######## tpx3_out_stage_flat ########
`src/rtl/tpx3_out_stage_if.sv`:
```
// Bus bundle for tpx3_out_stage: upstream FWFT pop side, downstream FIFO side,
// heartbeat configuration and status counters.
interface tpx3_out_stage_if #(
  parameter int HB_PERIOD_WIDTH = 24
);
  logic                       IN_EMPTY;
  logic [31:0]                IN_DATA;
  logic                       IN_READ;
  logic                       OUT_READ;
  logic                       OUT_EMPTY;
  logic [31:0]                OUT_DATA;
  logic                       HB_EN;
  logic [HB_PERIOD_WIDTH-1:0] HB_PERIOD;
  logic [31:0]                WORD_CNT;
  logic [27:0]                HB_CNT;
  logic                       FULL;

  modport master (
    output IN_EMPTY, IN_DATA, OUT_READ, HB_EN, HB_PERIOD,
    input  IN_READ, OUT_EMPTY, OUT_DATA, WORD_CNT, HB_CNT, FULL
  );

  modport slave (
    input  IN_EMPTY, IN_DATA, OUT_READ, HB_EN, HB_PERIOD,
    output IN_READ, OUT_EMPTY, OUT_DATA, WORD_CNT, HB_CNT, FULL
  );
endinterface

```
`src/rtl/tpx3_out_stage.sv`:
```
// Elastic register FIFO between readout arbiter and BRAM output FIFO, with
// word counting and idle-time heartbeat insertion.
module tpx3_out_stage #(
  parameter int         DEPTH           = 4,
  parameter logic [3:0] HB_IDENTIFIER   = 4'b1010,
  parameter int         HB_PERIOD_WIDTH = 24
) (
  input  logic                 BUS_CLK,
  input  logic                 BUS_RST_N,
  tpx3_out_stage_if.slave      bus
);
  localparam int AW = $clog2(DEPTH);
  localparam int CW = $clog2(DEPTH + 1);

  logic [31:0]                mem_q [DEPTH];
  logic [31:0]                mem_d [DEPTH];
  logic [AW-1:0]              wr_ptr_q, wr_ptr_d;
  logic [AW-1:0]              rd_ptr_q, rd_ptr_d;
  logic [CW-1:0]              count_q, count_d;
  logic [31:0]                word_cnt_q, word_cnt_d;
  logic [27:0]                hb_cnt_q, hb_cnt_d;
  logic [HB_PERIOD_WIDTH-1:0] idle_q, idle_d;
  logic                       hb_pending_q, hb_pending_d;

  logic        full, empty, data_push, hb_push, push, pop;
  logic        hb_active, hb_expire;
  logic [31:0] push_word;

  // FULL is taken from the registered count only, so a pop never opens IN_READ
  // in the same cycle.
  assign full      = (count_q == CW'(DEPTH));
  assign empty     = (count_q == '0);
  assign data_push = !bus.IN_EMPTY && !full;
  assign hb_push   = hb_pending_q && !full && !data_push;
  assign push      = data_push || hb_push;
  assign pop       = bus.OUT_READ && !empty;
  assign hb_active = bus.HB_EN && (bus.HB_PERIOD != '0);
  assign hb_expire = hb_active && !data_push &&
                     (idle_q == (bus.HB_PERIOD - HB_PERIOD_WIDTH'(1)));
  assign push_word = data_push ? bus.IN_DATA : {HB_IDENTIFIER, hb_cnt_q};

  always_comb begin
    mem_d        = mem_q;
    wr_ptr_d     = wr_ptr_q;
    rd_ptr_d     = rd_ptr_q;
    count_d      = count_q;
    word_cnt_d   = word_cnt_q;
    hb_cnt_d     = hb_cnt_q;
    idle_d       = idle_q;
    hb_pending_d = hb_pending_q;

    if (push) begin
      mem_d[wr_ptr_q] = push_word;
      wr_ptr_d        = wr_ptr_q + AW'(1);
    end
    if (pop) begin
      rd_ptr_d = rd_ptr_q + AW'(1);
    end
    if (push && !pop) begin
      count_d = count_q + CW'(1);
    end else if (pop && !push) begin
      count_d = count_q - CW'(1);
    end

    if (data_push) begin
      word_cnt_d = word_cnt_q + 32'd1;
    end
    if (hb_push) begin
      hb_cnt_d = hb_cnt_q + 28'd1;
    end

    if (!hb_active || data_push || hb_expire) begin
      idle_d = '0;
    end else begin
      idle_d = idle_q + HB_PERIOD_WIDTH'(1);
    end

    // Only one heartbeat can be outstanding; data makes a pending one redundant.
    if (hb_expire) begin
      hb_pending_d = 1'b1;
    end else if (push) begin
      hb_pending_d = 1'b0;
    end
  end

  always_ff @(posedge BUS_CLK or negedge BUS_RST_N) begin
    if (!BUS_RST_N) begin
      mem_q        <= '{default: '0};
      wr_ptr_q     <= '0;
      rd_ptr_q     <= '0;
      count_q      <= '0;
      word_cnt_q   <= '0;
      hb_cnt_q     <= '0;
      idle_q       <= '0;
      hb_pending_q <= 1'b0;
    end else begin
      mem_q        <= mem_d;
      wr_ptr_q     <= wr_ptr_d;
      rd_ptr_q     <= rd_ptr_d;
      count_q      <= count_d;
      word_cnt_q   <= word_cnt_d;
      hb_cnt_q     <= hb_cnt_d;
      idle_q       <= idle_d;
      hb_pending_q <= hb_pending_d;
    end
  end

  assign bus.IN_READ   = data_push;
  assign bus.OUT_EMPTY = empty;
  assign bus.OUT_DATA  = mem_q[rd_ptr_q];
  assign bus.FULL      = full;
  assign bus.WORD_CNT  = word_cnt_q;
  assign bus.HB_CNT    = hb_cnt_q;
endmodule

```
`src/flat_wrapper.sv`:
```
// flat-port wrapper written by rule: the top's interface ports become plain ports
module tpx3_out_stage_flat 
#(
  parameter int         DEPTH           = 4,
  parameter logic [3:0] HB_IDENTIFIER   = 4'b1010,
  parameter int         HB_PERIOD_WIDTH = 24
)
  (BUS_CLK, BUS_RST_N, bus_IN_EMPTY, bus_IN_DATA, bus_OUT_READ, bus_HB_EN, bus_HB_PERIOD, bus_IN_READ, bus_OUT_EMPTY, bus_OUT_DATA, bus_WORD_CNT, bus_HB_CNT, bus_FULL);
  tpx3_out_stage_if #(.HB_PERIOD_WIDTH(HB_PERIOD_WIDTH)) bus_i ();
  input  logic BUS_CLK;
  input  logic BUS_RST_N;
  input wire logic [$bits(bus_i.IN_EMPTY)-1:0] bus_IN_EMPTY;
  input wire logic [$bits(bus_i.IN_DATA)-1:0] bus_IN_DATA;
  input wire logic [$bits(bus_i.OUT_READ)-1:0] bus_OUT_READ;
  input wire logic [$bits(bus_i.HB_EN)-1:0] bus_HB_EN;
  input wire logic [$bits(bus_i.HB_PERIOD)-1:0] bus_HB_PERIOD;
  output wire logic [$bits(bus_i.IN_READ)-1:0] bus_IN_READ;
  output wire logic [$bits(bus_i.OUT_EMPTY)-1:0] bus_OUT_EMPTY;
  output wire logic [$bits(bus_i.OUT_DATA)-1:0] bus_OUT_DATA;
  output wire logic [$bits(bus_i.WORD_CNT)-1:0] bus_WORD_CNT;
  output wire logic [$bits(bus_i.HB_CNT)-1:0] bus_HB_CNT;
  output wire logic [$bits(bus_i.FULL)-1:0] bus_FULL;
  assign bus_i.IN_EMPTY = bus_IN_EMPTY;
  assign bus_i.IN_DATA = bus_IN_DATA;
  assign bus_i.OUT_READ = bus_OUT_READ;
  assign bus_i.HB_EN = bus_HB_EN;
  assign bus_i.HB_PERIOD = bus_HB_PERIOD;
  assign bus_IN_READ = bus_i.IN_READ;
  assign bus_OUT_EMPTY = bus_i.OUT_EMPTY;
  assign bus_OUT_DATA = bus_i.OUT_DATA;
  assign bus_WORD_CNT = bus_i.WORD_CNT;
  assign bus_HB_CNT = bus_i.HB_CNT;
  assign bus_FULL = bus_i.FULL;
  tpx3_out_stage #(.DEPTH(DEPTH), .HB_IDENTIFIER(HB_IDENTIFIER), .HB_PERIOD_WIDTH(HB_PERIOD_WIDTH)) u_core (.BUS_CLK(BUS_CLK), .BUS_RST_N(BUS_RST_N), .bus(bus_i));
endmodule
```
`config.mk`:
```
export PLATFORM = sky130hd
export DESIGN_NAME = tpx3_out_stage_flat
export DESIGN_NICKNAME = d
export VERILOG_FILES = /design/src/rtl/tpx3_out_stage_if.sv /design/src/rtl/tpx3_out_stage.sv /design/src/flat_wrapper.sv
export SDC_FILE = /design/constraint.sdc
export NUM_CORES = 1
export LEC_CHECK = 0
export CAP_MARGIN = 20
export CORE_AREA = 2 2 142 144
export DETAILED_ROUTE_END_ITERATION = 16
export DIE_AREA = 0 0 144 146
export PLACE_DENSITY_LB_ADDON = 0.1
export SLEW_MARGIN = 20
export SYNTH_ARGS = -nofsm -noshare
export SYNTH_HDL_FRONTEND = slang
export SYNTH_SLANG_ARGS = --single-unit
export TNS_END_PERCENT = 10
```
`constraint.sdc`:
```
create_clock -name BUS_CLK -period 8.8 [get_ports BUS_CLK]
set_clock_uncertainty 0.2 [all_clocks]
set_input_delay 2.2 -clock BUS_CLK [delete_from_list [all_inputs] [get_ports BUS_CLK]]
set_output_delay 2.2 -clock BUS_CLK [all_outputs]
set_load 0.005 [all_outputs]
```
######## regfile_mp_flat ########
### src/rtl/regfile_mp_if.sv
// Bus bundle for the multi-port register file.
// Groups the decode-side read ports, the two write-back lanes and the
// bulk-clear handshake. The master modport is the pipeline side; the slave
// modport is the register file itself.
//   rd_addr  : NRD packed read addresses, port k at [k*AW +: AW]
//   rd_data  : NRD packed read data,     port k at [k*XLEN +: XLEN]
//   we0/wa0/wd0 : write lane 0
//   we1/wa1/wd1 : write lane 1 (wins on address collision)
//   clr_req  : bulk-clear request
//   clr_busy : clear sweep in progress
//   clr_done : one-cycle pulse at sweep completion
interface regfile_mp_if #(
  parameter int unsigned XLEN = 32,
  parameter int unsigned AW   = 5,
  parameter int unsigned NRD  = 2
);
  logic [NRD*AW-1:0]   rd_addr;
  logic [NRD*XLEN-1:0] rd_data;
  logic                we0;
  logic [AW-1:0]       wa0;
  logic [XLEN-1:0]     wd0;
  logic                we1;
  logic [AW-1:0]       wa1;
  logic [XLEN-1:0]     wd1;
  logic                clr_req;
  logic                clr_busy;
  logic                clr_done;

  modport master (
    output rd_addr, we0, wa0, wd0, we1, wa1, wd1, clr_req,
    input  rd_data, clr_busy, clr_done
  );

  modport slave (
    input  rd_addr, we0, wa0, wd0, we1, wa1, wd1, clr_req,
    output rd_data, clr_busy, clr_done
  );
endinterface

### src/rtl/regfile_mp.sv
// Multi-port integer register file for the RV32I pipeline.
// NRD combinational read ports, two write lanes (lane 1 has priority),
// optional same-cycle write-to-read bypass, and a bulk-clear sequencer that
// sweeps registers 1..NREG-1 back to their reset values.
//   clk : clock
//   rst : asynchronous active-low reset
//   bus : regfile_mp_if slave modport (read ports, write lanes, clear handshake)
// Register 0 reads as zero and ignores writes. Register SP_IDX resets and
// clears to SP_INIT, all others to zero.
module regfile_mp #(
  parameter int unsigned XLEN    = 32,
  parameter int unsigned NREG    = 32,
  parameter int unsigned AW      = $clog2(NREG),
  parameter int unsigned NRD     = 2,
  parameter int unsigned SP_IDX  = 2,
  parameter int unsigned SP_INIT = 1024,
  parameter int unsigned BYPASS  = 1
) (
  input  logic         clk,
  input  logic         rst,
  regfile_mp_if.slave  bus
);

  typedef enum logic [1:0] {IDLE, SWEEP, DONE} state_t;

  state_t          state;
  state_t          state_nx;
  logic [AW-1:0]   idx;
  logic [XLEN-1:0] regs [NREG];
  logic            clr_busy;
  logic            clr_done;
  logic [AW-1:0]   ra [NRD];
  logic [XLEN-1:0] rv [NRD];
  logic [NRD*XLEN-1:0] rd_data_c;

  function automatic logic [XLEN-1:0] init_val(input int unsigned i);
    return (i == SP_IDX) ? XLEN'(SP_INIT) : '0;
  endfunction

  // Clear sequencer: state register
  always_ff @(posedge clk or negedge rst) begin
    if (!rst) state <= IDLE;
    else      state <= state_nx;
  end

  // Clear sequencer: next state and status outputs
  always_comb begin
    state_nx = state;
    clr_busy = 1'b0;
    clr_done = 1'b0;
    unique case (state)
      IDLE:  if (bus.clr_req) state_nx = SWEEP;
      SWEEP: begin
        clr_busy = 1'b1;
        if (idx == AW'(NREG - 1)) state_nx = DONE;
      end
      DONE: begin
        clr_done = 1'b1;
        state_nx = IDLE;
      end
      default: state_nx = IDLE;
    endcase
  end

  // Array, sweep index and write lanes. Lane 1 is applied after lane 0 so it
  // wins a same-address collision. Register 0 is never written, so it holds
  // its reset zero forever.
  always_ff @(posedge clk or negedge rst) begin
    if (!rst) begin
      for (int unsigned i = 0; i < NREG; i++) regs[AW'(i)] <= init_val(i);
      idx <= AW'(1);
    end else begin
      if (state == IDLE && bus.clr_req) begin
        idx <= AW'(1);
      end else if (state == SWEEP) begin
        regs[idx] <= init_val(32'(idx));
        idx       <= idx + AW'(1);
      end
      if (!clr_busy) begin
        if (bus.we0 && bus.wa0 != '0) regs[bus.wa0] <= bus.wd0;
        if (bus.we1 && bus.wa1 != '0) regs[bus.wa1] <= bus.wd1;
      end
    end
  end

  // Combinational reads. Forwarding is suppressed during a sweep because the
  // write lanes are being discarded then; address 0 is forced to zero last so
  // it overrides any forwarded value.
  always_comb begin
    rd_data_c = '0;
    for (int unsigned k = 0; k < NRD; k++) begin
      ra[k] = bus.rd_addr[k*AW +: AW];
      rv[k] = regs[ra[k]];
      if (BYPASS != 0 && !clr_busy) begin
        if (bus.we0 && bus.wa0 == ra[k]) rv[k] = bus.wd0;
        if (bus.we1 && bus.wa1 == ra[k]) rv[k] = bus.wd1;
      end
      if (ra[k] == '0) rv[k] = '0;
      rd_data_c[k*XLEN +: XLEN] = rv[k];
    end
  end

  assign bus.rd_data  = rd_data_c;
  assign bus.clr_busy = clr_busy;
  assign bus.clr_done = clr_done;

endmodule

### src/flat_wrapper.sv
// flat-port wrapper written by rule: the top's interface ports become plain ports
module regfile_mp_flat 
#(
  parameter int unsigned XLEN    = 32,
  parameter int unsigned NREG    = 32,
  parameter int unsigned AW      = $clog2(NREG),
  parameter int unsigned NRD     = 2,
  parameter int unsigned SP_IDX  = 2,
  parameter int unsigned SP_INIT = 1024,
  parameter int unsigned BYPASS  = 1
)
  (clk, rst, bus_rd_addr, bus_we0, bus_wa0, bus_wd0, bus_we1, bus_wa1, bus_wd1, bus_clr_req, bus_rd_data, bus_clr_busy, bus_clr_done);
  regfile_mp_if #(.XLEN(XLEN), .AW(AW), .NRD(NRD)) bus_i ();
  input  logic clk;
  input  logic rst;
  input wire logic [$bits(bus_i.rd_addr)-1:0] bus_rd_addr;
  input wire logic [$bits(bus_i.we0)-1:0] bus_we0;
  input wire logic [$bits(bus_i.wa0)-1:0] bus_wa0;
  input wire logic [$bits(bus_i.wd0)-1:0] bus_wd0;
  input wire logic [$bits(bus_i.we1)-1:0] bus_we1;
  input wire logic [$bits(bus_i.wa1)-1:0] bus_wa1;
  input wire logic [$bits(bus_i.wd1)-1:0] bus_wd1;
  input wire logic [$bits(bus_i.clr_req)-1:0] bus_clr_req;
  output wire logic [$bits(bus_i.rd_data)-1:0] bus_rd_data;
  output wire logic [$bits(bus_i.clr_busy)-1:0] bus_clr_busy;
  output wire logic [$bits(bus_i.clr_done)-1:0] bus_clr_done;
  assign bus_i.rd_addr = bus_rd_addr;
  assign bus_i.we0 = bus_we0;
  assign bus_i.wa0 = bus_wa0;
  assign bus_i.wd0 = bus_wd0;
  assign bus_i.we1 = bus_we1;
  assign bus_i.wa1 = bus_wa1;
  assign bus_i.wd1 = bus_wd1;
  assign bus_i.clr_req = bus_clr_req;
  assign bus_rd_data = bus_i.rd_data;
  assign bus_clr_busy = bus_i.clr_busy;
  assign bus_clr_done = bus_i.clr_done;
  regfile_mp #(.XLEN(XLEN), .NREG(NREG), .AW(AW), .NRD(NRD), .SP_IDX(SP_IDX), .SP_INIT(SP_INIT), .BYPASS(BYPASS)) u_core (.clk(clk), .rst(rst), .bus(bus_i));
endmodule
### config.mk
export PLATFORM = sky130hd
export DESIGN_NAME = regfile_mp_flat
export DESIGN_NICKNAME = d
export VERILOG_FILES = /design/src/rtl/regfile_mp_if.sv /design/src/rtl/regfile_mp.sv /design/src/flat_wrapper.sv
export SDC_FILE = /design/constraint.sdc
export NUM_CORES = 2
export LEC_CHECK = 0
export CORE_MARGIN = 2
export CORE_UTILIZATION = 36
export CTS_BUF_LIST = sky130_fd_sc_hd__clkbuf_16
export DETAILED_ROUTE_END_ITERATION = 8
export PLACE_DENSITY_LB_ADDON = 0.15
export SLEW_MARGIN = 20
export SYNTH_ARGS = -nofsm -noshare
export SYNTH_HDL_FRONTEND = slang
export SYNTH_SLANG_ARGS = --single-unit
### constraint.sdc
create_clock -name clk -period 3.6 [get_ports clk]
set_input_delay 0.9 -clock clk [delete_from_list [all_inputs] [get_ports clk]]
set_output_delay 0.9 -clock clk [all_outputs]
set_load 0.02 [all_outputs]
######## glitch_sequencer ########
## src/rtl/glitch_sequencer.sv

```systemverilog
// Trigger-synchronous glitch sequencer: plays up to 2**ADDR_W delay/width pulses from a table.
// Define GLITCH_TRIG_SYNC_EN to pass trigger_i through a 2-flop synchroniser.
module glitch_sequencer #(
  parameter int unsigned CNT_W   = 24,
  parameter int unsigned WIDTH_W = 12,
  parameter int unsigned ADDR_W  = 3
) (
  input  logic               clk,
  input  logic               rst,
  input  logic               cfg_we,
  input  logic [ADDR_W-1:0]  cfg_addr,
  input  logic [CNT_W-1:0]   cfg_delay,
  input  logic [WIDTH_W-1:0] cfg_width,
  input  logic [ADDR_W:0]    cfg_count,
  input  logic [CNT_W-1:0]   reset_length,
  input  logic [1:0]         reset_mode,
  input  logic [1:0]         trig_edge,
  input  logic               auto_rearm,
  input  logic               start_i,
  input  logic               arm_i,
  input  logic               disarm_i,
  input  logic               abort_i,
  input  logic               trigger_i,
  output logic               pulse_o,
  output logic               target_reset_o,
  output logic               busy_o,
  output logic               armed_o,
  output logic               done_o,
  output logic [ADDR_W-1:0]  entry_o
);

  localparam int unsigned DEPTH = 2 ** ADDR_W;
  localparam logic [ADDR_W:0] DepthCnt = (ADDR_W + 1)'(DEPTH);
  localparam logic [CNT_W-1:0] One = CNT_W'(1);

  typedef enum logic [1:0] {StIdle, StReset, StDelay, StPulse} state_e;

  state_e             state_q, state_d;
  logic [CNT_W-1:0]   cnt_q, cnt_d;
  logic [ADDR_W-1:0]  entry_q, entry_d;
  logic [ADDR_W:0]    count_q, count_d;
  logic [CNT_W-1:0]   rlen_q, rlen_d;
  logic [1:0]         mode_q, mode_d;
  logic               armed_q, armed_d;
  logic               done_q, done_d;
  logic               empty_q, empty_d;
  logic               by_trig_q, by_trig_d;
  logic               trig_prev_q, trig_prev_d;
  logic [CNT_W-1:0]   delay_q [DEPTH];
  logic [CNT_W-1:0]   delay_d [DEPTH];
  logic [WIDTH_W-1:0] width_q [DEPTH];
  logic [WIDTH_W-1:0] width_d [DEPTH];

  logic               trig_s, edge_ok, trig_hit;
  logic [ADDR_W:0]    count_in, scan_cnt, scan_from;
  logic               found, nxt_delay;
  logic [ADDR_W-1:0]  nxt_idx;
  logic [CNT_W-1:0]   cur_d, cur_w_ext;
  logic               launch, advance, finish;

`ifdef GLITCH_TRIG_SYNC_EN
  logic [1:0] sync_q, sync_d;
  assign sync_d = {sync_q[0], trigger_i};
  assign trig_s = sync_q[1];
  always_ff @(posedge clk) begin
    if (rst) sync_q <= '0;
    else     sync_q <= sync_d;
  end
`else
  assign trig_s = trigger_i;
`endif

  always_comb begin
    case (trig_edge)
      2'b00:   edge_ok = trig_s;
      2'b01:   edge_ok = trig_s & ~trig_prev_q;
      2'b10:   edge_ok = ~trig_s & trig_prev_q;
      default: edge_ok = trig_s ^ trig_prev_q;
    endcase
  end

  assign trig_hit  = armed_q && (state_q == StIdle) && edge_ok;
  assign count_in  = (cfg_count > DepthCnt) ? DepthCnt : cfg_count;
  assign cur_d     = delay_q[entry_q];
  assign cur_w_ext = CNT_W'(width_q[entry_q]);

  // Find the next entry at or after scan_from that consumes at least one cycle.
  always_comb begin
    scan_cnt  = (state_q == StIdle) ? count_in : count_q;
    scan_from = (state_q == StDelay || state_q == StPulse) ?
                ({1'b0, entry_q} + (ADDR_W + 1)'(1)) : '0;
    found     = 1'b0;
    nxt_idx   = '0;
    nxt_delay = 1'b0;
    for (int k = int'(DEPTH) - 1; k >= 0; k--) begin
      if ((ADDR_W + 1)'(k) >= scan_from && (ADDR_W + 1)'(k) < scan_cnt &&
          (delay_q[k] != '0 || width_q[k] != '0)) begin
        found     = 1'b1;
        nxt_idx   = ADDR_W'(k);
        nxt_delay = (delay_q[k] != '0);
      end
    end
  end

  always_comb begin
    delay_d = delay_q;
    width_d = width_q;
    if (cfg_we && state_q == StIdle) begin
      delay_d[cfg_addr] = cfg_delay;
      width_d[cfg_addr] = cfg_width;
    end
  end

  always_comb begin
    state_d     = state_q;
    cnt_d       = cnt_q;
    entry_d     = entry_q;
    count_d     = count_q;
    rlen_d      = rlen_q;
    mode_d      = mode_q;
    armed_d     = armed_q;
    done_d      = 1'b0;
    empty_d     = empty_q;
    by_trig_d   = by_trig_q;
    trig_prev_d = trig_s;
    launch      = 1'b0;
    advance     = 1'b0;
    finish      = 1'b0;

    unique case (state_q)
      StIdle: begin
        if (start_i) begin
          count_d   = count_in;
          rlen_d    = reset_length;
          mode_d    = reset_mode;
          by_trig_d = 1'b0;
          if (reset_length != '0) begin
            state_d = StReset;
            cnt_d   = '0;
          end else begin
            launch = 1'b1;
          end
        end else if (trig_hit) begin
          count_d   = count_in;
          by_trig_d = 1'b1;
          armed_d   = 1'b0;
          launch    = 1'b1;
        end
      end
      StReset: begin
        if (cnt_q == rlen_q - One) begin
          if (mode_q == 2'b01) begin
            launch = 1'b1;
          end else begin
            state_d = StIdle;
            done_d  = 1'b1;
            if (mode_q == 2'b10) armed_d = 1'b1;
          end
        end else begin
          cnt_d = cnt_q + One;
        end
      end
      StDelay: begin
        if (empty_q) begin
          finish = 1'b1;
        end else if (cnt_q == cur_d - One) begin
          if (cur_w_ext != '0) begin
            state_d = StPulse;
            cnt_d   = '0;
          end else begin
            advance = 1'b1;
          end
        end else begin
          cnt_d = cnt_q + One;
        end
      end
      StPulse: begin
        if (cnt_q == cur_w_ext - One) advance = 1'b1;
        else                          cnt_d   = cnt_q + One;
      end
    endcase

    // An empty sequence still spends one cycle in DELAY so done_o lands on the following edge.
    if (launch || advance) begin
      if (found) begin
        state_d = nxt_delay ? StDelay : StPulse;
        entry_d = nxt_idx;
        cnt_d   = '0;
        empty_d = 1'b0;
      end else if (launch) begin
        state_d = StDelay;
        entry_d = '0;
        cnt_d   = '0;
        empty_d = 1'b1;
      end else begin
        finish = 1'b1;
      end
    end

    if (finish) begin
      state_d = StIdle;
      done_d  = 1'b1;
      entry_d = '0;
      empty_d = 1'b0;
      if (by_trig_q && auto_rearm) armed_d = 1'b1;
    end

    if (arm_i)    armed_d = 1'b1;
    if (disarm_i) armed_d = 1'b0;

    if (abort_i) begin
      state_d = StIdle;
      armed_d = 1'b0;
      done_d  = 1'b0;
      entry_d = '0;
      cnt_d   = '0;
      empty_d = 1'b0;
    end
  end

  always_ff @(posedge clk) begin
    if (rst) begin
      state_q     <= StIdle;
      cnt_q       <= '0;
      entry_q     <= '0;
      count_q     <= '0;
      rlen_q      <= '0;
      mode_q      <= '0;
      armed_q     <= 1'b0;
      done_q      <= 1'b0;
      empty_q     <= 1'b0;
      by_trig_q   <= 1'b0;
      trig_prev_q <= 1'b0;
      delay_q     <= '{default: '0};
      width_q     <= '{default: '0};
    end else begin
      state_q     <= state_d;
      cnt_q       <= cnt_d;
      entry_q     <= entry_d;
      count_q     <= count_d;
      rlen_q      <= rlen_d;
      mode_q      <= mode_d;
      armed_q     <= armed_d;
      done_q      <= done_d;
      empty_q     <= empty_d;
      by_trig_q   <= by_trig_d;
      trig_prev_q <= trig_prev_d;
      delay_q     <= delay_d;
      width_q     <= width_d;
    end
  end

  assign pulse_o        = (state_q == StPulse);
  assign target_reset_o = (state_q == StReset);
  assign busy_o         = (state_q != StIdle);
  assign armed_o        = armed_q;
  assign done_o         = done_q;
  assign entry_o        = entry_q;

endmodule

```

## config.mk

```make
export PLATFORM = sky130hd
export DESIGN_NAME = glitch_sequencer
export DESIGN_NICKNAME = d
export VERILOG_FILES = /design/src/rtl/glitch_sequencer.sv
export SDC_FILE = /design/constraint.sdc
export NUM_CORES = 1
export LEC_CHECK = 0
export CAP_MARGIN = 40
export CORE_UTILIZATION = 60
export CTS_CLUSTER_SIZE = 16
export DETAILED_ROUTE_END_ITERATION = 6
export PLACE_DENSITY_LB_ADDON = 0.15
export SETUP_SLACK_MARGIN = 0.4
export SYNTH_ARGS = -nofsm -noshare
export SYNTH_HDL_FRONTEND = slang
export SYNTH_SLANG_ARGS = --single-unit
export TNS_END_PERCENT = 5
```

## constraint.sdc

```tcl
create_clock -name clk -period 5.7 [get_ports clk]
set_input_delay 1.14 -clock clk [delete_from_list [all_inputs] [get_ports clk]]
set_output_delay 1.14 -clock clk [all_outputs]
set_load 0.01 [all_outputs]
```

Figure 1. Metal layers overlaid (tpx3_out_stage_flat).
Drawn at 2 px/µm.
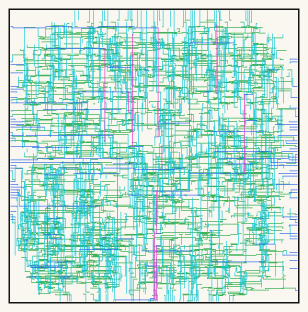
| color | layer | wire length |
|---|---|---|
| magenta | M4 | 487 µm |
| cyan | M2 | 11300 µm |
| green | M1 | 10800 µm |
| blue | M3 | 1310 µm |
Via Count: 7768
Routed WL per cell: 17.1 µm
WL final: 23.9 mm
GR Util All Layers: 23.2%

==> results_dict.tcl, tpx3_out_stage_flat <==
# flow metrics
set metrics [dict create \
    signal_buffers 165 \
    nClkBuffers 35 \
    hold_ws_ns 0.273 \
    p_clk_mw 1.00 \
    cp_data_arrival_time_ns 3.58 \
    rsz0062_at_grt "no" \
    wl_met1_mm 10.8 \
    clock_area_share_pct 6.08 \
    crit_top_cell "clkdlybuf4s50_1" \
    comb_cells 699 \
    hold_class "reg2reg" \
    grt_util_met2_pct 37.5 \
    powerSeq_mw 1.52 \
    p_per_area_nw_per_um2 283 \
    clkLatencyLatePin_ns 0.52 \
    fmax_mhz 167 \
    top_register "u_core.mem_q" \
    xor_area_share_pct 9.50 \
    p_int_mw 2.56 \
    die_h_um 146 \
    cts-htree-levels 1 \
    synth.avg_cell_area_um2 10.7 \
    globalRouteMet3Util_pct 4.08 \
    dp_cells 1361 \
    status "finished, final reports clean" \
    fp-row-count 51 \
    warning_count 32 \
    yosysMostFrequentCell "dfrtp_1" \
    pwr-share-clk_pct 27.1 \
    diodes 0 \
    common_cells "220 x dfrtp_1, 157 x nand2_1, 117 x o21ai_0" \
    drive_gt1_share_pct 8.34 \
    gp_congestion 0.825 \
    num-nonclk-inverters 13 \
    yosys_warnings 0 \
    hold_start "u_core.bus.WORD_CNT[31]" \
    aoi_share_pct 8.84 \
    hold_depth 1 \
    path_delay_family "buffers and inverters" \
]
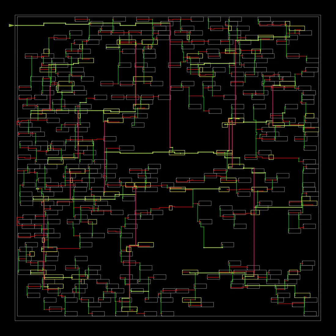
Figure 2: glitch_sequencer, clock routing.
sequential cells: 352
P_clk: 2.61 mW

==> results_dict.tcl, glitch_sequencer <==
# flow metrics
set metrics [dict create \
    adder_share_pct 0.458 \
    finalCritPeriodShare_pct 90.0 \
    path_buffers 1 \
    grt_util_met2_pct 59.0 \
    ys_top_cells_by_area "dfxtp_1 37%, nand2_1 14%, a21oi_1 9.4%" \
    p_per_area_nw_per_um2 290 \
    maxSlewViolCount 0 \
    cts_tree "yes" \
    die_h_um 181 \
    biggestCellCategory "multi-input combinational cells" \
    path_max_fanout 24 \
    ys_types 79 \
    cap_violations 0 \
    cts-root-buf "clkbuf_16" \
    p_switching_mw 1.72 \
    final_common_cell "nand2_1" \
    cp_cell_sequence "buf_4, mux4_2, mux2i_1, nand2_1, or4_1, or3_1, mux2_2, o31a_1, nand4b_2, a22o_1, nor3b_1, o22ai_1, a21oi_1" \
    globalRouteMet3Util_pct 7.54 \
    top_register "delay_q" \
    dp_cells 2773 \
    cp.required_ns 6.09 \
    netlist_logic_family_top "simple AND/OR/NAND/NOR gates" \
    nClkBuffers 54 \
    common_cells "727 x nand2_1, 359 x a21oi_1, 352 x dfxtp_1" \
    cp_data_arrival_time_ns 5.51 \
    pwr-share-comb_pct 15.6 \
    path_clk_slew_ns 0.06 \
    yosys_most_used_dff "dfxtp_1" \
    cts_buffers 39 \
    worst_clock_skew_ns 0.0170 \
    status "finished, final reports clean" \
    xor_area_share_pct 3.30 \
    worstSetupEndpoint "cnt_q[22]" \
    hold_class "reg2reg" \
    criticalPathCategory "reg2reg" \
    fp-row-count 65 \
    diodes 0 \
]
Figure 3. Placement by cell class (regfile_mp_flat).
Drawn at 1 px/µm.
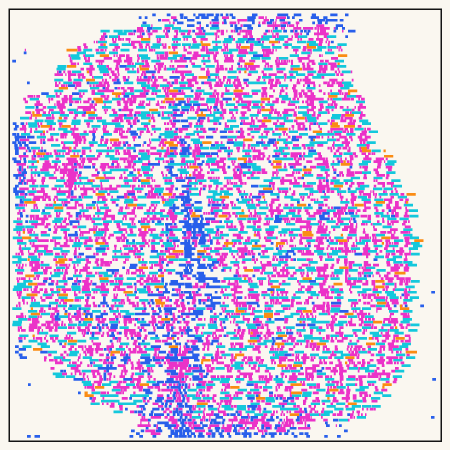
| color | class | cells |
|---|---|---|
| magenta | remaining logic cells | 4981 |
| orange | clock drivers and dummy loads | 230 |
| cyan | sequential cells | 1031 |
| blue | remaining buffers and delay cells | 1004 |
Seq/total area: 30.9%
core area: 181000 µm²
design area: 83600 µm²

==> results_dict.tcl, regfile_mp_flat <==
# flow metrics
set metrics [dict create \
    status "finished with violations" \
    violations "setup timing" \
    use_met1_pct 50.0 \
    reg2reg_from "u_core.state[0]" \
    hold_ws_ns 0.497 \
    path_buffers 6 \
    tightest_slew_ns 1.19 \
    port_buffers 154 \
    path_clk_slew_ns 0.05 \
    pwr-share-clk_pct 28.3 \
    worstSetupEndpoint "bus_rd_data[20]" \
    hold_class "reg2reg" \
    buffer_area_share_pct 14.0 \
    power_mw 46.5 \
    synth.avg_cell_area_um2 9.41 \
    biggestCellCategory "multi-input combinational cells" \
    synth_nets 7052 \
    fp-row-count 156 \
    finalSetupViolCount 64 \
    dp_hpwl_mm 236 \
    r2r_end "u_core.regs[500]" \
    adder_share_pct 0.0955 \
    track_usage_pct 39.5 \
    overflow 0 \
    p_comb_mw 15.5 \
    hold_start "u_core.regs[938]" \
    fmax_mhz 243 \
    comb_cells 4911 \
    die_area_um2 185000 \
    layout_setup_ws_ns -0.514 \
    dp_cells 9242 \
    fin_util_pct 46.3 \
]

######## flag_update_unit_flat ########
Figure 4. Placement by cell class (flag_update_unit_flat).
Drawn at 4 px/µm.
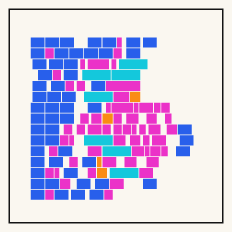

[config.mk]
export PLATFORM = sky130hd
export DESIGN_NAME = flag_update_unit_flat
export DESIGN_NICKNAME = d
export VERILOG_FILES = /design/src/rtl/flag_update_unit_pkg.sv /design/src/rtl/flag_update_unit_if.sv /design/src/rtl/flag_update_unit_cond_eval.sv /design/src/rtl/flag_update_unit.sv /design/src/flat_wrapper.sv
export SDC_FILE = /design/constraint.sdc
export NUM_CORES = 1
export LEC_CHECK = 0
export ABC_CLOCK_PERIOD_IN_PS = 4900
export CORE_MARGIN = 5
export CORE_UTILIZATION = 31
export DETAILED_ROUTE_END_ITERATION = 7
export MAX_ROUTING_LAYER = met4
export PLACE_DENSITY = 0.91
export SYNTH_ARGS = -nofsm -noshare
export SYNTH_HDL_FRONTEND = slang
export SYNTH_SLANG_ARGS = --single-unit
[constraint.sdc]
create_clock -name clk -period 4.9 [get_ports clk]
set_input_delay 0.98 -clock clk [delete_from_list [all_inputs] [get_ports clk]]
set_output_delay 0.98 -clock clk [all_outputs]
set_load 0.01 [all_outputs]
[src/rtl/flag_update_unit_pkg.sv]
// Shared definitions for the execute-stage flag unit: condition codes,
// flag bit positions and flag-write enable indices.
package flag_update_unit_pkg;

  localparam int unsigned DATA_W = 32;

  localparam int unsigned FLAG_N = 3;
  localparam int unsigned FLAG_Z = 2;
  localparam int unsigned FLAG_C = 1;
  localparam int unsigned FLAG_V = 0;

  localparam int unsigned FW_NZ = 1;
  localparam int unsigned FW_CV = 0;

  typedef enum logic [3:0] {
    COND_EQ = 4'b0000,
    COND_NE = 4'b0001,
    COND_CS = 4'b0010,
    COND_CC = 4'b0011,
    COND_MI = 4'b0100,
    COND_PL = 4'b0101,
    COND_VS = 4'b0110,
    COND_VC = 4'b0111,
    COND_HI = 4'b1000,
    COND_LS = 4'b1001,
    COND_GE = 4'b1010,
    COND_LT = 4'b1011,
    COND_GT = 4'b1100,
    COND_LE = 4'b1101,
    COND_AL = 4'b1110,
    COND_NV = 4'b1111
  } cond_t;

endpackage

[src/rtl/flag_update_unit_if.sv]
// E-stage control/ALU inputs and flag/M-stage outputs of the flag unit.
interface flag_update_unit_if #(
  parameter int unsigned WIDTH = 32
);
  logic             stall_e;
  logic             flush_e;
  logic [3:0]       cond_e;
  logic [1:0]       flag_write_e;
  logic [WIDTH-1:0] alu_result_e;
  logic             alu_carry_e;
  logic             alu_ovf_e;
  logic             reg_write_e;
  logic             mem_write_e;
  logic             pcsrc_e;
  logic [3:0]       flags;
  logic             cond_ex_e;
  logic             reg_write_m;
  logic             mem_write_m;
  logic             pcsrc_m;

  modport master (
    output stall_e, flush_e, cond_e, flag_write_e, alu_result_e,
           alu_carry_e, alu_ovf_e, reg_write_e, mem_write_e, pcsrc_e,
    input  flags, cond_ex_e, reg_write_m, mem_write_m, pcsrc_m
  );

  modport slave (
    input  stall_e, flush_e, cond_e, flag_write_e, alu_result_e,
           alu_carry_e, alu_ovf_e, reg_write_e, mem_write_e, pcsrc_e,
    output flags, cond_ex_e, reg_write_m, mem_write_m, pcsrc_m
  );
endinterface

[src/rtl/flag_update_unit_cond_eval.sv]
// Combinational ARM condition check of a 4-bit condition field against NZCV.
module flag_update_unit_cond_eval
  import flag_update_unit_pkg::*;
(
  input  logic [3:0] cond_i,
  input  logic [3:0] flags_i,
  output logic       pass_o
);

  logic n, z, c, v;

  assign n = flags_i[FLAG_N];
  assign z = flags_i[FLAG_Z];
  assign c = flags_i[FLAG_C];
  assign v = flags_i[FLAG_V];

  always_comb begin
    pass_o = 1'b1;
    case (cond_t'(cond_i))
      COND_EQ: pass_o = z;
      COND_NE: pass_o = ~z;
      COND_CS: pass_o = c;
      COND_CC: pass_o = ~c;
      COND_MI: pass_o = n;
      COND_PL: pass_o = ~n;
      COND_VS: pass_o = v;
      COND_VC: pass_o = ~v;
      COND_HI: pass_o = c & ~z;
      COND_LS: pass_o = ~c | z;
      COND_GE: pass_o = (n == v);
      COND_LT: pass_o = (n != v);
      COND_GT: pass_o = ~z & (n == v);
      COND_LE: pass_o = z | (n != v);
      default: pass_o = 1'b1;
    endcase
  end

endmodule

[src/rtl/flag_update_unit.sv]
// Execute-stage NZCV producer: holds the flag register, evaluates the E-stage
// condition on the current flags and gates flag/reg/mem/PC writes into M.
module flag_update_unit
  import flag_update_unit_pkg::*;
#(
  parameter int unsigned WIDTH = DATA_W
) (
  input  logic               clk,
  input  logic               reset,
  flag_update_unit_if.slave  bus
);

  logic [3:0] flags_q, flags_d;
  logic       reg_write_m_q, reg_write_m_d;
  logic       mem_write_m_q, mem_write_m_d;
  logic       pcsrc_m_q, pcsrc_m_d;
  logic       n_c, z_c;
  logic       pass_c;
  logic       commit_c;

  assign n_c = bus.alu_result_e[WIDTH-1];
  assign z_c = (bus.alu_result_e == WIDTH'(0));

  // Condition is judged on the registered flags only; no same-cycle bypass.
  flag_update_unit_cond_eval u_cond_eval (
    .cond_i  (bus.cond_e),
    .flags_i (flags_q),
    .pass_o  (pass_c)
  );

  assign commit_c = pass_c & ~(bus.stall_e | bus.flush_e);

  always_comb begin
    flags_d       = flags_q;
    reg_write_m_d = bus.reg_write_e & commit_c;
    mem_write_m_d = bus.mem_write_e & commit_c;
    pcsrc_m_d     = bus.pcsrc_e & commit_c;
    if (commit_c && bus.flag_write_e[FW_NZ]) begin
      flags_d[FLAG_N] = n_c;
      flags_d[FLAG_Z] = z_c;
    end
    if (commit_c && bus.flag_write_e[FW_CV]) begin
      flags_d[FLAG_C] = bus.alu_carry_e;
      flags_d[FLAG_V] = bus.alu_ovf_e;
    end
  end

  always_ff @(posedge clk) begin
    if (reset) begin
      flags_q       <= 4'b0000;
      reg_write_m_q <= 1'b0;
      mem_write_m_q <= 1'b0;
      pcsrc_m_q     <= 1'b0;
    end else begin
      flags_q       <= flags_d;
      reg_write_m_q <= reg_write_m_d;
      mem_write_m_q <= mem_write_m_d;
      pcsrc_m_q     <= pcsrc_m_d;
    end
  end

  assign bus.flags       = flags_q;
  assign bus.cond_ex_e   = pass_c;
  assign bus.reg_write_m = reg_write_m_q;
  assign bus.mem_write_m = mem_write_m_q;
  assign bus.pcsrc_m     = pcsrc_m_q;

endmodule

[src/flat_wrapper.sv]
// flat-port wrapper written by rule: the top's interface ports become plain ports
module flag_update_unit_flat import flag_update_unit_pkg::*;
#(
  parameter int unsigned WIDTH = DATA_W
)
  (clk, reset, bus_stall_e, bus_flush_e, bus_cond_e, bus_flag_write_e, bus_alu_result_e, bus_alu_carry_e, bus_alu_ovf_e, bus_reg_write_e, bus_mem_write_e, bus_pcsrc_e, bus_flags, bus_cond_ex_e, bus_reg_write_m, bus_mem_write_m, bus_pcsrc_m);
  flag_update_unit_if #(.WIDTH(WIDTH)) bus_i ();
  input  logic clk;
  input  logic reset;
  input wire logic [$bits(bus_i.stall_e)-1:0] bus_stall_e;
  input wire logic [$bits(bus_i.flush_e)-1:0] bus_flush_e;
  input wire logic [$bits(bus_i.cond_e)-1:0] bus_cond_e;
  input wire logic [$bits(bus_i.flag_write_e)-1:0] bus_flag_write_e;
  input wire logic [$bits(bus_i.alu_result_e)-1:0] bus_alu_result_e;
  input wire logic [$bits(bus_i.alu_carry_e)-1:0] bus_alu_carry_e;
  input wire logic [$bits(bus_i.alu_ovf_e)-1:0] bus_alu_ovf_e;
  input wire logic [$bits(bus_i.reg_write_e)-1:0] bus_reg_write_e;
  input wire logic [$bits(bus_i.mem_write_e)-1:0] bus_mem_write_e;
  input wire logic [$bits(bus_i.pcsrc_e)-1:0] bus_pcsrc_e;
  output wire logic [$bits(bus_i.flags)-1:0] bus_flags;
  output wire logic [$bits(bus_i.cond_ex_e)-1:0] bus_cond_ex_e;
  output wire logic [$bits(bus_i.reg_write_m)-1:0] bus_reg_write_m;
  output wire logic [$bits(bus_i.mem_write_m)-1:0] bus_mem_write_m;
  output wire logic [$bits(bus_i.pcsrc_m)-1:0] bus_pcsrc_m;
  assign bus_i.stall_e = bus_stall_e;
  assign bus_i.flush_e = bus_flush_e;
  assign bus_i.cond_e = bus_cond_e;
  assign bus_i.flag_write_e = bus_flag_write_e;
  assign bus_i.alu_result_e = bus_alu_result_e;
  assign bus_i.alu_carry_e = bus_alu_carry_e;
  assign bus_i.alu_ovf_e = bus_alu_ovf_e;
  assign bus_i.reg_write_e = bus_reg_write_e;
  assign bus_i.mem_write_e = bus_mem_write_e;
  assign bus_i.pcsrc_e = bus_pcsrc_e;
  assign bus_flags = bus_i.flags;
  assign bus_cond_ex_e = bus_i.cond_ex_e;
  assign bus_reg_write_m = bus_i.reg_write_m;
  assign bus_mem_write_m = bus_i.mem_write_m;
  assign bus_pcsrc_m = bus_i.pcsrc_m;
  flag_update_unit #(.WIDTH(WIDTH)) u_core (.clk(clk), .reset(reset), .bus(bus_i));
endmodule
######## mem_fifo_arbiter ########
**config.mk**
```make
export PLATFORM = sky130hd
export DESIGN_NAME = mem_fifo_arbiter
export DESIGN_NICKNAME = d
export VERILOG_FILES = /design/src/rtl/mem_fifo_arbiter.sv
export SDC_FILE = /design/constraint.sdc
export NUM_CORES = 1
export LEC_CHECK = 0
export CAP_MARGIN = 20
export CORE_AREA = 10 10 220 222
export DETAILED_ROUTE_END_ITERATION = 16
export DIE_AREA = 0 0 230 232
export PLACE_DENSITY = 0.35
export SLEW_MARGIN = 40
export SYNTH_ARGS = -nofsm -noshare
export SYNTH_HDL_FRONTEND = slang
export SYNTH_SLANG_ARGS = --single-unit
```
**constraint.sdc**
```tcl
create_clock -name clk -period 2.2 [get_ports clk]
set_input_delay 0.44 -clock clk [delete_from_list [all_inputs] [get_ports clk]]
set_output_delay 0.44 -clock clk [all_outputs]
set_load 0.05 [all_outputs]
```
**src/rtl/mem_fifo_arbiter.sv**
```systemverilog
// Arbiter for the shared DDR request path (address FIFO + write-data FIFO).
// Requester 0 (pixel feeder) issues reads and has absolute priority; requesters 1 and 2
// (line engine, fill/clear engine) issue two-beat writes and share round-robin.
// Grants cover whole transactions: a write pair is never split across grants.
`timescale 1ns/1ps
module mem_fifo_arbiter #(
   parameter int unsigned MAX_XACT = 16,
   parameter int unsigned CNT_W    = 5
) (
   input  logic         clk,
   input  logic         rst,
   input  logic [2:0]   req,
   output logic [2:0]   gnt,
   output logic [2:0]   fifo_access,
   // requester 0: pixel feeder (reads only)
   input  logic [30:0]  r0_af_addr_din,
   input  logic         r0_af_wr_en,
   input  logic [2:0]   r0_af_cmd,
   output logic         r0_af_full,
   // requester 1: line engine
   input  logic [30:0]  r1_af_addr_din,
   input  logic         r1_af_wr_en,
   input  logic [2:0]   r1_af_cmd,
   input  logic [127:0] r1_wdf_din,
   input  logic [15:0]  r1_wdf_mask_din,
   input  logic         r1_wdf_wr_en,
   output logic         r1_af_full,
   output logic         r1_wdf_full,
   // requester 2: fill/clear engine
   input  logic [30:0]  r2_af_addr_din,
   input  logic         r2_af_wr_en,
   input  logic [2:0]   r2_af_cmd,
   input  logic [127:0] r2_wdf_din,
   input  logic [15:0]  r2_wdf_mask_din,
   input  logic         r2_wdf_wr_en,
   output logic         r2_af_full,
   output logic         r2_wdf_full,
   // shared FIFO interface
   input  logic         af_full,
   input  logic         wdf_full,
   output logic [30:0]  af_addr_din,
   output logic [2:0]   af_cmd_din,
   output logic         af_wr_en,
   output logic [127:0] wdf_din,
   output logic [15:0]  wdf_mask_din,
   output logic         wdf_wr_en
);

   localparam logic [CNT_W-1:0] MaxCnt = CNT_W'(MAX_XACT);
   localparam logic [2:0]       CmdWrite = 3'b000;

   typedef enum logic [1:0] {StIdle, StGrant, StDrain} state_e;

   state_e           state_q, state_d;
   logic [2:0]       gnt_q, gnt_d;
   logic [2:0]       fifo_access_q;
   logic [1:0]       rr_ptr_q, rr_ptr_d;    // writer preferred on the next 1-vs-2 tie
   logic [CNT_W-1:0] xact_cnt_q, xact_cnt_d;
   logic             beat_pending_q, beat_pending_d;

   logic af_acc, wdf_acc, writer_gnt, req_held, rel_cond;

   assign gnt         = gnt_q;
   assign fifo_access = fifo_access_q;

   // Mux the granted requester onto the shared FIFO inputs; idle values when ungranted.
   always_comb begin
      af_addr_din  = '0;
      af_cmd_din   = '0;
      af_wr_en     = 1'b0;
      wdf_din      = '0;
      wdf_mask_din = '1;
      wdf_wr_en    = 1'b0;
      if (gnt_q[0]) begin
         af_addr_din = r0_af_addr_din;
         af_cmd_din  = r0_af_cmd;
         af_wr_en    = r0_af_wr_en;
      end
      if (gnt_q[1]) begin
         af_addr_din  = r1_af_addr_din;
         af_cmd_din   = r1_af_cmd;
         af_wr_en     = r1_af_wr_en;
         wdf_din      = r1_wdf_din;
         wdf_mask_din = r1_wdf_mask_din;
         wdf_wr_en    = r1_wdf_wr_en;
      end
      if (gnt_q[2]) begin
         af_addr_din  = r2_af_addr_din;
         af_cmd_din   = r2_af_cmd;
         af_wr_en     = r2_af_wr_en;
         wdf_din      = r2_wdf_din;
         wdf_mask_din = r2_wdf_mask_din;
         wdf_wr_en    = r2_wdf_wr_en;
      end
   end

   // Per-requester backpressure; DRAIN blocks new addresses while the pair completes.
   always_comb begin
      r0_af_full  = af_full | ~gnt_q[0] | (state_q == StDrain);
      r1_af_full  = af_full | ~gnt_q[1] | (state_q == StDrain);
      r2_af_full  = af_full | ~gnt_q[2] | (state_q == StDrain);
      r1_wdf_full = wdf_full | ~gnt_q[1];
      r2_wdf_full = wdf_full | ~gnt_q[2];
   end

   assign af_acc     = af_wr_en & ~af_full;
   assign wdf_acc    = wdf_wr_en & ~wdf_full;
   assign writer_gnt = gnt_q[1] | gnt_q[2];
   assign req_held   = |(req & gnt_q);

   // Next-state: grant selection, transaction counting, pair tracking and release.
   // Release decisions use this cycle's updated count/pending so an accepted 16th
   // transaction or a completing beat takes effect without an extra cycle.
   always_comb begin
      state_d        = state_q;
      gnt_d          = gnt_q;
      rr_ptr_d       = rr_ptr_q;
      xact_cnt_d     = xact_cnt_q;
      beat_pending_d = beat_pending_q;
      rel_cond       = 1'b0;
      unique case (state_q)
         StIdle: begin
            xact_cnt_d     = '0;
            beat_pending_d = 1'b0;
            if (req[0]) begin
               gnt_d   = 3'b001;
               state_d = StGrant;
            end else if (req[1] && req[2]) begin
               gnt_d   = (rr_ptr_q == 2'd2) ? 3'b100 : 3'b010;
               state_d = StGrant;
            end else if (req[1]) begin
               gnt_d   = 3'b010;
               state_d = StGrant;
            end else if (req[2]) begin
               gnt_d   = 3'b100;
               state_d = StGrant;
            end
         end
         StGrant: begin
            if (af_acc && (xact_cnt_q != MaxCnt)) begin
               xact_cnt_d = xact_cnt_q + CNT_W'(1);
            end
            if (!beat_pending_q) begin
               beat_pending_d = af_acc && (af_cmd_din == CmdWrite) && wdf_acc;
            end else if (wdf_acc) begin
               beat_pending_d = 1'b0;
            end
            rel_cond = !req_held || (xact_cnt_d == MaxCnt) ||
                       (req[0] && writer_gnt && (xact_cnt_d != '0));
            if (rel_cond) begin
               if (beat_pending_d) begin
                  state_d = StDrain;
               end else begin
                  state_d    = StIdle;
                  gnt_d      = '0;
                  xact_cnt_d = '0;
                  if (gnt_q[1]) rr_ptr_d = 2'd2;
                  else if (gnt_q[2]) rr_ptr_d = 2'd1;
               end
            end
         end
         StDrain: begin
            if (wdf_acc) begin
               beat_pending_d = 1'b0;
               state_d        = StIdle;
               gnt_d          = '0;
               xact_cnt_d     = '0;
               if (gnt_q[1]) rr_ptr_d = 2'd2;
               else if (gnt_q[2]) rr_ptr_d = 2'd1;
            end
         end
         default: begin
            state_d = StIdle;
            gnt_d   = '0;
         end
      endcase
   end

   // State registers with synchronous reset.
   always_ff @(posedge clk) begin
      if (rst) begin
         state_q        <= StIdle;
         gnt_q          <= '0;
         fifo_access_q  <= '0;
         rr_ptr_q       <= 2'd1;
         xact_cnt_q     <= '0;
         beat_pending_q <= 1'b0;
      end else begin
         state_q        <= state_d;
         gnt_q          <= gnt_d;
         fifo_access_q  <= gnt_d;
         rr_ptr_q       <= rr_ptr_d;
         xact_cnt_q     <= xact_cnt_d;
         beat_pending_q <= beat_pending_d;
      end
   end

endmodule

```
######## signal_meter ########
`config.mk`:
```
export PLATFORM = sky130hd
export DESIGN_NAME = signal_meter
export DESIGN_NICKNAME = d
export VERILOG_FILES = /design/src/rtl/signal_meter_pkg.sv /design/src/rtl/signal_meter_avg.sv /design/src/rtl/signal_meter.sv
export SDC_FILE = /design/constraint.sdc
export NUM_CORES = 1
export LEC_CHECK = 0
export ABC_AREA = 1
export CAP_MARGIN = 40
export CORE_MARGIN = 3
export CORE_UTILIZATION = 60
export CTS_CLUSTER_SIZE = 10
export DETAILED_ROUTE_END_ITERATION = 6
export PLACE_DENSITY = 0.82
export SLEW_MARGIN = 20
export SYNTH_ARGS = -nofsm -noshare
export SYNTH_HDL_FRONTEND = slang
export SYNTH_SLANG_ARGS = --single-unit
```
`constraint.sdc`:
```
create_clock -name aclk -period 4.6 [get_ports aclk]
set_input_delay 0.92 -clock aclk [delete_from_list [all_inputs] [get_ports aclk]]
set_output_delay 0.92 -clock aclk [all_outputs]
set_load 0.02 [all_outputs]
```
`src/rtl/signal_meter_pkg.sv`:
```
// Shared types and helpers for the signal meter (peak-hold + boxcar average).
package signal_meter_pkg;

    localparam int unsigned MAG_W  = 15;
    localparam int unsigned HOLD_W = 16;

    typedef enum logic {
        ST_HOLD  = 1'b0,
        ST_DECAY = 1'b1
    } peak_state_e;

    // Per-sample decay step: peak >> shift, never smaller than 1 so decay always progresses.
    function automatic logic [MAG_W-1:0] decay_step(input logic [MAG_W-1:0] pk,
                                                    input int unsigned      shift);
        logic [MAG_W-1:0] s;
        s = pk >> shift;
        if (s == '0) begin
            s = MAG_W'(1);
        end
        return s;
    endfunction

endpackage

```
`src/rtl/signal_meter_avg.sv`:
```
// Block boxcar averager over 2^AVG_LOG2 valid samples; accumulator sized to never overflow.
module boxcar_avg
    import signal_meter_pkg::*;
#(
    parameter int unsigned DIN_W    = MAG_W,
    parameter int unsigned AVG_LOG2 = 8
) (
    input  logic             aclk,
    input  logic             reset,
    input  logic [DIN_W-1:0] din,
    input  logic             din_valid,
    output logic [DIN_W-1:0] dout,
    output logic             dout_valid
);

    localparam int unsigned ACC_W = DIN_W + AVG_LOG2;

    logic [ACC_W-1:0]    acc_q;
    logic [ACC_W-1:0]    sum_d;
    logic [AVG_LOG2-1:0] cnt_q;
    logic [DIN_W-1:0]    dout_q;
    logic                dout_valid_q;

    assign sum_d = acc_q + ACC_W'(din);

    // Accumulate valid samples; on the last sample of a block publish the truncated mean.
    always_ff @(posedge aclk) begin
        if (reset) begin
            acc_q        <= '0;
            cnt_q        <= '0;
            dout_q       <= '0;
            dout_valid_q <= 1'b0;
        end else begin
            dout_valid_q <= 1'b0;
            if (din_valid) begin
                cnt_q <= cnt_q + AVG_LOG2'(1);
                if (cnt_q == '1) begin
                    dout_q       <= DIN_W'(sum_d >> AVG_LOG2);
                    acc_q        <= '0;
                    dout_valid_q <= 1'b1;
                end else begin
                    acc_q <= sum_d;
                end
            end
        end
    end

    assign dout       = dout_q;
    assign dout_valid = dout_valid_q;

endmodule

```
`src/rtl/signal_meter.sv`:
```
// Signal meter: peak-hold with hold time and linear-exponential decay, plus block average.
// Optional overload detector enabled by defining SIGNAL_METER_OVERLOAD_EN.
module signal_meter
    import signal_meter_pkg::*;
#(
    parameter int unsigned AVG_LOG2     = 8,
    parameter int unsigned HOLD_SAMPLES = 1024,
    parameter int unsigned DECAY_SHIFT  = 4
`ifdef SIGNAL_METER_OVERLOAD_EN
    ,
    parameter logic [15:0] OVL_THRESHOLD = 16'd30000
`endif
) (
    input  logic             aclk,
    input  logic             reset,
    input  logic [15:0]      mag,
    input  logic             mag_valid,
    output logic [MAG_W-1:0] peak,
    output logic             peak_valid,
    output logic [MAG_W-1:0] avg,
    output logic             avg_valid
`ifdef SIGNAL_METER_OVERLOAD_EN
    ,
    output logic             overload,
    output logic [15:0]      ovl_count
`endif
);

    logic [MAG_W-1:0]  mag_clip;
    logic [MAG_W-1:0]  step_w;
    logic [MAG_W-1:0]  peak_dec_d;
    logic [MAG_W-1:0]  peak_q;
    logic              peak_valid_q;
    logic [HOLD_W-1:0] hold_cnt_q;
    peak_state_e       state_q;

    // Negative samples clamp to zero; the sign bit is the only thing dropped otherwise.
    assign mag_clip   = mag[15] ? '0 : mag[MAG_W-1:0];
    assign step_w     = decay_step(peak_q, DECAY_SHIFT);
    assign peak_dec_d = peak_q - step_w;

    // Peak FSM: attack on m >= peak, hold for HOLD_SAMPLES, then decay floored at the input.
    always_ff @(posedge aclk) begin
        if (reset) begin
            peak_q       <= '0;
            peak_valid_q <= 1'b0;
            hold_cnt_q   <= '0;
            state_q      <= ST_DECAY;
        end else begin
            peak_valid_q <= mag_valid;
            if (mag_valid) begin
                if (mag_clip >= peak_q) begin
                    peak_q     <= mag_clip;
                    hold_cnt_q <= HOLD_W'(HOLD_SAMPLES - 1);
                    state_q    <= ST_HOLD;
                end else if (state_q == ST_HOLD) begin
                    if (hold_cnt_q != '0) begin
                        hold_cnt_q <= hold_cnt_q - HOLD_W'(1);
                    end else begin
                        state_q <= ST_DECAY;
                    end
                end else begin
                    peak_q <= (mag_clip > peak_dec_d) ? mag_clip : peak_dec_d;
                end
            end
        end
    end

    assign peak       = peak_q;
    assign peak_valid = peak_valid_q;

    boxcar_avg #(
        .DIN_W    (MAG_W),
        .AVG_LOG2 (AVG_LOG2)
    ) u_avg (
        .aclk       (aclk),
        .reset      (reset),
        .din        (mag_clip),
        .din_valid  (mag_valid),
        .dout       (avg),
        .dout_valid (avg_valid)
    );

`ifdef SIGNAL_METER_OVERLOAD_EN
    logic        overload_q;
    logic [15:0] ovl_count_q;
    logic        ovl_hit;

    assign ovl_hit = mag_valid && ({1'b0, mag_clip} >= OVL_THRESHOLD);

    // Overload flag aligned with peak_valid, and a saturating event count.
    always_ff @(posedge aclk) begin
        if (reset) begin
            overload_q  <= 1'b0;
            ovl_count_q <= '0;
        end else begin
            overload_q <= ovl_hit;
            if (ovl_hit && (ovl_count_q != 16'hFFFF)) begin
                ovl_count_q <= ovl_count_q + 16'd1;
            end
        end
    end

    assign overload  = overload_q;
    assign ovl_count = ovl_count_q;
`endif

endmodule

```
Figure 5. Placement by cell class (mem_fifo_arbiter).
Drawn at 1 px/µm.
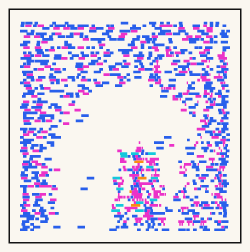
| color | class | cells |
|---|---|---|
| blue | remaining buffers and delay cells | 666 |
| orange | clock drivers and dummy loads | 4 |
| cyan | sequential cells | 13 |
| magenta | remaining logic cells | 404 |
Seq/total area: 1.94%
design area: 14000 µm²
core area: 43900 µm²
std cell rows: 77

==> results_dict.tcl, mem_fifo_arbiter <==
# flow metrics
set metrics [dict create \
    status "finished with violations" \
    p_per_area_nw_per_um2 296 \
    routed_via_density 3.84 \
    adder_share_pct 2.35 \
    fmax_mhz 418 \
    synth_nets 879 \
    cts-htree-levels 1 \
    comb_area_um2 4350 \
    finalSetupViolCount 119 \
    hold_end "rr_ptr_q[1]" \
    clock_area_share_pct 0.563 \
    path_max_fanout 4 \
    io_pins 593 \
    wl_met2_mm 22.3 \
    synth.avg_cell_area_um2 6.78 \
    cts-root-buf "clkbuf_16" \
    cp-end-kind "flop" \
    grt_pass1_vias 7092 \
    grt_max_degree 46 \
    yosys_warnings 0 \
    p_int_mw 2.35 \
    tightest_slew_ns 0.544 \
    initCoreUtil_pct 7.27 \
    post_cts_buffers 5 \
    violations "setup timing" \
    worstSetupEndpoint "fifo_access[1]" \
    hold_viol 0 \
    rsz0062_at_grt "yes" \
    start_kind "flop" \
    ys_area_um2 3190 \
    dp_hpwl_mm 37.0 \
    avgRoutedWirePerCell_um 25.0 \
    layout_setup_ws_ns -0.195 \
    r2r_end "fifo_access[1]" \
    synth_cells 471 \
]
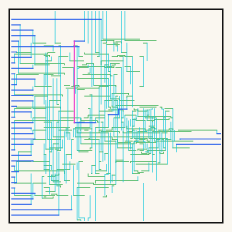
Figure 6: flag_update_unit_flat, metal layers overlaid.
Drawn at 4 px/µm.
| color | layer | wire length |
|---|---|---|
| blue | M3 | 216 µm |
| magenta | M4 | 20.4 µm |
| green | M1 | 752 µm |
| cyan | M2 | 1090 µm |
WL final: 2.08 mm
Routed WL per cell: 14.2 µm

About Figure 4:
| color | class | cells |
|---|---|---|
| cyan | sequential cells | 7 |
| blue | remaining buffers and delay cells | 54 |
| orange | clock drivers and dummy loads | 4 |
| magenta | remaining logic cells | 57 |
core area: 1750 µm²
Util after Layout: 66.2%
design area: 1150 µm²
Seq/total area: 12.1%

==> results_dict.tcl, flag_update_unit_flat <==
# flow metrics
set metrics [dict create \
    clock_area_share_pct 2.28 \
    fillers 128 \
    cts_buffers 3 \
    pwr-share-clk_pct 28.9 \
    hold_viol 0 \
    rsz0062_at_grt "no" \
    grt_util_met2_pct 31.4 \
    firstDrtPassIters 4 \
    synth.yosys.seq_area_share_pct 24.5 \
    yosys-stat-cells 68 \
    cts-root-buf "clkbuf_4" \
    ir_drop_v 0.0000973 \
    remaining_drc_errors 0 \
    cp_data_arrival_time_ns 3.15 \
    wl_met1_um 751 \
    setup_tns_ns 0 \
    synth_nets 115 \
    hold_ws_ns 0.540 \
    yosys_warnings 0 \
    relSlewSlack_pct 71.8 \
    routed_via_density 5.18 \
    slowest_delay_ns 0.66 \
    status "finished, final reports clean" \
    die_area_um2 2810 \
    grt_max_degree 12 \
    routed-wl-met3_um 216 \
    largest_reg_flops 4 \
    tap_cells 25 \
    synth.avg_cell_area_um2 8.43 \
    post_cts_buffers 0 \
    common_cells "8 x nor4_1, 7 x dfxtp_1, 7 x nand2b_1" \
    path_delay_family "buffers and inverters" \
]
Figure 7. Clock routing (signal_meter).
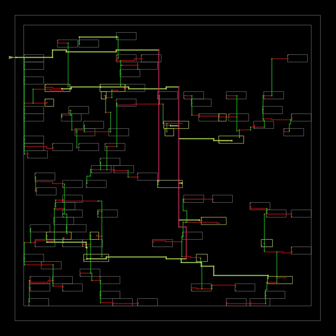
Num CTS Buffers: 9
sequential cells: 80
Layout Skew: 0.00673 ns

==> results_dict.tcl, signal_meter <==
# flow metrics
set metrics [dict create \
    status "finished, final reports clean" \
    adder_share_pct 11.3 \
    cts_hold_buf 0 \
    worst-path-stages 26 \
    common_cells "387 x nand2_1, 184 x inv_1, 99 x nor2_1" \
    p_switching_mw 1.60 \
    grt-busiest-layer "met2" \
    finalSetupViolCount 0 \
    post_cts_resized 0 \
    synth.yosys.seq_area_share_pct 23.6 \
    sh_comb_area_pct 56.6 \
    comb_area_um2 4340 \
    yosys_warnings 0 \
    cts-htree-levels 3 \
    final_common_cell "nand2_1" \
    die_h_um 112 \
    p_clk_mw 0.709 \
    reg2reg_from "peak[9]" \
    synth.avg_cell_area_um2 5.95 \
    pwr-share-comb_pct 54.4 \
    powerSeq_mw 0.844 \
    grt_util_met2_pct 44.3 \
    cp-end-kind "flop" \
    ys_area_um2 6790 \
    p_per_area_nw_per_um2 445 \
    clock_area_share_pct 3.74 \
    overflow 0 \
    signal_buffers 54 \
    cts-root-buf "clkbuf_16" \
    firstDrtPassIters 5 \
    ff_latch_area_um2 1600 \
    clock_sinks 80 \
    port_buffers 50 \
    r2r_slack_ns 0.46 \
    post-place-ws_ns 0.547 \
    routed-wl-met3_mm 1.19 \
    detail-route-antenna-nets 0 \
    tap_cells 140 \
    finalNetCount 1261 \
    dp_hpwl_mm 13.6 \
    initCoreUtil_pct 62.1 \
]

==> layout pictures side by side <==
Pin placement.
shot_01.png
Drawn at 8 px/µm. Pins as bars across the die edge, other pins in gray.
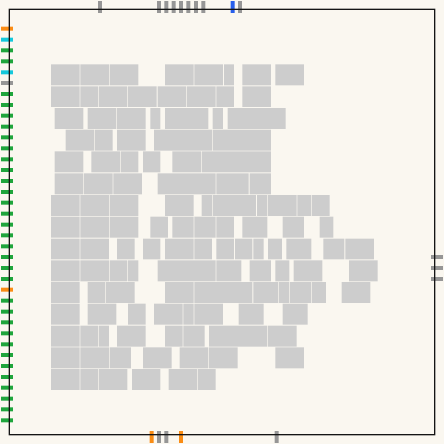
shot_02.png
Drawn at 3 px/µm. Pins as bars across the die edge, other pins in gray.
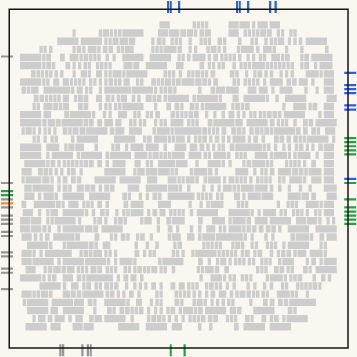
shot_03.png
Drawn at 1.5 px/µm. Pins as bars across the die edge, other pins in gray.
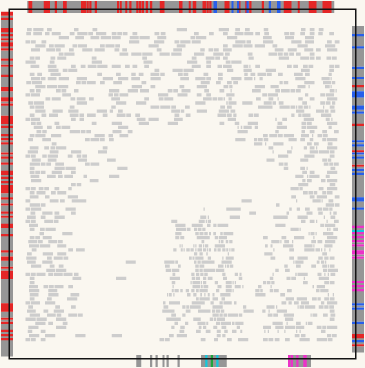
For flag_update_unit_flat, see shot_01.png.
For mem_fifo_arbiter, see shot_03.png.
For signal_meter, see shot_02.png.

Key to shot_03.png:
| color | port | pins | direction | edge |
|---|---|---|---|---|
| cyan | `r1_af_cmd` | 3 | input | 2 south, 1 east |
| red | `r2_wdf_din` | 128 | input | 61 west, 60 north, 7 east |
| magenta | `wdf_mask_din` | 16 | output | 11 east, 5 south |
| green | `af_full` | 1 | input | south |
| blue | `r1_af_addr_din` | 31 | input | 23 east, 8 north |


######## micro_core ########
Figure 8. Pin placement (micro_core).
Drawn at 3 px/µm. Pins as bars across the die edge, other pins in gray.
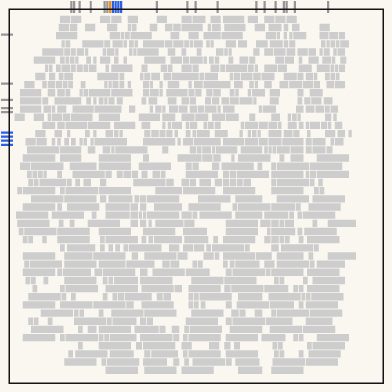

`src/rtl/micro_core.sv`:
```
// Accumulator micro-core: fetch/execute/halt sequencer, 16-entry register file,
// ALU with zero and carry flags, and conditional jumps through register targets.
module micro_core #(
    parameter int DATA_W = 8,
    parameter int PC_W   = 8,
    parameter int NREGS  = 16
) (
    input  logic              clk,
    input  logic              CLB,
    input  logic [7:0]        INST,
    input  logic              inst_valid,
    output logic              inst_ready,
    output logic [PC_W-1:0]   PC,
    output logic [DATA_W-1:0] ACC,
    output logic              z_flag,
    output logic              c_flag,
    output logic              halted
);

    typedef enum logic [1:0] {
        FETCH = 2'd0,
        EXEC  = 2'd1,
        HALT  = 2'd2
    } state_t;

    state_t state, state_nxt;

    logic [7:0]        ir;
    logic [DATA_W-1:0] regs [NREGS];
    logic [3:0]        opcode;
    logic [3:0]        n;
    logic [DATA_W-1:0] operand;
    logic [PC_W-1:0]   jump_target;
    logic [DATA_W:0]   sum;
    logic [DATA_W:0]   diff;

    logic [DATA_W-1:0] acc_nxt;
    logic [PC_W-1:0]   pc_nxt;
    logic              z_nxt;
    logic              c_nxt;
    logic              acc_we;
    logic              reg_we;

    assign opcode  = ir[7:4];
    assign n       = ir[3:0];
    assign operand = regs[n];
    // Size cast truncates a wide register or zero-extends a narrow one.
    assign jump_target = PC_W'(operand);
    // The extra top bit of diff is the unsigned borrow, i.e. ACC < R[n].
    assign sum  = {1'b0, ACC} + {1'b0, operand};
    assign diff = {1'b0, ACC} - {1'b0, operand};

    always_ff @(posedge clk) begin
        if (CLB) begin
            state <= FETCH;
        end else begin
            state <= state_nxt;
        end
    end

    always_comb begin
        state_nxt = state;
        case (state)
            FETCH:   if (inst_valid) state_nxt = EXEC;
            EXEC:    state_nxt = (opcode == 4'hF) ? HALT : FETCH;
            HALT:    state_nxt = HALT;
            default: state_nxt = FETCH;
        endcase
    end

    always_comb begin
        inst_ready = (state == FETCH);
        halted     = (state == HALT);
    end

    // Conditional jumps read the flag registers, so they see pre-EXEC values.
    always_comb begin
        acc_nxt = ACC;
        c_nxt   = c_flag;
        pc_nxt  = PC + PC_W'(1);
        acc_we  = 1'b0;
        reg_we  = 1'b0;
        case (opcode)
            4'h0: ;
            4'h1: begin acc_nxt = DATA_W'(n);         acc_we = 1'b1; end
            4'h2: begin acc_nxt = operand;            acc_we = 1'b1; end
            4'h3: reg_we = 1'b1;
            4'h4: begin {c_nxt, acc_nxt} = sum;       acc_we = 1'b1; end
            4'h5: begin {c_nxt, acc_nxt} = diff;      acc_we = 1'b1; end
            4'h6: begin acc_nxt = ACC & operand;      acc_we = 1'b1; end
            4'h7: begin acc_nxt = ACC | operand;      acc_we = 1'b1; end
            4'h8: begin acc_nxt = ACC ^ operand;      acc_we = 1'b1; end
            4'h9: begin {c_nxt, acc_nxt} = {ACC, 1'b0}; acc_we = 1'b1; end
            4'hA: begin {acc_nxt, c_nxt} = {1'b0, ACC}; acc_we = 1'b1; end
            4'hB: pc_nxt = jump_target;
            4'hC: if (z_flag)  pc_nxt = jump_target;
            4'hD: if (c_flag)  pc_nxt = jump_target;
            4'hE: if (!z_flag) pc_nxt = jump_target;
            4'hF: pc_nxt = PC;
            default: ;
        endcase
        z_nxt = acc_we ? (acc_nxt == '0) : z_flag;
    end

    always_ff @(posedge clk) begin
        if (CLB) begin
            PC     <= '0;
            ACC    <= '0;
            z_flag <= 1'b0;
            c_flag <= 1'b0;
            ir     <= '0;
            for (int i = 0; i < NREGS; i++) begin
                regs[i] <= '0;
            end
        end else begin
            if (state == FETCH && inst_valid) begin
                ir <= INST;
            end
            if (state == EXEC) begin
                PC     <= pc_nxt;
                ACC    <= acc_nxt;
                z_flag <= z_nxt;
                c_flag <= c_nxt;
                if (reg_we) begin
                    regs[n] <= ACC;
                end
            end
        end
    end

endmodule

```
`config.mk`:
```
export PLATFORM = sky130hd
export DESIGN_NAME = micro_core
export DESIGN_NICKNAME = d
export VERILOG_FILES = /design/src/rtl/micro_core.sv
export SDC_FILE = /design/constraint.sdc
export NUM_CORES = 1
export LEC_CHECK = 0
export ABC_CLOCK_PERIOD_IN_PS = 10550
export CAP_MARGIN = 10
export CORE_UTILIZATION = 59
export CTS_CLUSTER_DIAMETER = 50
export DETAILED_ROUTE_END_ITERATION = 8
export HOLD_SLACK_MARGIN = 0.1
export PLACE_DENSITY = 0.75
export SETUP_SLACK_MARGIN = 0.4
export SYNTH_ARGS = -nofsm -noshare
export SYNTH_HDL_FRONTEND = slang
export SYNTH_SLANG_ARGS = --single-unit
```
`constraint.sdc`:
```
create_clock -name clk -period 10.55 [get_ports clk]
set_clock_uncertainty 0.2 [all_clocks]
set_input_delay 3.165 -clock clk [delete_from_list [all_inputs] [get_ports clk]]
set_output_delay 3.165 -clock clk [all_outputs]
set_load 0.02 [all_outputs]
```
######## param_lifo_stack ########
<file path="config.mk">
export PLATFORM = sky130hd
export DESIGN_NAME = param_lifo_stack
export DESIGN_NICKNAME = d
export VERILOG_FILES = /design/src/rtl/param_lifo_stack.sv
export SDC_FILE = /design/constraint.sdc
export NUM_CORES = 1
export LEC_CHECK = 0
export ABC_AREA = 1
export CAP_MARGIN = 25
export CORE_ASPECT_RATIO = 1.25
export CORE_UTILIZATION = 30
export DETAILED_ROUTE_END_ITERATION = 16
export HOLD_SLACK_MARGIN = 0.12
export PLACE_DENSITY = 0.44
export SYNTH_ARGS = -nofsm -noshare
export SYNTH_HDL_FRONTEND = slang
export SYNTH_SLANG_ARGS = --single-unit
</file>
<file path="constraint.sdc">
create_clock -name clk -period 3.1 [get_ports clk]
set_input_delay 0.465 -clock clk [delete_from_list [all_inputs] [get_ports clk]]
set_output_delay 0.465 -clock clk [all_outputs]
set_load 0.005 [all_outputs]
</file>
<file path="src/rtl/param_lifo_stack.sv">
// Parametrised LIFO stack with NOP/CLR/PUSH/POP/PEEK/REPLACE commands, occupancy flags
// and per-command plus sticky error reporting. All outputs are registered.
module param_lifo_stack #(
    parameter int unsigned WIDTH    = 8,
    parameter int unsigned DEPTH    = 8,
    parameter int unsigned AF_LEVEL = DEPTH - 1
) (
    input  logic                         clk,
    input  logic                         rst,
    input  logic [WIDTH-1:0]             data_in,
    input  logic [2:0]                   cmd,
    output logic [WIDTH-1:0]             data_out,
    output logic                         data_valid,
    output logic [$clog2(DEPTH+1)-1:0]   count,
    output logic                         empty,
    output logic                         full,
    output logic                         almost_full,
    output logic                         error,
    output logic                         err_sticky
);

    localparam int unsigned CW = $clog2(DEPTH + 1);
    localparam int unsigned AW = (DEPTH > 1) ? $clog2(DEPTH) : 1;

    localparam logic [CW-1:0] CountMax = CW'(DEPTH);
    localparam logic [CW-1:0] AfLevel  = CW'(AF_LEVEL);

    localparam logic [2:0] CmdNop     = 3'b000;
    localparam logic [2:0] CmdClr     = 3'b001;
    localparam logic [2:0] CmdPush    = 3'b010;
    localparam logic [2:0] CmdPop     = 3'b011;
    localparam logic [2:0] CmdPeek    = 3'b100;
    localparam logic [2:0] CmdReplace = 3'b101;

    logic [WIDTH-1:0] mem [DEPTH];

    logic [CW-1:0]    count_q, count_d;
    logic [WIDTH-1:0] data_out_q, data_out_d;
    logic             data_valid_q, data_valid_d;
    logic             empty_q, full_q, af_q;
    logic             error_q, error_d;
    logic             sticky_q, sticky_d;

    logic             is_empty, is_full;
    logic [AW-1:0]    top_addr, push_addr;
    logic [WIDTH-1:0] top_data;
    logic             mem_we;
    logic [AW-1:0]    mem_waddr;

    assign is_empty  = (count_q == '0);
    assign is_full   = (count_q == CountMax);
    assign top_addr  = AW'(count_q - 1'b1);
    assign push_addr = AW'(count_q);
    // Combinational read of the pre-write top gives REPLACE its read-before-write result.
    assign top_data  = mem[top_addr];

    always_comb begin
        count_d      = count_q;
        data_out_d   = data_out_q;
        data_valid_d = 1'b0;
        error_d      = 1'b0;
        sticky_d     = sticky_q;
        mem_we       = 1'b0;
        mem_waddr    = push_addr;

        case (cmd)
            CmdNop: ;
            CmdClr: begin
                count_d  = '0;
                sticky_d = 1'b0;
            end
            CmdPush: begin
                if (is_full) begin
                    error_d = 1'b1;
                end else begin
                    mem_we  = 1'b1;
                    count_d = count_q + 1'b1;
                end
            end
            CmdPop: begin
                if (is_empty) begin
                    error_d = 1'b1;
                end else begin
                    data_out_d   = top_data;
                    data_valid_d = 1'b1;
                    count_d      = count_q - 1'b1;
                end
            end
            CmdPeek: begin
                if (is_empty) begin
                    error_d = 1'b1;
                end else begin
                    data_out_d   = top_data;
                    data_valid_d = 1'b1;
                end
            end
            CmdReplace: begin
                if (is_empty) begin
                    error_d = 1'b1;
                end else begin
                    data_out_d   = top_data;
                    data_valid_d = 1'b1;
                    mem_we       = 1'b1;
                    mem_waddr    = top_addr;
                end
            end
            default: error_d = 1'b1;
        endcase

        if (error_d) begin
            sticky_d = 1'b1;
        end
    end

    always_ff @(posedge clk or posedge rst) begin
        if (rst) begin
            count_q      <= '0;
            data_out_q   <= '0;
            data_valid_q <= 1'b0;
            empty_q      <= 1'b1;
            full_q       <= 1'b0;
            af_q         <= 1'b0;
            error_q      <= 1'b0;
            sticky_q     <= 1'b0;
        end else begin
            count_q      <= count_d;
            data_out_q   <= data_out_d;
            data_valid_q <= data_valid_d;
            empty_q      <= (count_d == '0);
            full_q       <= (count_d == CountMax);
            af_q         <= (count_d >= AfLevel);
            error_q      <= error_d;
            sticky_q     <= sticky_d;
        end
    end

    // Storage is intentionally unreset; a write coinciding with reset is dropped.
    always_ff @(posedge clk) begin
        if (mem_we && !rst) begin
            mem[mem_waddr] <= data_in;
        end
    end

    assign data_out    = data_out_q;
    assign data_valid  = data_valid_q;
    assign count       = count_q;
    assign empty       = empty_q;
    assign full        = full_q;
    assign almost_full = af_q;
    assign error       = error_q;
    assign err_sticky  = sticky_q;

endmodule
</file>
######## sfft_frame_scheduler ########
`src/rtl/sfft_pkg.sv`:
```
// Shared types and constants for the split-FFT frame scheduler.
// State encodings, half-select codes and the frame length helper.
package sfft_pkg;

  typedef enum logic [2:0] {
    ST_RX,
    ST_EVEN_RUN,
    ST_ODD_LOAD,
    ST_ODD_RUN,
    ST_COMBINE
  } state_e;

  localparam logic EVEN = 1'b0;
  localparam logic ODD  = 1'b1;

  function automatic int nfft(input int size_buffer);
    return 1 << size_buffer;
  endfunction

endpackage

```
`src/rtl/sfft_watchdog.sv`:
```
// Stall watchdog: clearable, enabled up-counter with a
// terminal-count flag for the frame scheduler.
module sfft_watchdog #(
  parameter int TIMEOUT_W = 16
) (
  input  logic i_clk,
  input  logic i_reset,
  input  logic i_clr,
  input  logic i_en,
  output logic o_tc
);

  localparam logic [TIMEOUT_W-1:0] PRE_TC =
    {{(TIMEOUT_W-1){1'b1}}, 1'b0};
  localparam logic [TIMEOUT_W-1:0] ONE = TIMEOUT_W'(1);

  logic [TIMEOUT_W-1:0] cnt_q, cnt_d;

  always_comb begin
    cnt_d = cnt_q;
    if (i_clr)
      cnt_d = '0;
    else if (i_en)
      cnt_d = cnt_q + ONE;
  end

  always_ff @(posedge i_clk) begin
    if (i_reset)
      cnt_q <= '0;
    else
      cnt_q <= cnt_d;
  end

  // Fires on the edge that would make the count all-ones,
  // i.e. after 2^TIMEOUT_W-1 enabled cycles.
  assign o_tc = i_en && (cnt_q == PRE_TC);

endmodule

```
`src/rtl/sfft_frame_scheduler.sv`:
```
// Split-FFT frame scheduler: sample intake, half-core sequencing,
// combine hand-off and recovery from a stalled core.
module sfft_frame_scheduler
  import sfft_pkg::*;
#(
  parameter int SIZE_BUFFER = 3,
  parameter int TIMEOUT_W   = 16
) (
  input  logic                 i_clk,
  input  logic                 i_reset,
  input  logic                 i_valid,
  output logic                 o_ready,
  output logic [SIZE_BUFFER:0] o_counter_data,
  output logic                 o_fft_start,
  output logic                 o_fft_half,
  input  logic                 i_fft_done,
  input  logic                 i_fft_load_req,
  output logic                 o_fft_wayt_data,
  input  logic                 i_wayt_data_second_NChet,
  output logic                 o_combine_start,
  input  logic                 i_combine_done,
  output logic                 o_frame_done,
  output logic                 o_busy,
  output logic                 o_datapath_reset,
  output logic                 o_error
);

  localparam int NFFT = nfft(SIZE_BUFFER);
  localparam logic [SIZE_BUFFER:0] LAST_IDX =
    (SIZE_BUFFER+1)'(NFFT - 1);
  localparam logic [SIZE_BUFFER:0] IDX_ONE =
    (SIZE_BUFFER+1)'(1);

  state_e               state_q, state_d;
  logic [SIZE_BUFFER:0] cnt_q, cnt_d;
  logic start_q, start_d;
  logic half_q, half_d;
  logic comb_q, comb_d;
  logic frame_q, frame_d;
  logic dpr_q, dpr_d;
  logic err_q, err_d;
  logic odd_sent, proto_err;
  logic wd_tc, wd_clr, wd_en;

  assign odd_sent = !i_wayt_data_second_NChet;

  assign proto_err =
    (i_fft_done && (state_q inside
      {ST_RX, ST_ODD_LOAD, ST_COMBINE})) ||
    (i_combine_done && state_q != ST_COMBINE) ||
    (odd_sent && state_q != ST_ODD_LOAD);

  always_comb begin
    state_d = state_q;
    cnt_d   = cnt_q;
    start_d = 1'b0;
    half_d  = half_q;
    comb_d  = 1'b0;
    frame_d = 1'b0;
    dpr_d   = 1'b0;
    unique case (state_q)
      ST_RX: if (i_valid) begin
        if (cnt_q == LAST_IDX) begin
          cnt_d   = '0;
          state_d = ST_EVEN_RUN;
          start_d = 1'b1;
          half_d  = EVEN;
        end else begin
          cnt_d = cnt_q + IDX_ONE;
        end
      end
      ST_EVEN_RUN: if (i_fft_done)
        state_d = ST_ODD_LOAD;
      ST_ODD_LOAD: if (odd_sent) begin
        state_d = ST_ODD_RUN;
        start_d = 1'b1;
        half_d  = ODD;
      end
      ST_ODD_RUN: if (i_fft_done) begin
        state_d = ST_COMBINE;
        comb_d  = 1'b1;
      end
      ST_COMBINE: if (i_combine_done) begin
        state_d = ST_RX;
        frame_d = 1'b1;
      end
      default: state_d = ST_RX;
    endcase
    // A legal completion in the timeout cycle wins.
    if (wd_tc && state_d == state_q) begin
      state_d = ST_RX;
      cnt_d   = '0;
      dpr_d   = 1'b1;
    end
    err_d = err_q | proto_err | dpr_d;
  end

  assign wd_clr = (state_d != state_q);
  assign wd_en  = (state_q != ST_RX);

  sfft_watchdog #(
    .TIMEOUT_W(TIMEOUT_W)
  ) u_wd (
    .i_clk  (i_clk),
    .i_reset(i_reset),
    .i_clr  (wd_clr),
    .i_en   (wd_en),
    .o_tc   (wd_tc)
  );

  always_ff @(posedge i_clk) begin
    if (i_reset) begin
      state_q <= ST_RX;
      cnt_q   <= '0;
      start_q <= 1'b0;
      half_q  <= EVEN;
      comb_q  <= 1'b0;
      frame_q <= 1'b0;
      dpr_q   <= 1'b0;
      err_q   <= 1'b0;
    end else begin
      state_q <= state_d;
      cnt_q   <= cnt_d;
      start_q <= start_d;
      half_q  <= half_d;
      comb_q  <= comb_d;
      frame_q <= frame_d;
      dpr_q   <= dpr_d;
      err_q   <= err_d;
    end
  end

  assign o_ready          = (state_q == ST_RX);
  assign o_busy           = (state_q != ST_RX);
  assign o_fft_wayt_data  =
    (state_q == ST_ODD_LOAD) && i_fft_load_req;
  assign o_counter_data   = cnt_q;
  assign o_fft_start      = start_q;
  assign o_fft_half       = half_q;
  assign o_combine_start  = comb_q;
  assign o_frame_done     = frame_q;
  assign o_datapath_reset = dpr_q;
  assign o_error          = err_q;

endmodule

```
`config.mk`:
```
export PLATFORM = sky130hd
export DESIGN_NAME = sfft_frame_scheduler
export DESIGN_NICKNAME = d
export VERILOG_FILES = /design/src/rtl/sfft_pkg.sv /design/src/rtl/sfft_watchdog.sv /design/src/rtl/sfft_frame_scheduler.sv
export SDC_FILE = /design/constraint.sdc
export NUM_CORES = 1
export LEC_CHECK = 0
export CORE_MARGIN = 3
export CORE_UTILIZATION = 48
export CTS_CLUSTER_SIZE = 14
export DETAILED_ROUTE_END_ITERATION = 16
export PLACE_DENSITY = 0.71
export SYNTH_ARGS = -nofsm -noshare
export SYNTH_HDL_FRONTEND = slang
export SYNTH_HIERARCHICAL = 1
export SYNTH_SLANG_ARGS = --single-unit
```
`constraint.sdc`:
```
create_clock -name i_clk -period 2.7 [get_ports i_clk]
set_clock_uncertainty 0.05 [all_clocks]
set_input_delay 0.81 -clock i_clk [delete_from_list [all_inputs] [get_ports i_clk]]
set_output_delay 0.81 -clock i_clk [all_outputs]
set_load 0.01 [all_outputs]
```
######## hvac_seq_ctrl ########
$ cat src/rtl/hvac_pkg.sv
// Shared types and constants for the HVAC sequencing controller.
// Covers the FSM states, the heat/cool direction, fan speed codes and the timer width.
package hvac_pkg;

  typedef enum logic [1:0] {
    StIdle = 2'd0,
    StPre  = 2'd1,
    StRun  = 2'd2,
    StPost = 2'd3
  } state_e;

  typedef enum logic {
    DirHeat = 1'b0,
    DirCool = 1'b1
  } dir_e;

  localparam logic [1:0] SpdOff  = 2'd0;
  localparam logic [1:0] SpdLow  = 2'd1;
  localparam logic [1:0] SpdMid  = 2'd2;
  localparam logic [1:0] SpdHigh = 2'd3;

  localparam int unsigned SpdMidMag  = 3;
  localparam int unsigned SpdHighMag = 6;

  localparam int unsigned TimerW = 16;

  // Fan speed while running, graded by the temperature error magnitude.
  function automatic logic [1:0] run_speed(input int unsigned mag);
    if (mag >= SpdHighMag) return SpdHigh;
    if (mag >= SpdMidMag) return SpdMid;
    return SpdLow;
  endfunction

endpackage

$ cat src/rtl/hvac_tick_timer.sv
// Tick prescaler plus a loadable down-counter timing each FSM state.
// expired_o rises on the cycle the state should be left, so a load of N lasts N ticks (0 -> one cycle).
module hvac_tick_timer
  import hvac_pkg::*;
#(
  parameter int unsigned TickDiv = 1000
) (
  input  logic              clk,
  input  logic              rst_n,
  input  logic              load_i,
  input  logic [TimerW-1:0] load_val_i,
  output logic              tick_o,
  output logic              expired_o
);

  localparam int unsigned PreW = (TickDiv > 1) ? $clog2(TickDiv) : 1;
  localparam logic [PreW-1:0] PreMax = PreW'(TickDiv - 1);

  logic [PreW-1:0]   pre_q, pre_d;
  logic [TimerW-1:0] cnt_q, cnt_d;

  assign tick_o    = (pre_q == PreMax);
  assign expired_o = (cnt_q == '0) || ((cnt_q == TimerW'(1)) && tick_o);

  always_comb begin
    pre_d = pre_q;
    cnt_d = cnt_q;
    if (load_i) begin
      // Restart the prescaler so every state gets whole ticks.
      pre_d = '0;
      cnt_d = load_val_i;
    end else begin
      pre_d = tick_o ? '0 : pre_q + 1'b1;
      if (tick_o && (cnt_q != '0)) cnt_d = cnt_q - 1'b1;
    end
  end

  always_ff @(posedge clk or negedge rst_n) begin
    if (!rst_n) begin
      pre_q <= '0;
      cnt_q <= '0;
    end else begin
      pre_q <= pre_d;
      cnt_q <= cnt_d;
    end
  end

endmodule

$ cat src/rtl/hvac_seq_ctrl.sv
// HVAC sequencer: registered samples, hysteresis, fan lead/lag, compressor min-run and min-off.
// Drive outputs decode straight from the state register; speed is registered alongside it.
module hvac_seq_ctrl
  import hvac_pkg::*;
#(
  parameter int unsigned TW       = 8,
  parameter int unsigned HYST     = 1,
  parameter int unsigned TICK_DIV = 1000,
  parameter int unsigned FAN_LEAD = 4,
  parameter int unsigned MIN_RUN  = 16,
  parameter int unsigned FAN_LAG  = 8,
  parameter int unsigned MIN_OFF  = 16
) (
  input  logic          clk,
  input  logic          rst_n,
  input  logic          enable,
  input  logic          sample_valid,
  input  logic [TW-1:0] dtemp,
  input  logic [TW-1:0] atemp,
  output logic          heat,
  output logic          cool,
  output logic          idle,
  output logic          fan_on,
  output logic [1:0]    speed,
  output logic [2:0]    state_o
);

  localparam logic [TW-1:0] HystC = TW'(HYST);

  state_e            state_q, state_d;
  dir_e              dir_q, dir_d;
  logic [TW-1:0]     d_q, a_q;
  logic [1:0]        speed_q, speed_d;
  logic [TimerW-1:0] off_q, off_d;
  logic [TimerW-1:0] load_val;
  logic [TW-1:0]     mag;
  logic              need_heat, need_cool, done, tick, expired, off_ok;

  assign mag       = (d_q >= a_q) ? (d_q - a_q) : (a_q - d_q);
  assign need_heat = (d_q > a_q) && (mag > HystC);
  assign need_cool = (a_q > d_q) && (mag > HystC);
  assign done      = (dir_q == DirHeat) ? (a_q >= d_q) : (a_q <= d_q);
  assign off_ok    = (off_q == '0) || ((off_q == TimerW'(1)) && tick);

  hvac_tick_timer #(
    .TickDiv (TICK_DIV)
  ) u_timer (
    .clk        (clk),
    .rst_n      (rst_n),
    .load_i     (state_d != state_q),
    .load_val_i (load_val),
    .tick_o     (tick),
    .expired_o  (expired)
  );

  always_comb begin
    state_d = state_q;
    dir_d   = dir_q;
    case (state_q)
      StIdle: begin
        if (enable && off_ok && need_heat) begin
          state_d = StPre;
          dir_d   = DirHeat;
        end else if (enable && off_ok && need_cool) begin
          state_d = StPre;
          dir_d   = DirCool;
        end
      end
      StPre: begin
        if (!enable) state_d = StIdle;
        else if (expired) state_d = StRun;
      end
      StRun: begin
        // Opposite demand is ignored here; only satisfaction or shutdown ends the run.
        if (!enable || (done && expired)) state_d = StPost;
      end
      default: begin
        if (expired) state_d = StIdle;
      end
    endcase
  end

  always_comb begin
    load_val = '0;
    case (state_d)
      StPre:   load_val = TimerW'(FAN_LEAD);
      StRun:   load_val = TimerW'(MIN_RUN);
      StPost:  load_val = TimerW'(FAN_LAG);
      default: load_val = '0;
    endcase
  end

  always_comb begin
    off_d = off_q;
    if ((state_q == StPost) && (state_d == StIdle)) off_d = TimerW'(MIN_OFF);
    else if ((state_q == StIdle) && tick && (off_q != '0)) off_d = off_q - 1'b1;
  end

  always_comb begin
    speed_d = SpdLow;
    case (state_d)
      StIdle:  speed_d = SpdOff;
      StRun:   speed_d = run_speed(32'(mag));
      default: speed_d = SpdLow;
    endcase
  end

  always_ff @(posedge clk or negedge rst_n) begin
    if (!rst_n) begin
      state_q <= StIdle;
      dir_q   <= DirHeat;
      d_q     <= '0;
      a_q     <= '0;
      speed_q <= SpdOff;
      off_q   <= '0;
    end else begin
      state_q <= state_d;
      dir_q   <= dir_d;
      speed_q <= speed_d;
      off_q   <= off_d;
      if (sample_valid) begin
        d_q <= dtemp;
        a_q <= atemp;
      end
    end
  end

  assign heat    = (state_q == StRun) && (dir_q == DirHeat);
  assign cool    = (state_q == StRun) && (dir_q == DirCool);
  assign idle    = (state_q == StIdle);
  assign fan_on  = (state_q != StIdle);
  assign speed   = speed_q;
  assign state_o = {1'b0, state_q};

endmodule

$ cat config.mk
export PLATFORM = sky130hd
export DESIGN_NAME = hvac_seq_ctrl
export DESIGN_NICKNAME = d
export VERILOG_FILES = /design/src/rtl/hvac_pkg.sv /design/src/rtl/hvac_tick_timer.sv /design/src/rtl/hvac_seq_ctrl.sv
export SDC_FILE = /design/constraint.sdc
export NUM_CORES = 1
export LEC_CHECK = 0
export ABC_AREA = 1
export CAP_MARGIN = 15
export CORE_MARGIN = 2
export CORE_UTILIZATION = 60
export CTS_CLUSTER_SIZE = 10
export DETAILED_ROUTE_END_ITERATION = 12
export MAX_ROUTING_LAYER = met4
export PLACE_DENSITY = 0.8
export SLEW_MARGIN = 5
export SYNTH_ARGS = -nofsm -noshare
export SYNTH_HDL_FRONTEND = slang
export SYNTH_SLANG_ARGS = --single-unit
$ cat constraint.sdc
create_clock -name clk -period 3.7 [get_ports clk]
set_input_delay 0.555 -clock clk [delete_from_list [all_inputs] [get_ports clk]]
set_output_delay 0.555 -clock clk [all_outputs]
set_load 0.05 [all_outputs]
######## voter_ballot_collector ########
$ cat src/rtl/voter_pkg.sv
// Shared types and constants for the 4-voter decision path.
package voter_pkg;

    localparam int unsigned N_VOTERS = 4;

    typedef enum logic [1:0] {
        IDLE    = 2'd0,
        COLLECT = 2'd1,
        PRESENT = 2'd2
    } vote_state_e;

    // One-hot result codes of the downstream majority classifier.
    localparam logic [2:0] RES_FAIL = 3'b100;
    localparam logic [2:0] RES_TIE  = 3'b010;
    localparam logic [2:0] RES_PASS = 3'b001;

endpackage

$ cat src/rtl/voter_timeout_timer.sv
// COLLECT-phase cycle counter; flags the final permitted cycle of a session.
module voter_timeout_timer #(
    parameter int unsigned TIMEOUT_CYCLES = 16
) (
    input  logic clk,
    input  logic rst_n,
    input  logic clr,
    input  logic en,
    output logic expired
);

    localparam int unsigned W = $clog2(TIMEOUT_CYCLES);
    localparam logic [W-1:0] LAST = W'(TIMEOUT_CYCLES - 1);

    logic [W-1:0] count;

    always_ff @(posedge clk) begin
        if (!rst_n || clr) begin
            count <= '0;
        end else if (en) begin
            count <= count + 1'b1;
        end
    end

    assign expired = (count == LAST) & en;

endmodule

$ cat src/rtl/voter_ballot_collector.sv
// Opens a voting session on start_i, records first vote per voter, and presents
// the ballot with a valid/ready handshake once all have voted or time runs out.
module voter_ballot_collector #(
    parameter int unsigned N_VOTERS       = 4,
    parameter int unsigned TIMEOUT_CYCLES = 16
) (
    input  logic                clk,
    input  logic                rst_n,
    input  logic                start_i,
    input  logic [N_VOTERS-1:0] vote_valid_i,
    input  logic [N_VOTERS-1:0] vote_val_i,
    output logic [N_VOTERS-1:0] ballot_o,
    output logic                ballot_valid_o,
    input  logic                ballot_ready_i,
    output logic [N_VOTERS-1:0] voted_o,
    output logic                timeout_o,
    output logic                busy_o
);

    import voter_pkg::*;

    vote_state_e state_q;

    logic                timer_clr;
    logic                timer_en;
    logic                expired;
    logic [N_VOTERS-1:0] voted_next;
    logic                all_voted;

    assign timer_clr  = (state_q == IDLE) && start_i;
    assign timer_en   = (state_q == COLLECT);
    // Includes this cycle's new votes, so a vote in the expiry cycle wins over timeout.
    assign voted_next = voted_o | vote_valid_i;
    assign all_voted  = &voted_next;

    voter_timeout_timer #(
        .TIMEOUT_CYCLES(TIMEOUT_CYCLES)
    ) u_timer (
        .clk     (clk),
        .rst_n   (rst_n),
        .clr     (timer_clr),
        .en      (timer_en),
        .expired (expired)
    );

    always_ff @(posedge clk) begin
        if (!rst_n) begin
            state_q        <= IDLE;
            ballot_o       <= '0;
            voted_o        <= '0;
            ballot_valid_o <= 1'b0;
            timeout_o      <= 1'b0;
            busy_o         <= 1'b0;
        end else begin
            case (state_q)
                IDLE: begin
                    if (start_i) begin
                        state_q   <= COLLECT;
                        ballot_o  <= '0;
                        voted_o   <= '0;
                        timeout_o <= 1'b0;
                        busy_o    <= 1'b1;
                    end
                end
                COLLECT: begin
                    for (int unsigned i = 0; i < N_VOTERS; i++) begin
                        if (vote_valid_i[i] && !voted_o[i]) begin
                            ballot_o[i] <= vote_val_i[i];
                            voted_o[i]  <= 1'b1;
                        end
                    end
                    if (all_voted) begin
                        state_q        <= PRESENT;
                        ballot_valid_o <= 1'b1;
                    end else if (expired) begin
                        state_q        <= PRESENT;
                        ballot_valid_o <= 1'b1;
                        timeout_o      <= 1'b1;
                    end
                end
                PRESENT: begin
                    if (ballot_ready_i) begin
                        state_q        <= IDLE;
                        ballot_valid_o <= 1'b0;
                        busy_o         <= 1'b0;
                    end
                end
                default: begin
                    state_q        <= IDLE;
                    ballot_valid_o <= 1'b0;
                    busy_o         <= 1'b0;
                end
            endcase
        end
    end

endmodule
$ cat config.mk
export PLATFORM = sky130hd
export DESIGN_NAME = voter_ballot_collector
export DESIGN_NICKNAME = d
export VERILOG_FILES = /design/src/rtl/voter_pkg.sv /design/src/rtl/voter_timeout_timer.sv /design/src/rtl/voter_ballot_collector.sv
export SDC_FILE = /design/constraint.sdc
export NUM_CORES = 1
export LEC_CHECK = 0
export ABC_AREA = 0
export CORE_MARGIN = 5
export CORE_UTILIZATION = 39
export DETAILED_ROUTE_END_ITERATION = 10
export HOLD_SLACK_MARGIN = 0.05
export PLACE_DENSITY_LB_ADDON = 0.15
export SLEW_MARGIN = 20
export SYNTH_ARGS = -nofsm -noshare
export SYNTH_HDL_FRONTEND = slang
export SYNTH_SLANG_ARGS = --single-unit
$ cat constraint.sdc
create_clock -name clk -period 1.3 [get_ports clk]
set_clock_uncertainty 0.15 [all_clocks]
set_input_delay 0.26 -clock clk [delete_from_list [all_inputs] [get_ports clk]]
set_output_delay 0.26 -clock clk [all_outputs]
set_load 0.01 [all_outputs]
Figure 9. Placement density heat map (micro_core).
Drawn at 3 px/µm. 12 x 12 tiles, from black (low) to pale yellow (high), 0 to 100% covered.
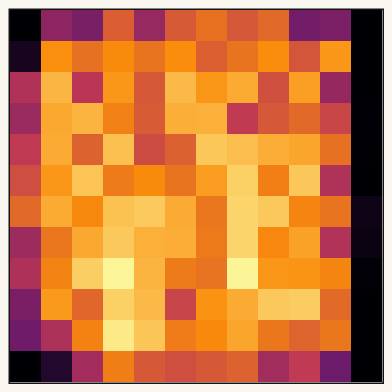
fullest tile: 98%
emptiest ninth of the die: north-east
nearly empty tiles: 8.3%
Util after Layout: 66.8%
FP Core Util: 60.6%
core area: 14500 µm²

Figure 10. Clock routing (micro_core).
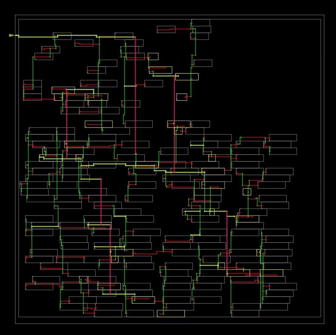
clk latency of the worst-skew pair: 0.43 ns
P_clk: 0.612 mW
CTS Sinks: 160
clkbuf count: 18
Num CTS Buffers: 17

Notes on Figure 8 above:
| color | port | pins | direction | edge |
|---|---|---|---|---|
| blue | `INST` | 8 | input | 4 west, 4 north |
| orange | `halted` | 1 | output | north |
port bufs: 30
Die W: 124 µm
Die Ht: 124 µm

==> results_dict.tcl, micro_core <==
# flow metrics
set metrics [dict create \
    comb_cells 509 \
    p_switching_mw 0.414 \
    ys_area_um2 8800 \
    synth_cells 768 \
    warning_count 46 \
    fin_crit_ns 6.54 \
    hold_depth 2 \
    buffer_area_share_pct 4.25 \
    xor_area_share_pct 0.298 \
    grt_max_degree 41 \
    yosys.area_share.simple_pct 16.8 \
    avgRoutedWirePerCell_um 23.8 \
    edf_count 128 \
    start_kind "primary input" \
    synth_flops 160 \
    grt_pass1_wl_mm 35.4 \
    p_int_mw 1.13 \
    fp-row-count 44 \
    common_cells "128 x edfxtp_1, 103 x nor3_1, 53 x clkbuf_1" \
    ir_drop_v 0.000141 \
    power_mw 1.54 \
    stdcell_count 957 \
    lay_top_cells "128 x edfxtp_1, 103 x nor3_1, 40 x nand2_1" \
    cts-htree-levels 4 \
    post_cts_buffers 0 \
    tightest_slew_ns 1.16 \
    ff_latch_area_um2 4490 \
    hold_viol 0 \
    flops 160 \
    cp-end-kind "flop" \
    pwr-share-clk_pct 39.6 \
    synth.yosys.seq_area_share_pct 50.9 \
    rr_worst_depth 12 \
    globalRouteMet3Util_pct 6.32 \
    yosys.area.top_type "edfxtp_1" \
    yosys_warnings 0 \
    fmax_mhz 153 \
    status "finished, final reports clean" \
    layout_setup_ws_ns 4.01 \
    routed-wl-met3_mm 2.47 \
    finalCritPeriodShare_pct 62.0 \
]
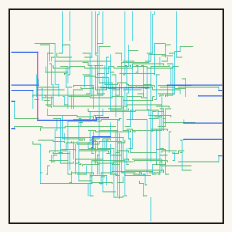
Figure 11: voter_ballot_collector, metal layers overlaid.
Drawn at 4 px/µm.
| color | layer | wire length |
|---|---|---|
| magenta | M4 | 17.0 µm |
| blue | M3 | 97.0 µm |
| green | M1 | 844 µm |
| cyan | M2 | 871 µm |
Via Count: 729
GR Util All Layers: 14.1%
WL final: 1.83 mm

Figure 12. Placement density heat map (voter_ballot_collector).
Drawn at 8 px/µm. 11 x 11 tiles, from black (low) to pale yellow (high), 0 to 100% covered.
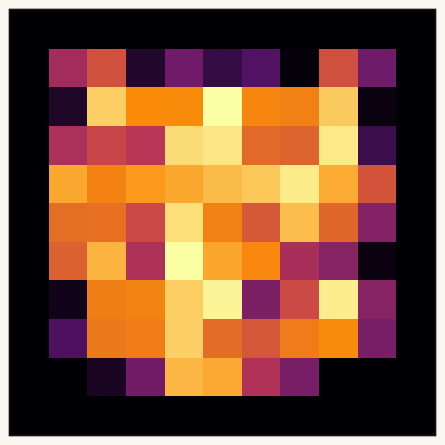
nearly empty tiles: 36%
tiles over 75% full: 20%
fullest tile: 100%
mean over tiles: 39%
densest ninth of the die: center
emptiest ninth of the die: south-west
core area: 1750 µm²
FP Core Util: 41.5%
Util after Layout: 64.1%

==> results_dict.tcl, voter_ballot_collector <==
# flow metrics
set metrics [dict create \
    layout_setup_ws_ns -0.0409 \
    finalSetupViolCount 1 \
    fin_crit_ns 1.34 \
    cts_buffers 3 \
    top_layer "met4" \
    ir_drop_v 0.000631 \
    grt_pass1_wl_mm 2.93 \
    routed_via_density 4.96 \
    p_per_area_nw_per_um2 1080 \
    violations "setup timing" \
    slowest_delay_ns 0.41 \
    status "finished with violations" \
    yosys.area.top_type "dfxtp_1" \
    netlist_logic_family_top "simple AND/OR/NAND/NOR gates" \
    reg2reg_from "state_q[0]" \
    yosysMostFrequentCell "dfxtp_1" \
    yosys-stat-cells 82 \
]
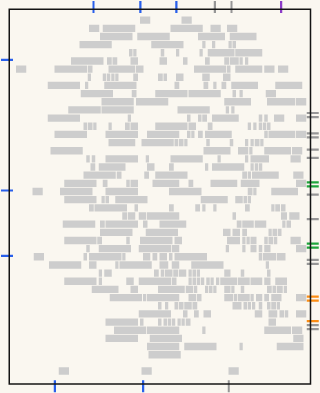
Figure 13: param_lifo_stack, pin placement.
Drawn at 3 px/µm. Pins as bars across the die edge, other pins in gray.
| color | port | pins | direction | edge |
|---|---|---|---|---|
| orange | `cmd` | 3 | input | east |
| blue | `data_in` | 8 | input | 3 north, 3 west, 2 south |
| green | `count` | 4 | output | east |
| purple | `clk` | 1 | input | north |
all pins by edge: 19 east, 6 north, 3 south, 3 west
port bufs: 30
Die Ht: 124 µm
Die W: 99.9 µm

==> results_dict.tcl, param_lifo_stack <==
# flow metrics
set metrics [dict create \
    diodes 0 \
    synth_nets 337 \
    pwr-share-clk_pct 26.0 \
    synth.yosys.seq_area_share_pct 66.0 \
    criticalPathCategory "reg2reg" \
    die_area_um2 12400 \
    clock_area_share_pct 6.53 \
    status "finished, final reports clean" \
    cts-root-buf "clkbuf_16" \
    antenna_found_initial 0 \
    path_buffers 3 \
    path_clk_slew_ns 0.06 \
    clkLatencyLatePin_ns 0.33 \
    p_int_mw 2.54 \
    tightest_slew_ns 0.742 \
    yosys-stat-cells 322 \
    dp_cells 514 \
    cp_cell_sequence "inv_1, ha_1, nand2_1, nor2_2, nor2_2, inv_1, a21oi_2, nand2_2, nor2_1, buf_4" \
    ys_types 30 \
    routed_via_density 4.50 \
    placed_cell_area_um2 4120 \
    clock_sinks 82 \
    rsz0062_at_grt "no" \
    tap_cells 161 \
    common_cells "64 x edfxtp_1, 61 x nor2_1, 47 x nand2_1" \
    sh_seq_area_pct 53.8 \
    relSlewSlack_pct 50.5 \
    swShare_pct 36.5 \
    p_switching_mw 1.46 \
    cts_buffers 9 \
    routed-wl-met3_um 194 \
]
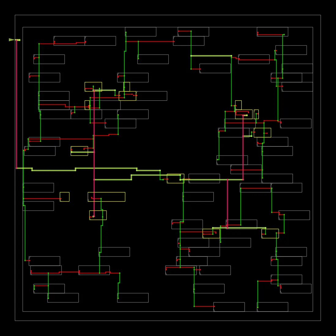
Figure 14: hvac_seq_ctrl, clock routing.
Layout Skew: 0.0101 ns
sequential cells: 63
clkbuf count: 11
Num CTS Buffers: 9
clk latency of the worst-skew pair: 0.35 ns

Figure 15. Metal layers overlaid (hvac_seq_ctrl).
Drawn at 3 px/µm.
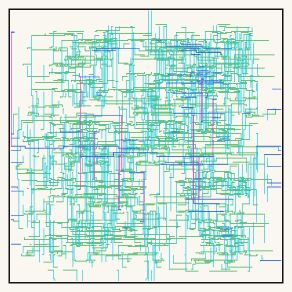
| color | layer | wire length |
|---|---|---|
| green | M1 | 4260 µm |
| cyan | M2 | 4630 µm |
| magenta | M4 | 220 µm |
| blue | M3 | 479 µm |
WL final: 9.59 mm
Routed WL per cell: 12.9 µm

==> results_dict.tcl, hvac_seq_ctrl <==
# flow metrics
set metrics [dict create \
    fp-row-count 31 \
    synth_nets 654 \
    power_mw 3.30 \
    status "finished, final reports clean" \
    pwr-share-comb_pct 53.8 \
    final_common_cell "nand2_1" \
    ir_drop_v 0.000328 \
    fillers 631 \
    hold_ws_ns 0.225 \
    synth_area_um2 4500 \
    cp.required_ns 3.94 \
    async_flop_share_pct 100 \
    yosys-stat-cells 611 \
    r2r_end "u_timer.cnt_q[3]" \
    pwr-share-clk_pct 17.5 \
    dp_hpwl_mm 7.43 \
    tap_cells 99 \
    routed_via_density 5.31 \
    yosysMostFrequentCell "nand2_1" \
    ys_sh_mux_pct 0 \
    die_h_um 90.6 \
    p_int_mw 1.70 \
    power-top-group "combinational logic" \
    cts_tree "yes" \
    post-place-ws_ns 0.501 \
    sh_seq_area_pct 31.4 \
    p_leak_nw 2.49 \
    synth_cells 611 \
    rsz0062_at_grt "no" \
]
Figure 16. Placement density heat map (sfft_frame_scheduler).
Drawn at 6 px/µm. 6 x 6 tiles, from black (low) to pale yellow (high), 0 to 100% covered.
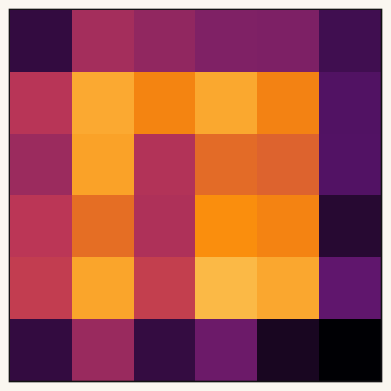
fullest tile: 85%
tiles over 75% full: 19%
emptiest ninth of the die: south-east
FP Core Util: 52.4%
Util after Layout: 63.9%
core area: 2850 µm²

==> results_dict.tcl, sfft_frame_scheduler <==
# flow metrics
set metrics [dict create \
    status "finished, final reports clean" \
    synth_nets 180 \
    synth_top_area_share_pct 38.9 \
    clockBufferDepth 2 \
    num-nonclk-inverters 7 \
    overflow 0 \
    cts_hold_buf 0 \
    diodes 0 \
    cp_data_arrival_time_ns 1.71 \
    globalRouteMet3Util_pct 5.58 \
    grt-busiest-layer "met2" \
    fmax_mhz 390 \
    hold_depth 2 \
    p_switching_mw 0.179 \
    hold_ws_ns 0.424 \
    clock_sinks 29 \
    aoi_share_pct 13.7 \
    yosys-stat-cells 170 \
    p_per_area_nw_per_um2 406 \
    criticalPathCategory "reg2out" \
    pwr-share-clk_pct 33.5 \
    use_met1_pct 20.4 \
    startpoint "state_q[2]" \
    ys_sh_mux_pct 4.69 \
    yosys.area_share.simple_pct 31.1 \
    yosys_most_used_dff "dfxtp_1" \
    finalNetCount 212 \
    grt_pass1_vias 1215 \
    hold_viol 0 \
    post_cts_buffers 0 \
    cp.required_ns 1.84 \
    remaining_drc_errors 0 \
    clkLatencyLatePin_ns 0.32 \
    r2r_slack_ns 0.26 \
]

######## fifo_rd_stream ########
Figure 17. Placement by cell class (fifo_rd_stream).
Drawn at 2 px/µm.
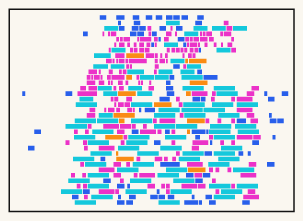
Figure 18. Pin placement (fifo_rd_stream).
Drawn at 3 px/µm. Pins as bars across the die edge, other pins in gray.
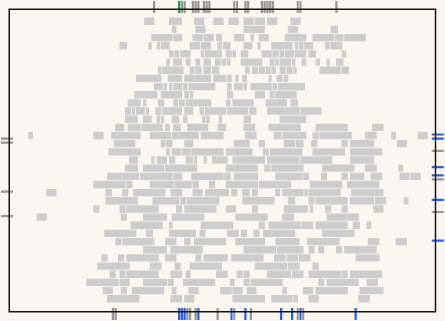
Figure 19. Placement density heat map (fifo_rd_stream).
Drawn at 3 px/µm. 14 x 10 tiles, from black (low) to pale yellow (high), 0 to 100% covered.
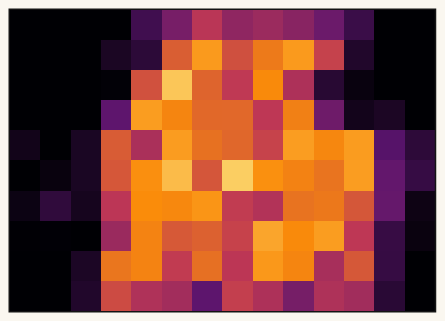
===== config.mk =====
export PLATFORM = sky130hd
export DESIGN_NAME = fifo_rd_stream
export DESIGN_NICKNAME = d
export VERILOG_FILES = /design/src/rtl/fifo_pkg.sv /design/src/rtl/rd_skid_buf.sv /design/src/rtl/fifo_rd_stream.sv
export SDC_FILE = /design/constraint.sdc
export NUM_CORES = 1
export LEC_CHECK = 0
export ABC_CLOCK_PERIOD_IN_PS = 2800
export CORE_ASPECT_RATIO = 0.7
export CORE_MARGIN = 2
export CORE_UTILIZATION = 30
export DETAILED_ROUTE_END_ITERATION = 10
export GPL_TIMING_DRIVEN = 0
export SETUP_SLACK_MARGIN = 0.2
export SYNTH_ARGS = -nofsm -noshare
export SYNTH_HDL_FRONTEND = slang
export SYNTH_SLANG_ARGS = --single-unit

===== constraint.sdc =====
create_clock -name clk_r -period 2.8 [get_ports clk_r]
set_clock_uncertainty 0.2 [all_clocks]
set_input_delay 0.56 -clock clk_r [delete_from_list [all_inputs] [get_ports clk_r]]
set_output_delay 0.56 -clock clk_r [all_outputs]
set_load 0.005 [all_outputs]

===== src/rtl/fifo_pkg.sv =====
// -----------------------------------------------------------------------------
// fifo_pkg
// Shared constants and helpers for the asynchronous FIFO read-side logic.
//   RD_BUF_DEPTH      : entries in the read-side output buffer
//   FRAME_CNT_W       : width of the frame word index
//   DEFAULT_FRAME_LEN : default number of words per frame
//   rd_ptr_inc()      : circular pointer increment for a 3-entry buffer
// -----------------------------------------------------------------------------
package fifo_pkg;

    localparam int RD_BUF_DEPTH      = 3;
    localparam int RD_PTR_W          = 2;
    localparam int FRAME_CNT_W       = 16;
    localparam int DEFAULT_FRAME_LEN = 8;

    // Pointers live in 0..2; the 2-bit encoding 3 is never reached.
    function automatic logic [RD_PTR_W-1:0] rd_ptr_inc(input logic [RD_PTR_W-1:0] ptr);
        return (ptr == RD_PTR_W'(RD_BUF_DEPTH - 1)) ? '0 : ptr + RD_PTR_W'(1);
    endfunction

endpackage


===== src/rtl/rd_skid_buf.sv =====
// -----------------------------------------------------------------------------
// rd_skid_buf
// Three-entry circular buffer that holds words returned by the FIFO read port
// until the downstream stream accepts them.
// Ports:
//   clk_r      in   clock, rising edge
//   reset      in   synchronous active-high reset
//   push       in   write push_data at the tail this cycle
//   push_data  in   word to store
//   pop        in   advance the head this cycle
//   head_data  out  word at the head (meaningful when occ != 0)
//   occ        out  number of stored words, 0..3
// -----------------------------------------------------------------------------
module rd_skid_buf
    import fifo_pkg::*;
#(
    parameter int width = 16
) (
    input  logic                clk_r,
    input  logic                reset,
    input  logic                push,
    input  logic [width-1:0]    push_data,
    input  logic                pop,
    output logic [width-1:0]    head_data,
    output logic [RD_PTR_W-1:0] occ
);

    logic [width-1:0]    mem_q [RD_BUF_DEPTH];
    logic [RD_PTR_W-1:0] head_q, head_d;
    logic [RD_PTR_W-1:0] tail_q, tail_d;
    logic [RD_PTR_W-1:0] occ_q, occ_d;
    logic                push_ok;
    logic                pop_ok;

    // The upstream credit check keeps push away from a full buffer; the guard
    // here only protects stored words should that contract ever be broken.
    assign pop_ok  = pop && (occ_q != '0);
    assign push_ok = push && ((occ_q != RD_PTR_W'(RD_BUF_DEPTH)) || pop_ok);

    always_comb begin
        head_d = head_q;
        tail_d = tail_q;
        occ_d  = occ_q;
        if (push_ok) begin
            tail_d = rd_ptr_inc(tail_q);
        end
        if (pop_ok) begin
            head_d = rd_ptr_inc(head_q);
        end
        occ_d = occ_q + RD_PTR_W'(push_ok) - RD_PTR_W'(pop_ok);
    end

    always_ff @(posedge clk_r) begin
        if (reset) begin
            head_q <= '0;
            tail_q <= '0;
            occ_q  <= '0;
            for (int i = 0; i < RD_BUF_DEPTH; i++) begin
                mem_q[i] <= '0;
            end
        end else begin
            head_q <= head_d;
            tail_q <= tail_d;
            occ_q  <= occ_d;
            if (push_ok) begin
                mem_q[tail_q] <= push_data;
            end
        end
    end

    assign head_data = mem_q[head_q];
    assign occ       = occ_q;

endmodule


===== src/rtl/fifo_rd_stream.sv =====
// -----------------------------------------------------------------------------
// fifo_rd_stream
// Read-side drainer for the asynchronous FIFO. Issues reads against the FIFO
// read port, absorbs the one-cycle read latency in a 3-entry buffer and
// presents the words as a valid/ready stream with a frame marker every
// frame_len words. fifo_rd_en never depends on m_ready.
// Ports:
//   clk_r       in   read-domain clock, rising edge
//   reset       in   synchronous active-high reset
//   fifo_empty  in   FIFO empty flag
//   fifo_data   in   FIFO read data, valid the cycle after fifo_rd_en
//   fifo_rd_en  out  FIFO read request, one word per high cycle
//   m_valid     out  downstream word valid
//   m_ready     in   downstream accept
//   m_data      out  downstream word (buffer head)
//   m_last      out  final word of the current frame
//   frame_cnt   out  index within the frame of the word at the head
// -----------------------------------------------------------------------------
module fifo_rd_stream
    import fifo_pkg::*;
#(
    parameter int width     = 16,
    parameter int frame_len = DEFAULT_FRAME_LEN
) (
    input  logic                   clk_r,
    input  logic                   reset,
    input  logic                   fifo_empty,
    input  logic [width-1:0]       fifo_data,
    output logic                   fifo_rd_en,
    output logic                   m_valid,
    input  logic                   m_ready,
    output logic [width-1:0]       m_data,
    output logic                   m_last,
    output logic [FRAME_CNT_W-1:0] frame_cnt
);

    localparam logic [FRAME_CNT_W-1:0] LAST_IDX = FRAME_CNT_W'(frame_len - 1);

    logic                   inflight_q, inflight_d;
    logic [FRAME_CNT_W-1:0] frame_cnt_q, frame_cnt_d;
    logic [RD_PTR_W-1:0]    occ;
    logic [width-1:0]       head_data;
    logic [RD_PTR_W:0]      credit_used;
    logic                   pop;

    rd_skid_buf #(
        .width (width)
    ) u_buf (
        .clk_r     (clk_r),
        .reset     (reset),
        .push      (inflight_q),
        .push_data (fifo_data),
        .pop       (pop),
        .head_data (head_data),
        .occ       (occ)
    );

    // Words already buffered plus the one still coming back from the FIFO;
    // a new read is only allowed while a slot is guaranteed for its data.
    assign credit_used = {1'b0, occ} + {{RD_PTR_W{1'b0}}, inflight_q};
    assign fifo_rd_en  = !reset && !fifo_empty
                         && (credit_used < (RD_PTR_W+1)'(RD_BUF_DEPTH));

    // Outputs are forced quiet while reset is held so nothing stale leaks out
    // before the registers have been cleared.
    assign m_valid   = !reset && (occ != '0);
    assign m_data    = m_valid ? head_data : '0;
    assign m_last    = m_valid && (frame_cnt_q == LAST_IDX);
    assign frame_cnt = frame_cnt_q;
    assign pop       = m_valid && m_ready;

    always_comb begin
        inflight_d  = fifo_rd_en;
        frame_cnt_d = frame_cnt_q;
        if (pop) begin
            frame_cnt_d = (frame_cnt_q == LAST_IDX) ? '0 : frame_cnt_q + FRAME_CNT_W'(1);
        end
    end

    always_ff @(posedge clk_r) begin
        if (reset) begin
            inflight_q  <= 1'b0;
            frame_cnt_q <= '0;
        end else begin
            inflight_q  <= inflight_d;
            frame_cnt_q <= frame_cnt_d;
        end
    end

endmodule


==> results_dict.tcl <==
# flow metrics
set metrics [dict create \
    power_mw 3.30 \
    rr_worst_depth 7 \
    status "finished, final reports clean" \
    p_leak_nw 1.93 \
    comb_area_um2 1620 \
    swShare_pct 24.1 \
    io_pins 55 \
    reg2reg_from "frame_cnt[0]" \
    fmax_mhz 370 \
    cts_buffers 9 \
    post_cts_buffers 13 \
    yosysMostFrequentCell "edfxtp_1" \
    start_kind "flop" \
    criticalPathCategory "reg2out" \
    drive_gt1_share_pct 28.8 \
    firstDrtPassIters 4 \
]
About Figure 17:
| color | class | cells |
|---|---|---|
| blue | remaining buffers and delay cells | 86 |
| orange | clock drivers and dummy loads | 16 |
| magenta | remaining logic cells | 198 |
| cyan | sequential cells | 89 |
Util after Layout: 41.4%
core area: 13100 µm²
design area: 5410 µm²
std cell rows: 35

About Figure 18:
| color | port | pins | direction | edge |
|---|---|---|---|---|
| green | `reset` | 1 | input | north |
| blue | `m_data` | 16 | output | 10 south, 6 east |
all pins by edge: 22 north, 20 south, 9 east, 4 west
Die Ht: 100 µm
Die W: 142 µm

About Figure 19:
fullest tile: 89%
tiles over 75% full: 12%
emptiest ninth of the die: north-west
mean over tiles: 37%
FP Core Util: 30.5%



==> screenshots <==
Clock routing.
Plate I
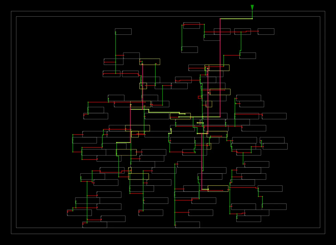
Plate II
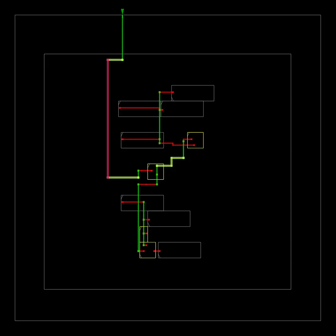
Plate III
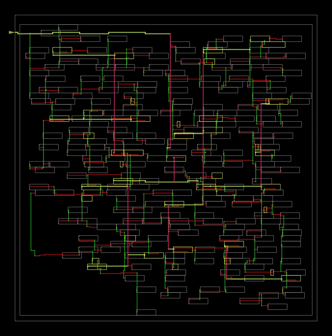
Plate IV
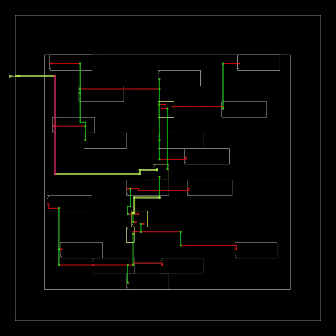
Plate V
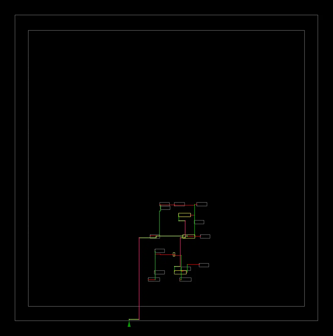
Plate VI
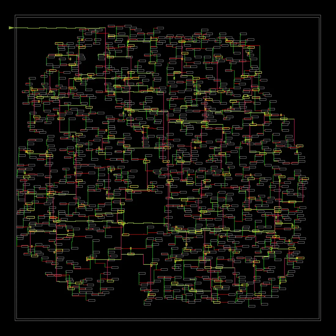
| picture | from |
|---|---|
| Plate III | tpx3_out_stage_flat |
| Plate I | fifo_rd_stream |
| Plate V | mem_fifo_arbiter |
| Plate VI | regfile_mp_flat |
| Plate IV | voter_ballot_collector |
| Plate II | flag_update_unit_flat |
- most sequential cells: Plate VI
- most clock buffers: Plate VI


==> layout pictures side by side <==
Placement density heat map.
image #1
22 x 22 tiles, from black (low) to pale yellow (high), 0 to 100% covered.
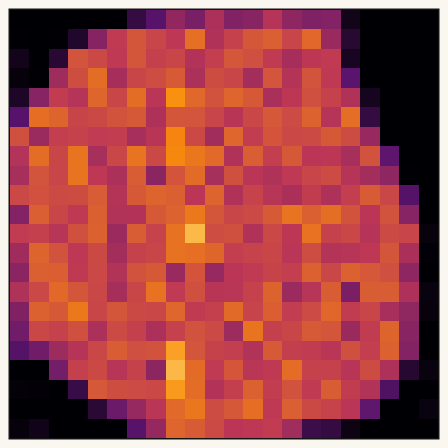
image #2
Drawn at 1.5 px/µm. 23 x 23 tiles, from black (low) to pale yellow (high), 0 to 100% covered.
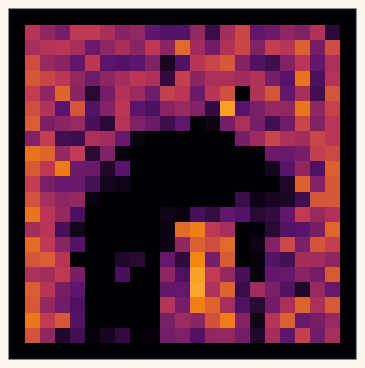
image #3
Drawn at 2 px/µm. 14 x 15 tiles, from black (low) to pale yellow (high), 0 to 100% covered.
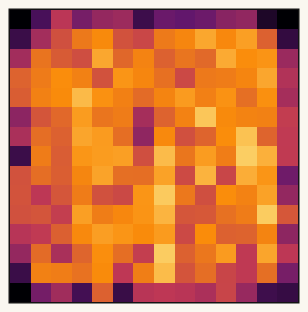
image #4
Drawn at 3 px/µm. 10 x 12 tiles, from black (low) to pale yellow (high), 0 to 100% covered.
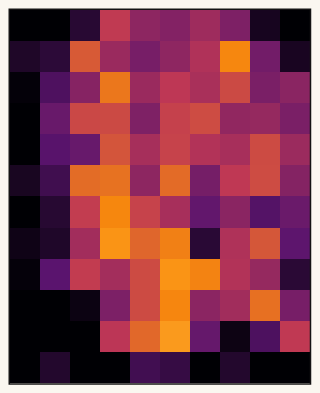
image #5
Drawn at 3 px/µm. 11 x 11 tiles, from black (low) to pale yellow (high), 0 to 100% covered.
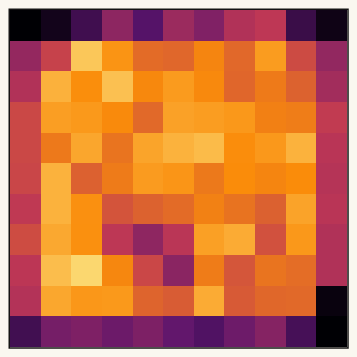
image #6
Drawn at 2 px/µm. 18 x 18 tiles, from black (low) to pale yellow (high), 0 to 100% covered.
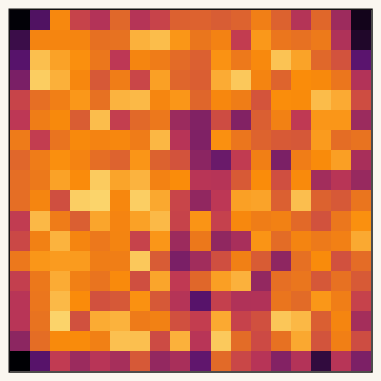
The one with the lowest utilization is image #2.
- image #2 = mem_fifo_arbiter
- image #6 = glitch_sequencer
- image #5 = signal_meter
- image #1 = regfile_mp_flat
- image #3 = tpx3_out_stage_flat
- image #4 = param_lifo_stack

No activity file was given, so power comes from the tool's default toggle rates.
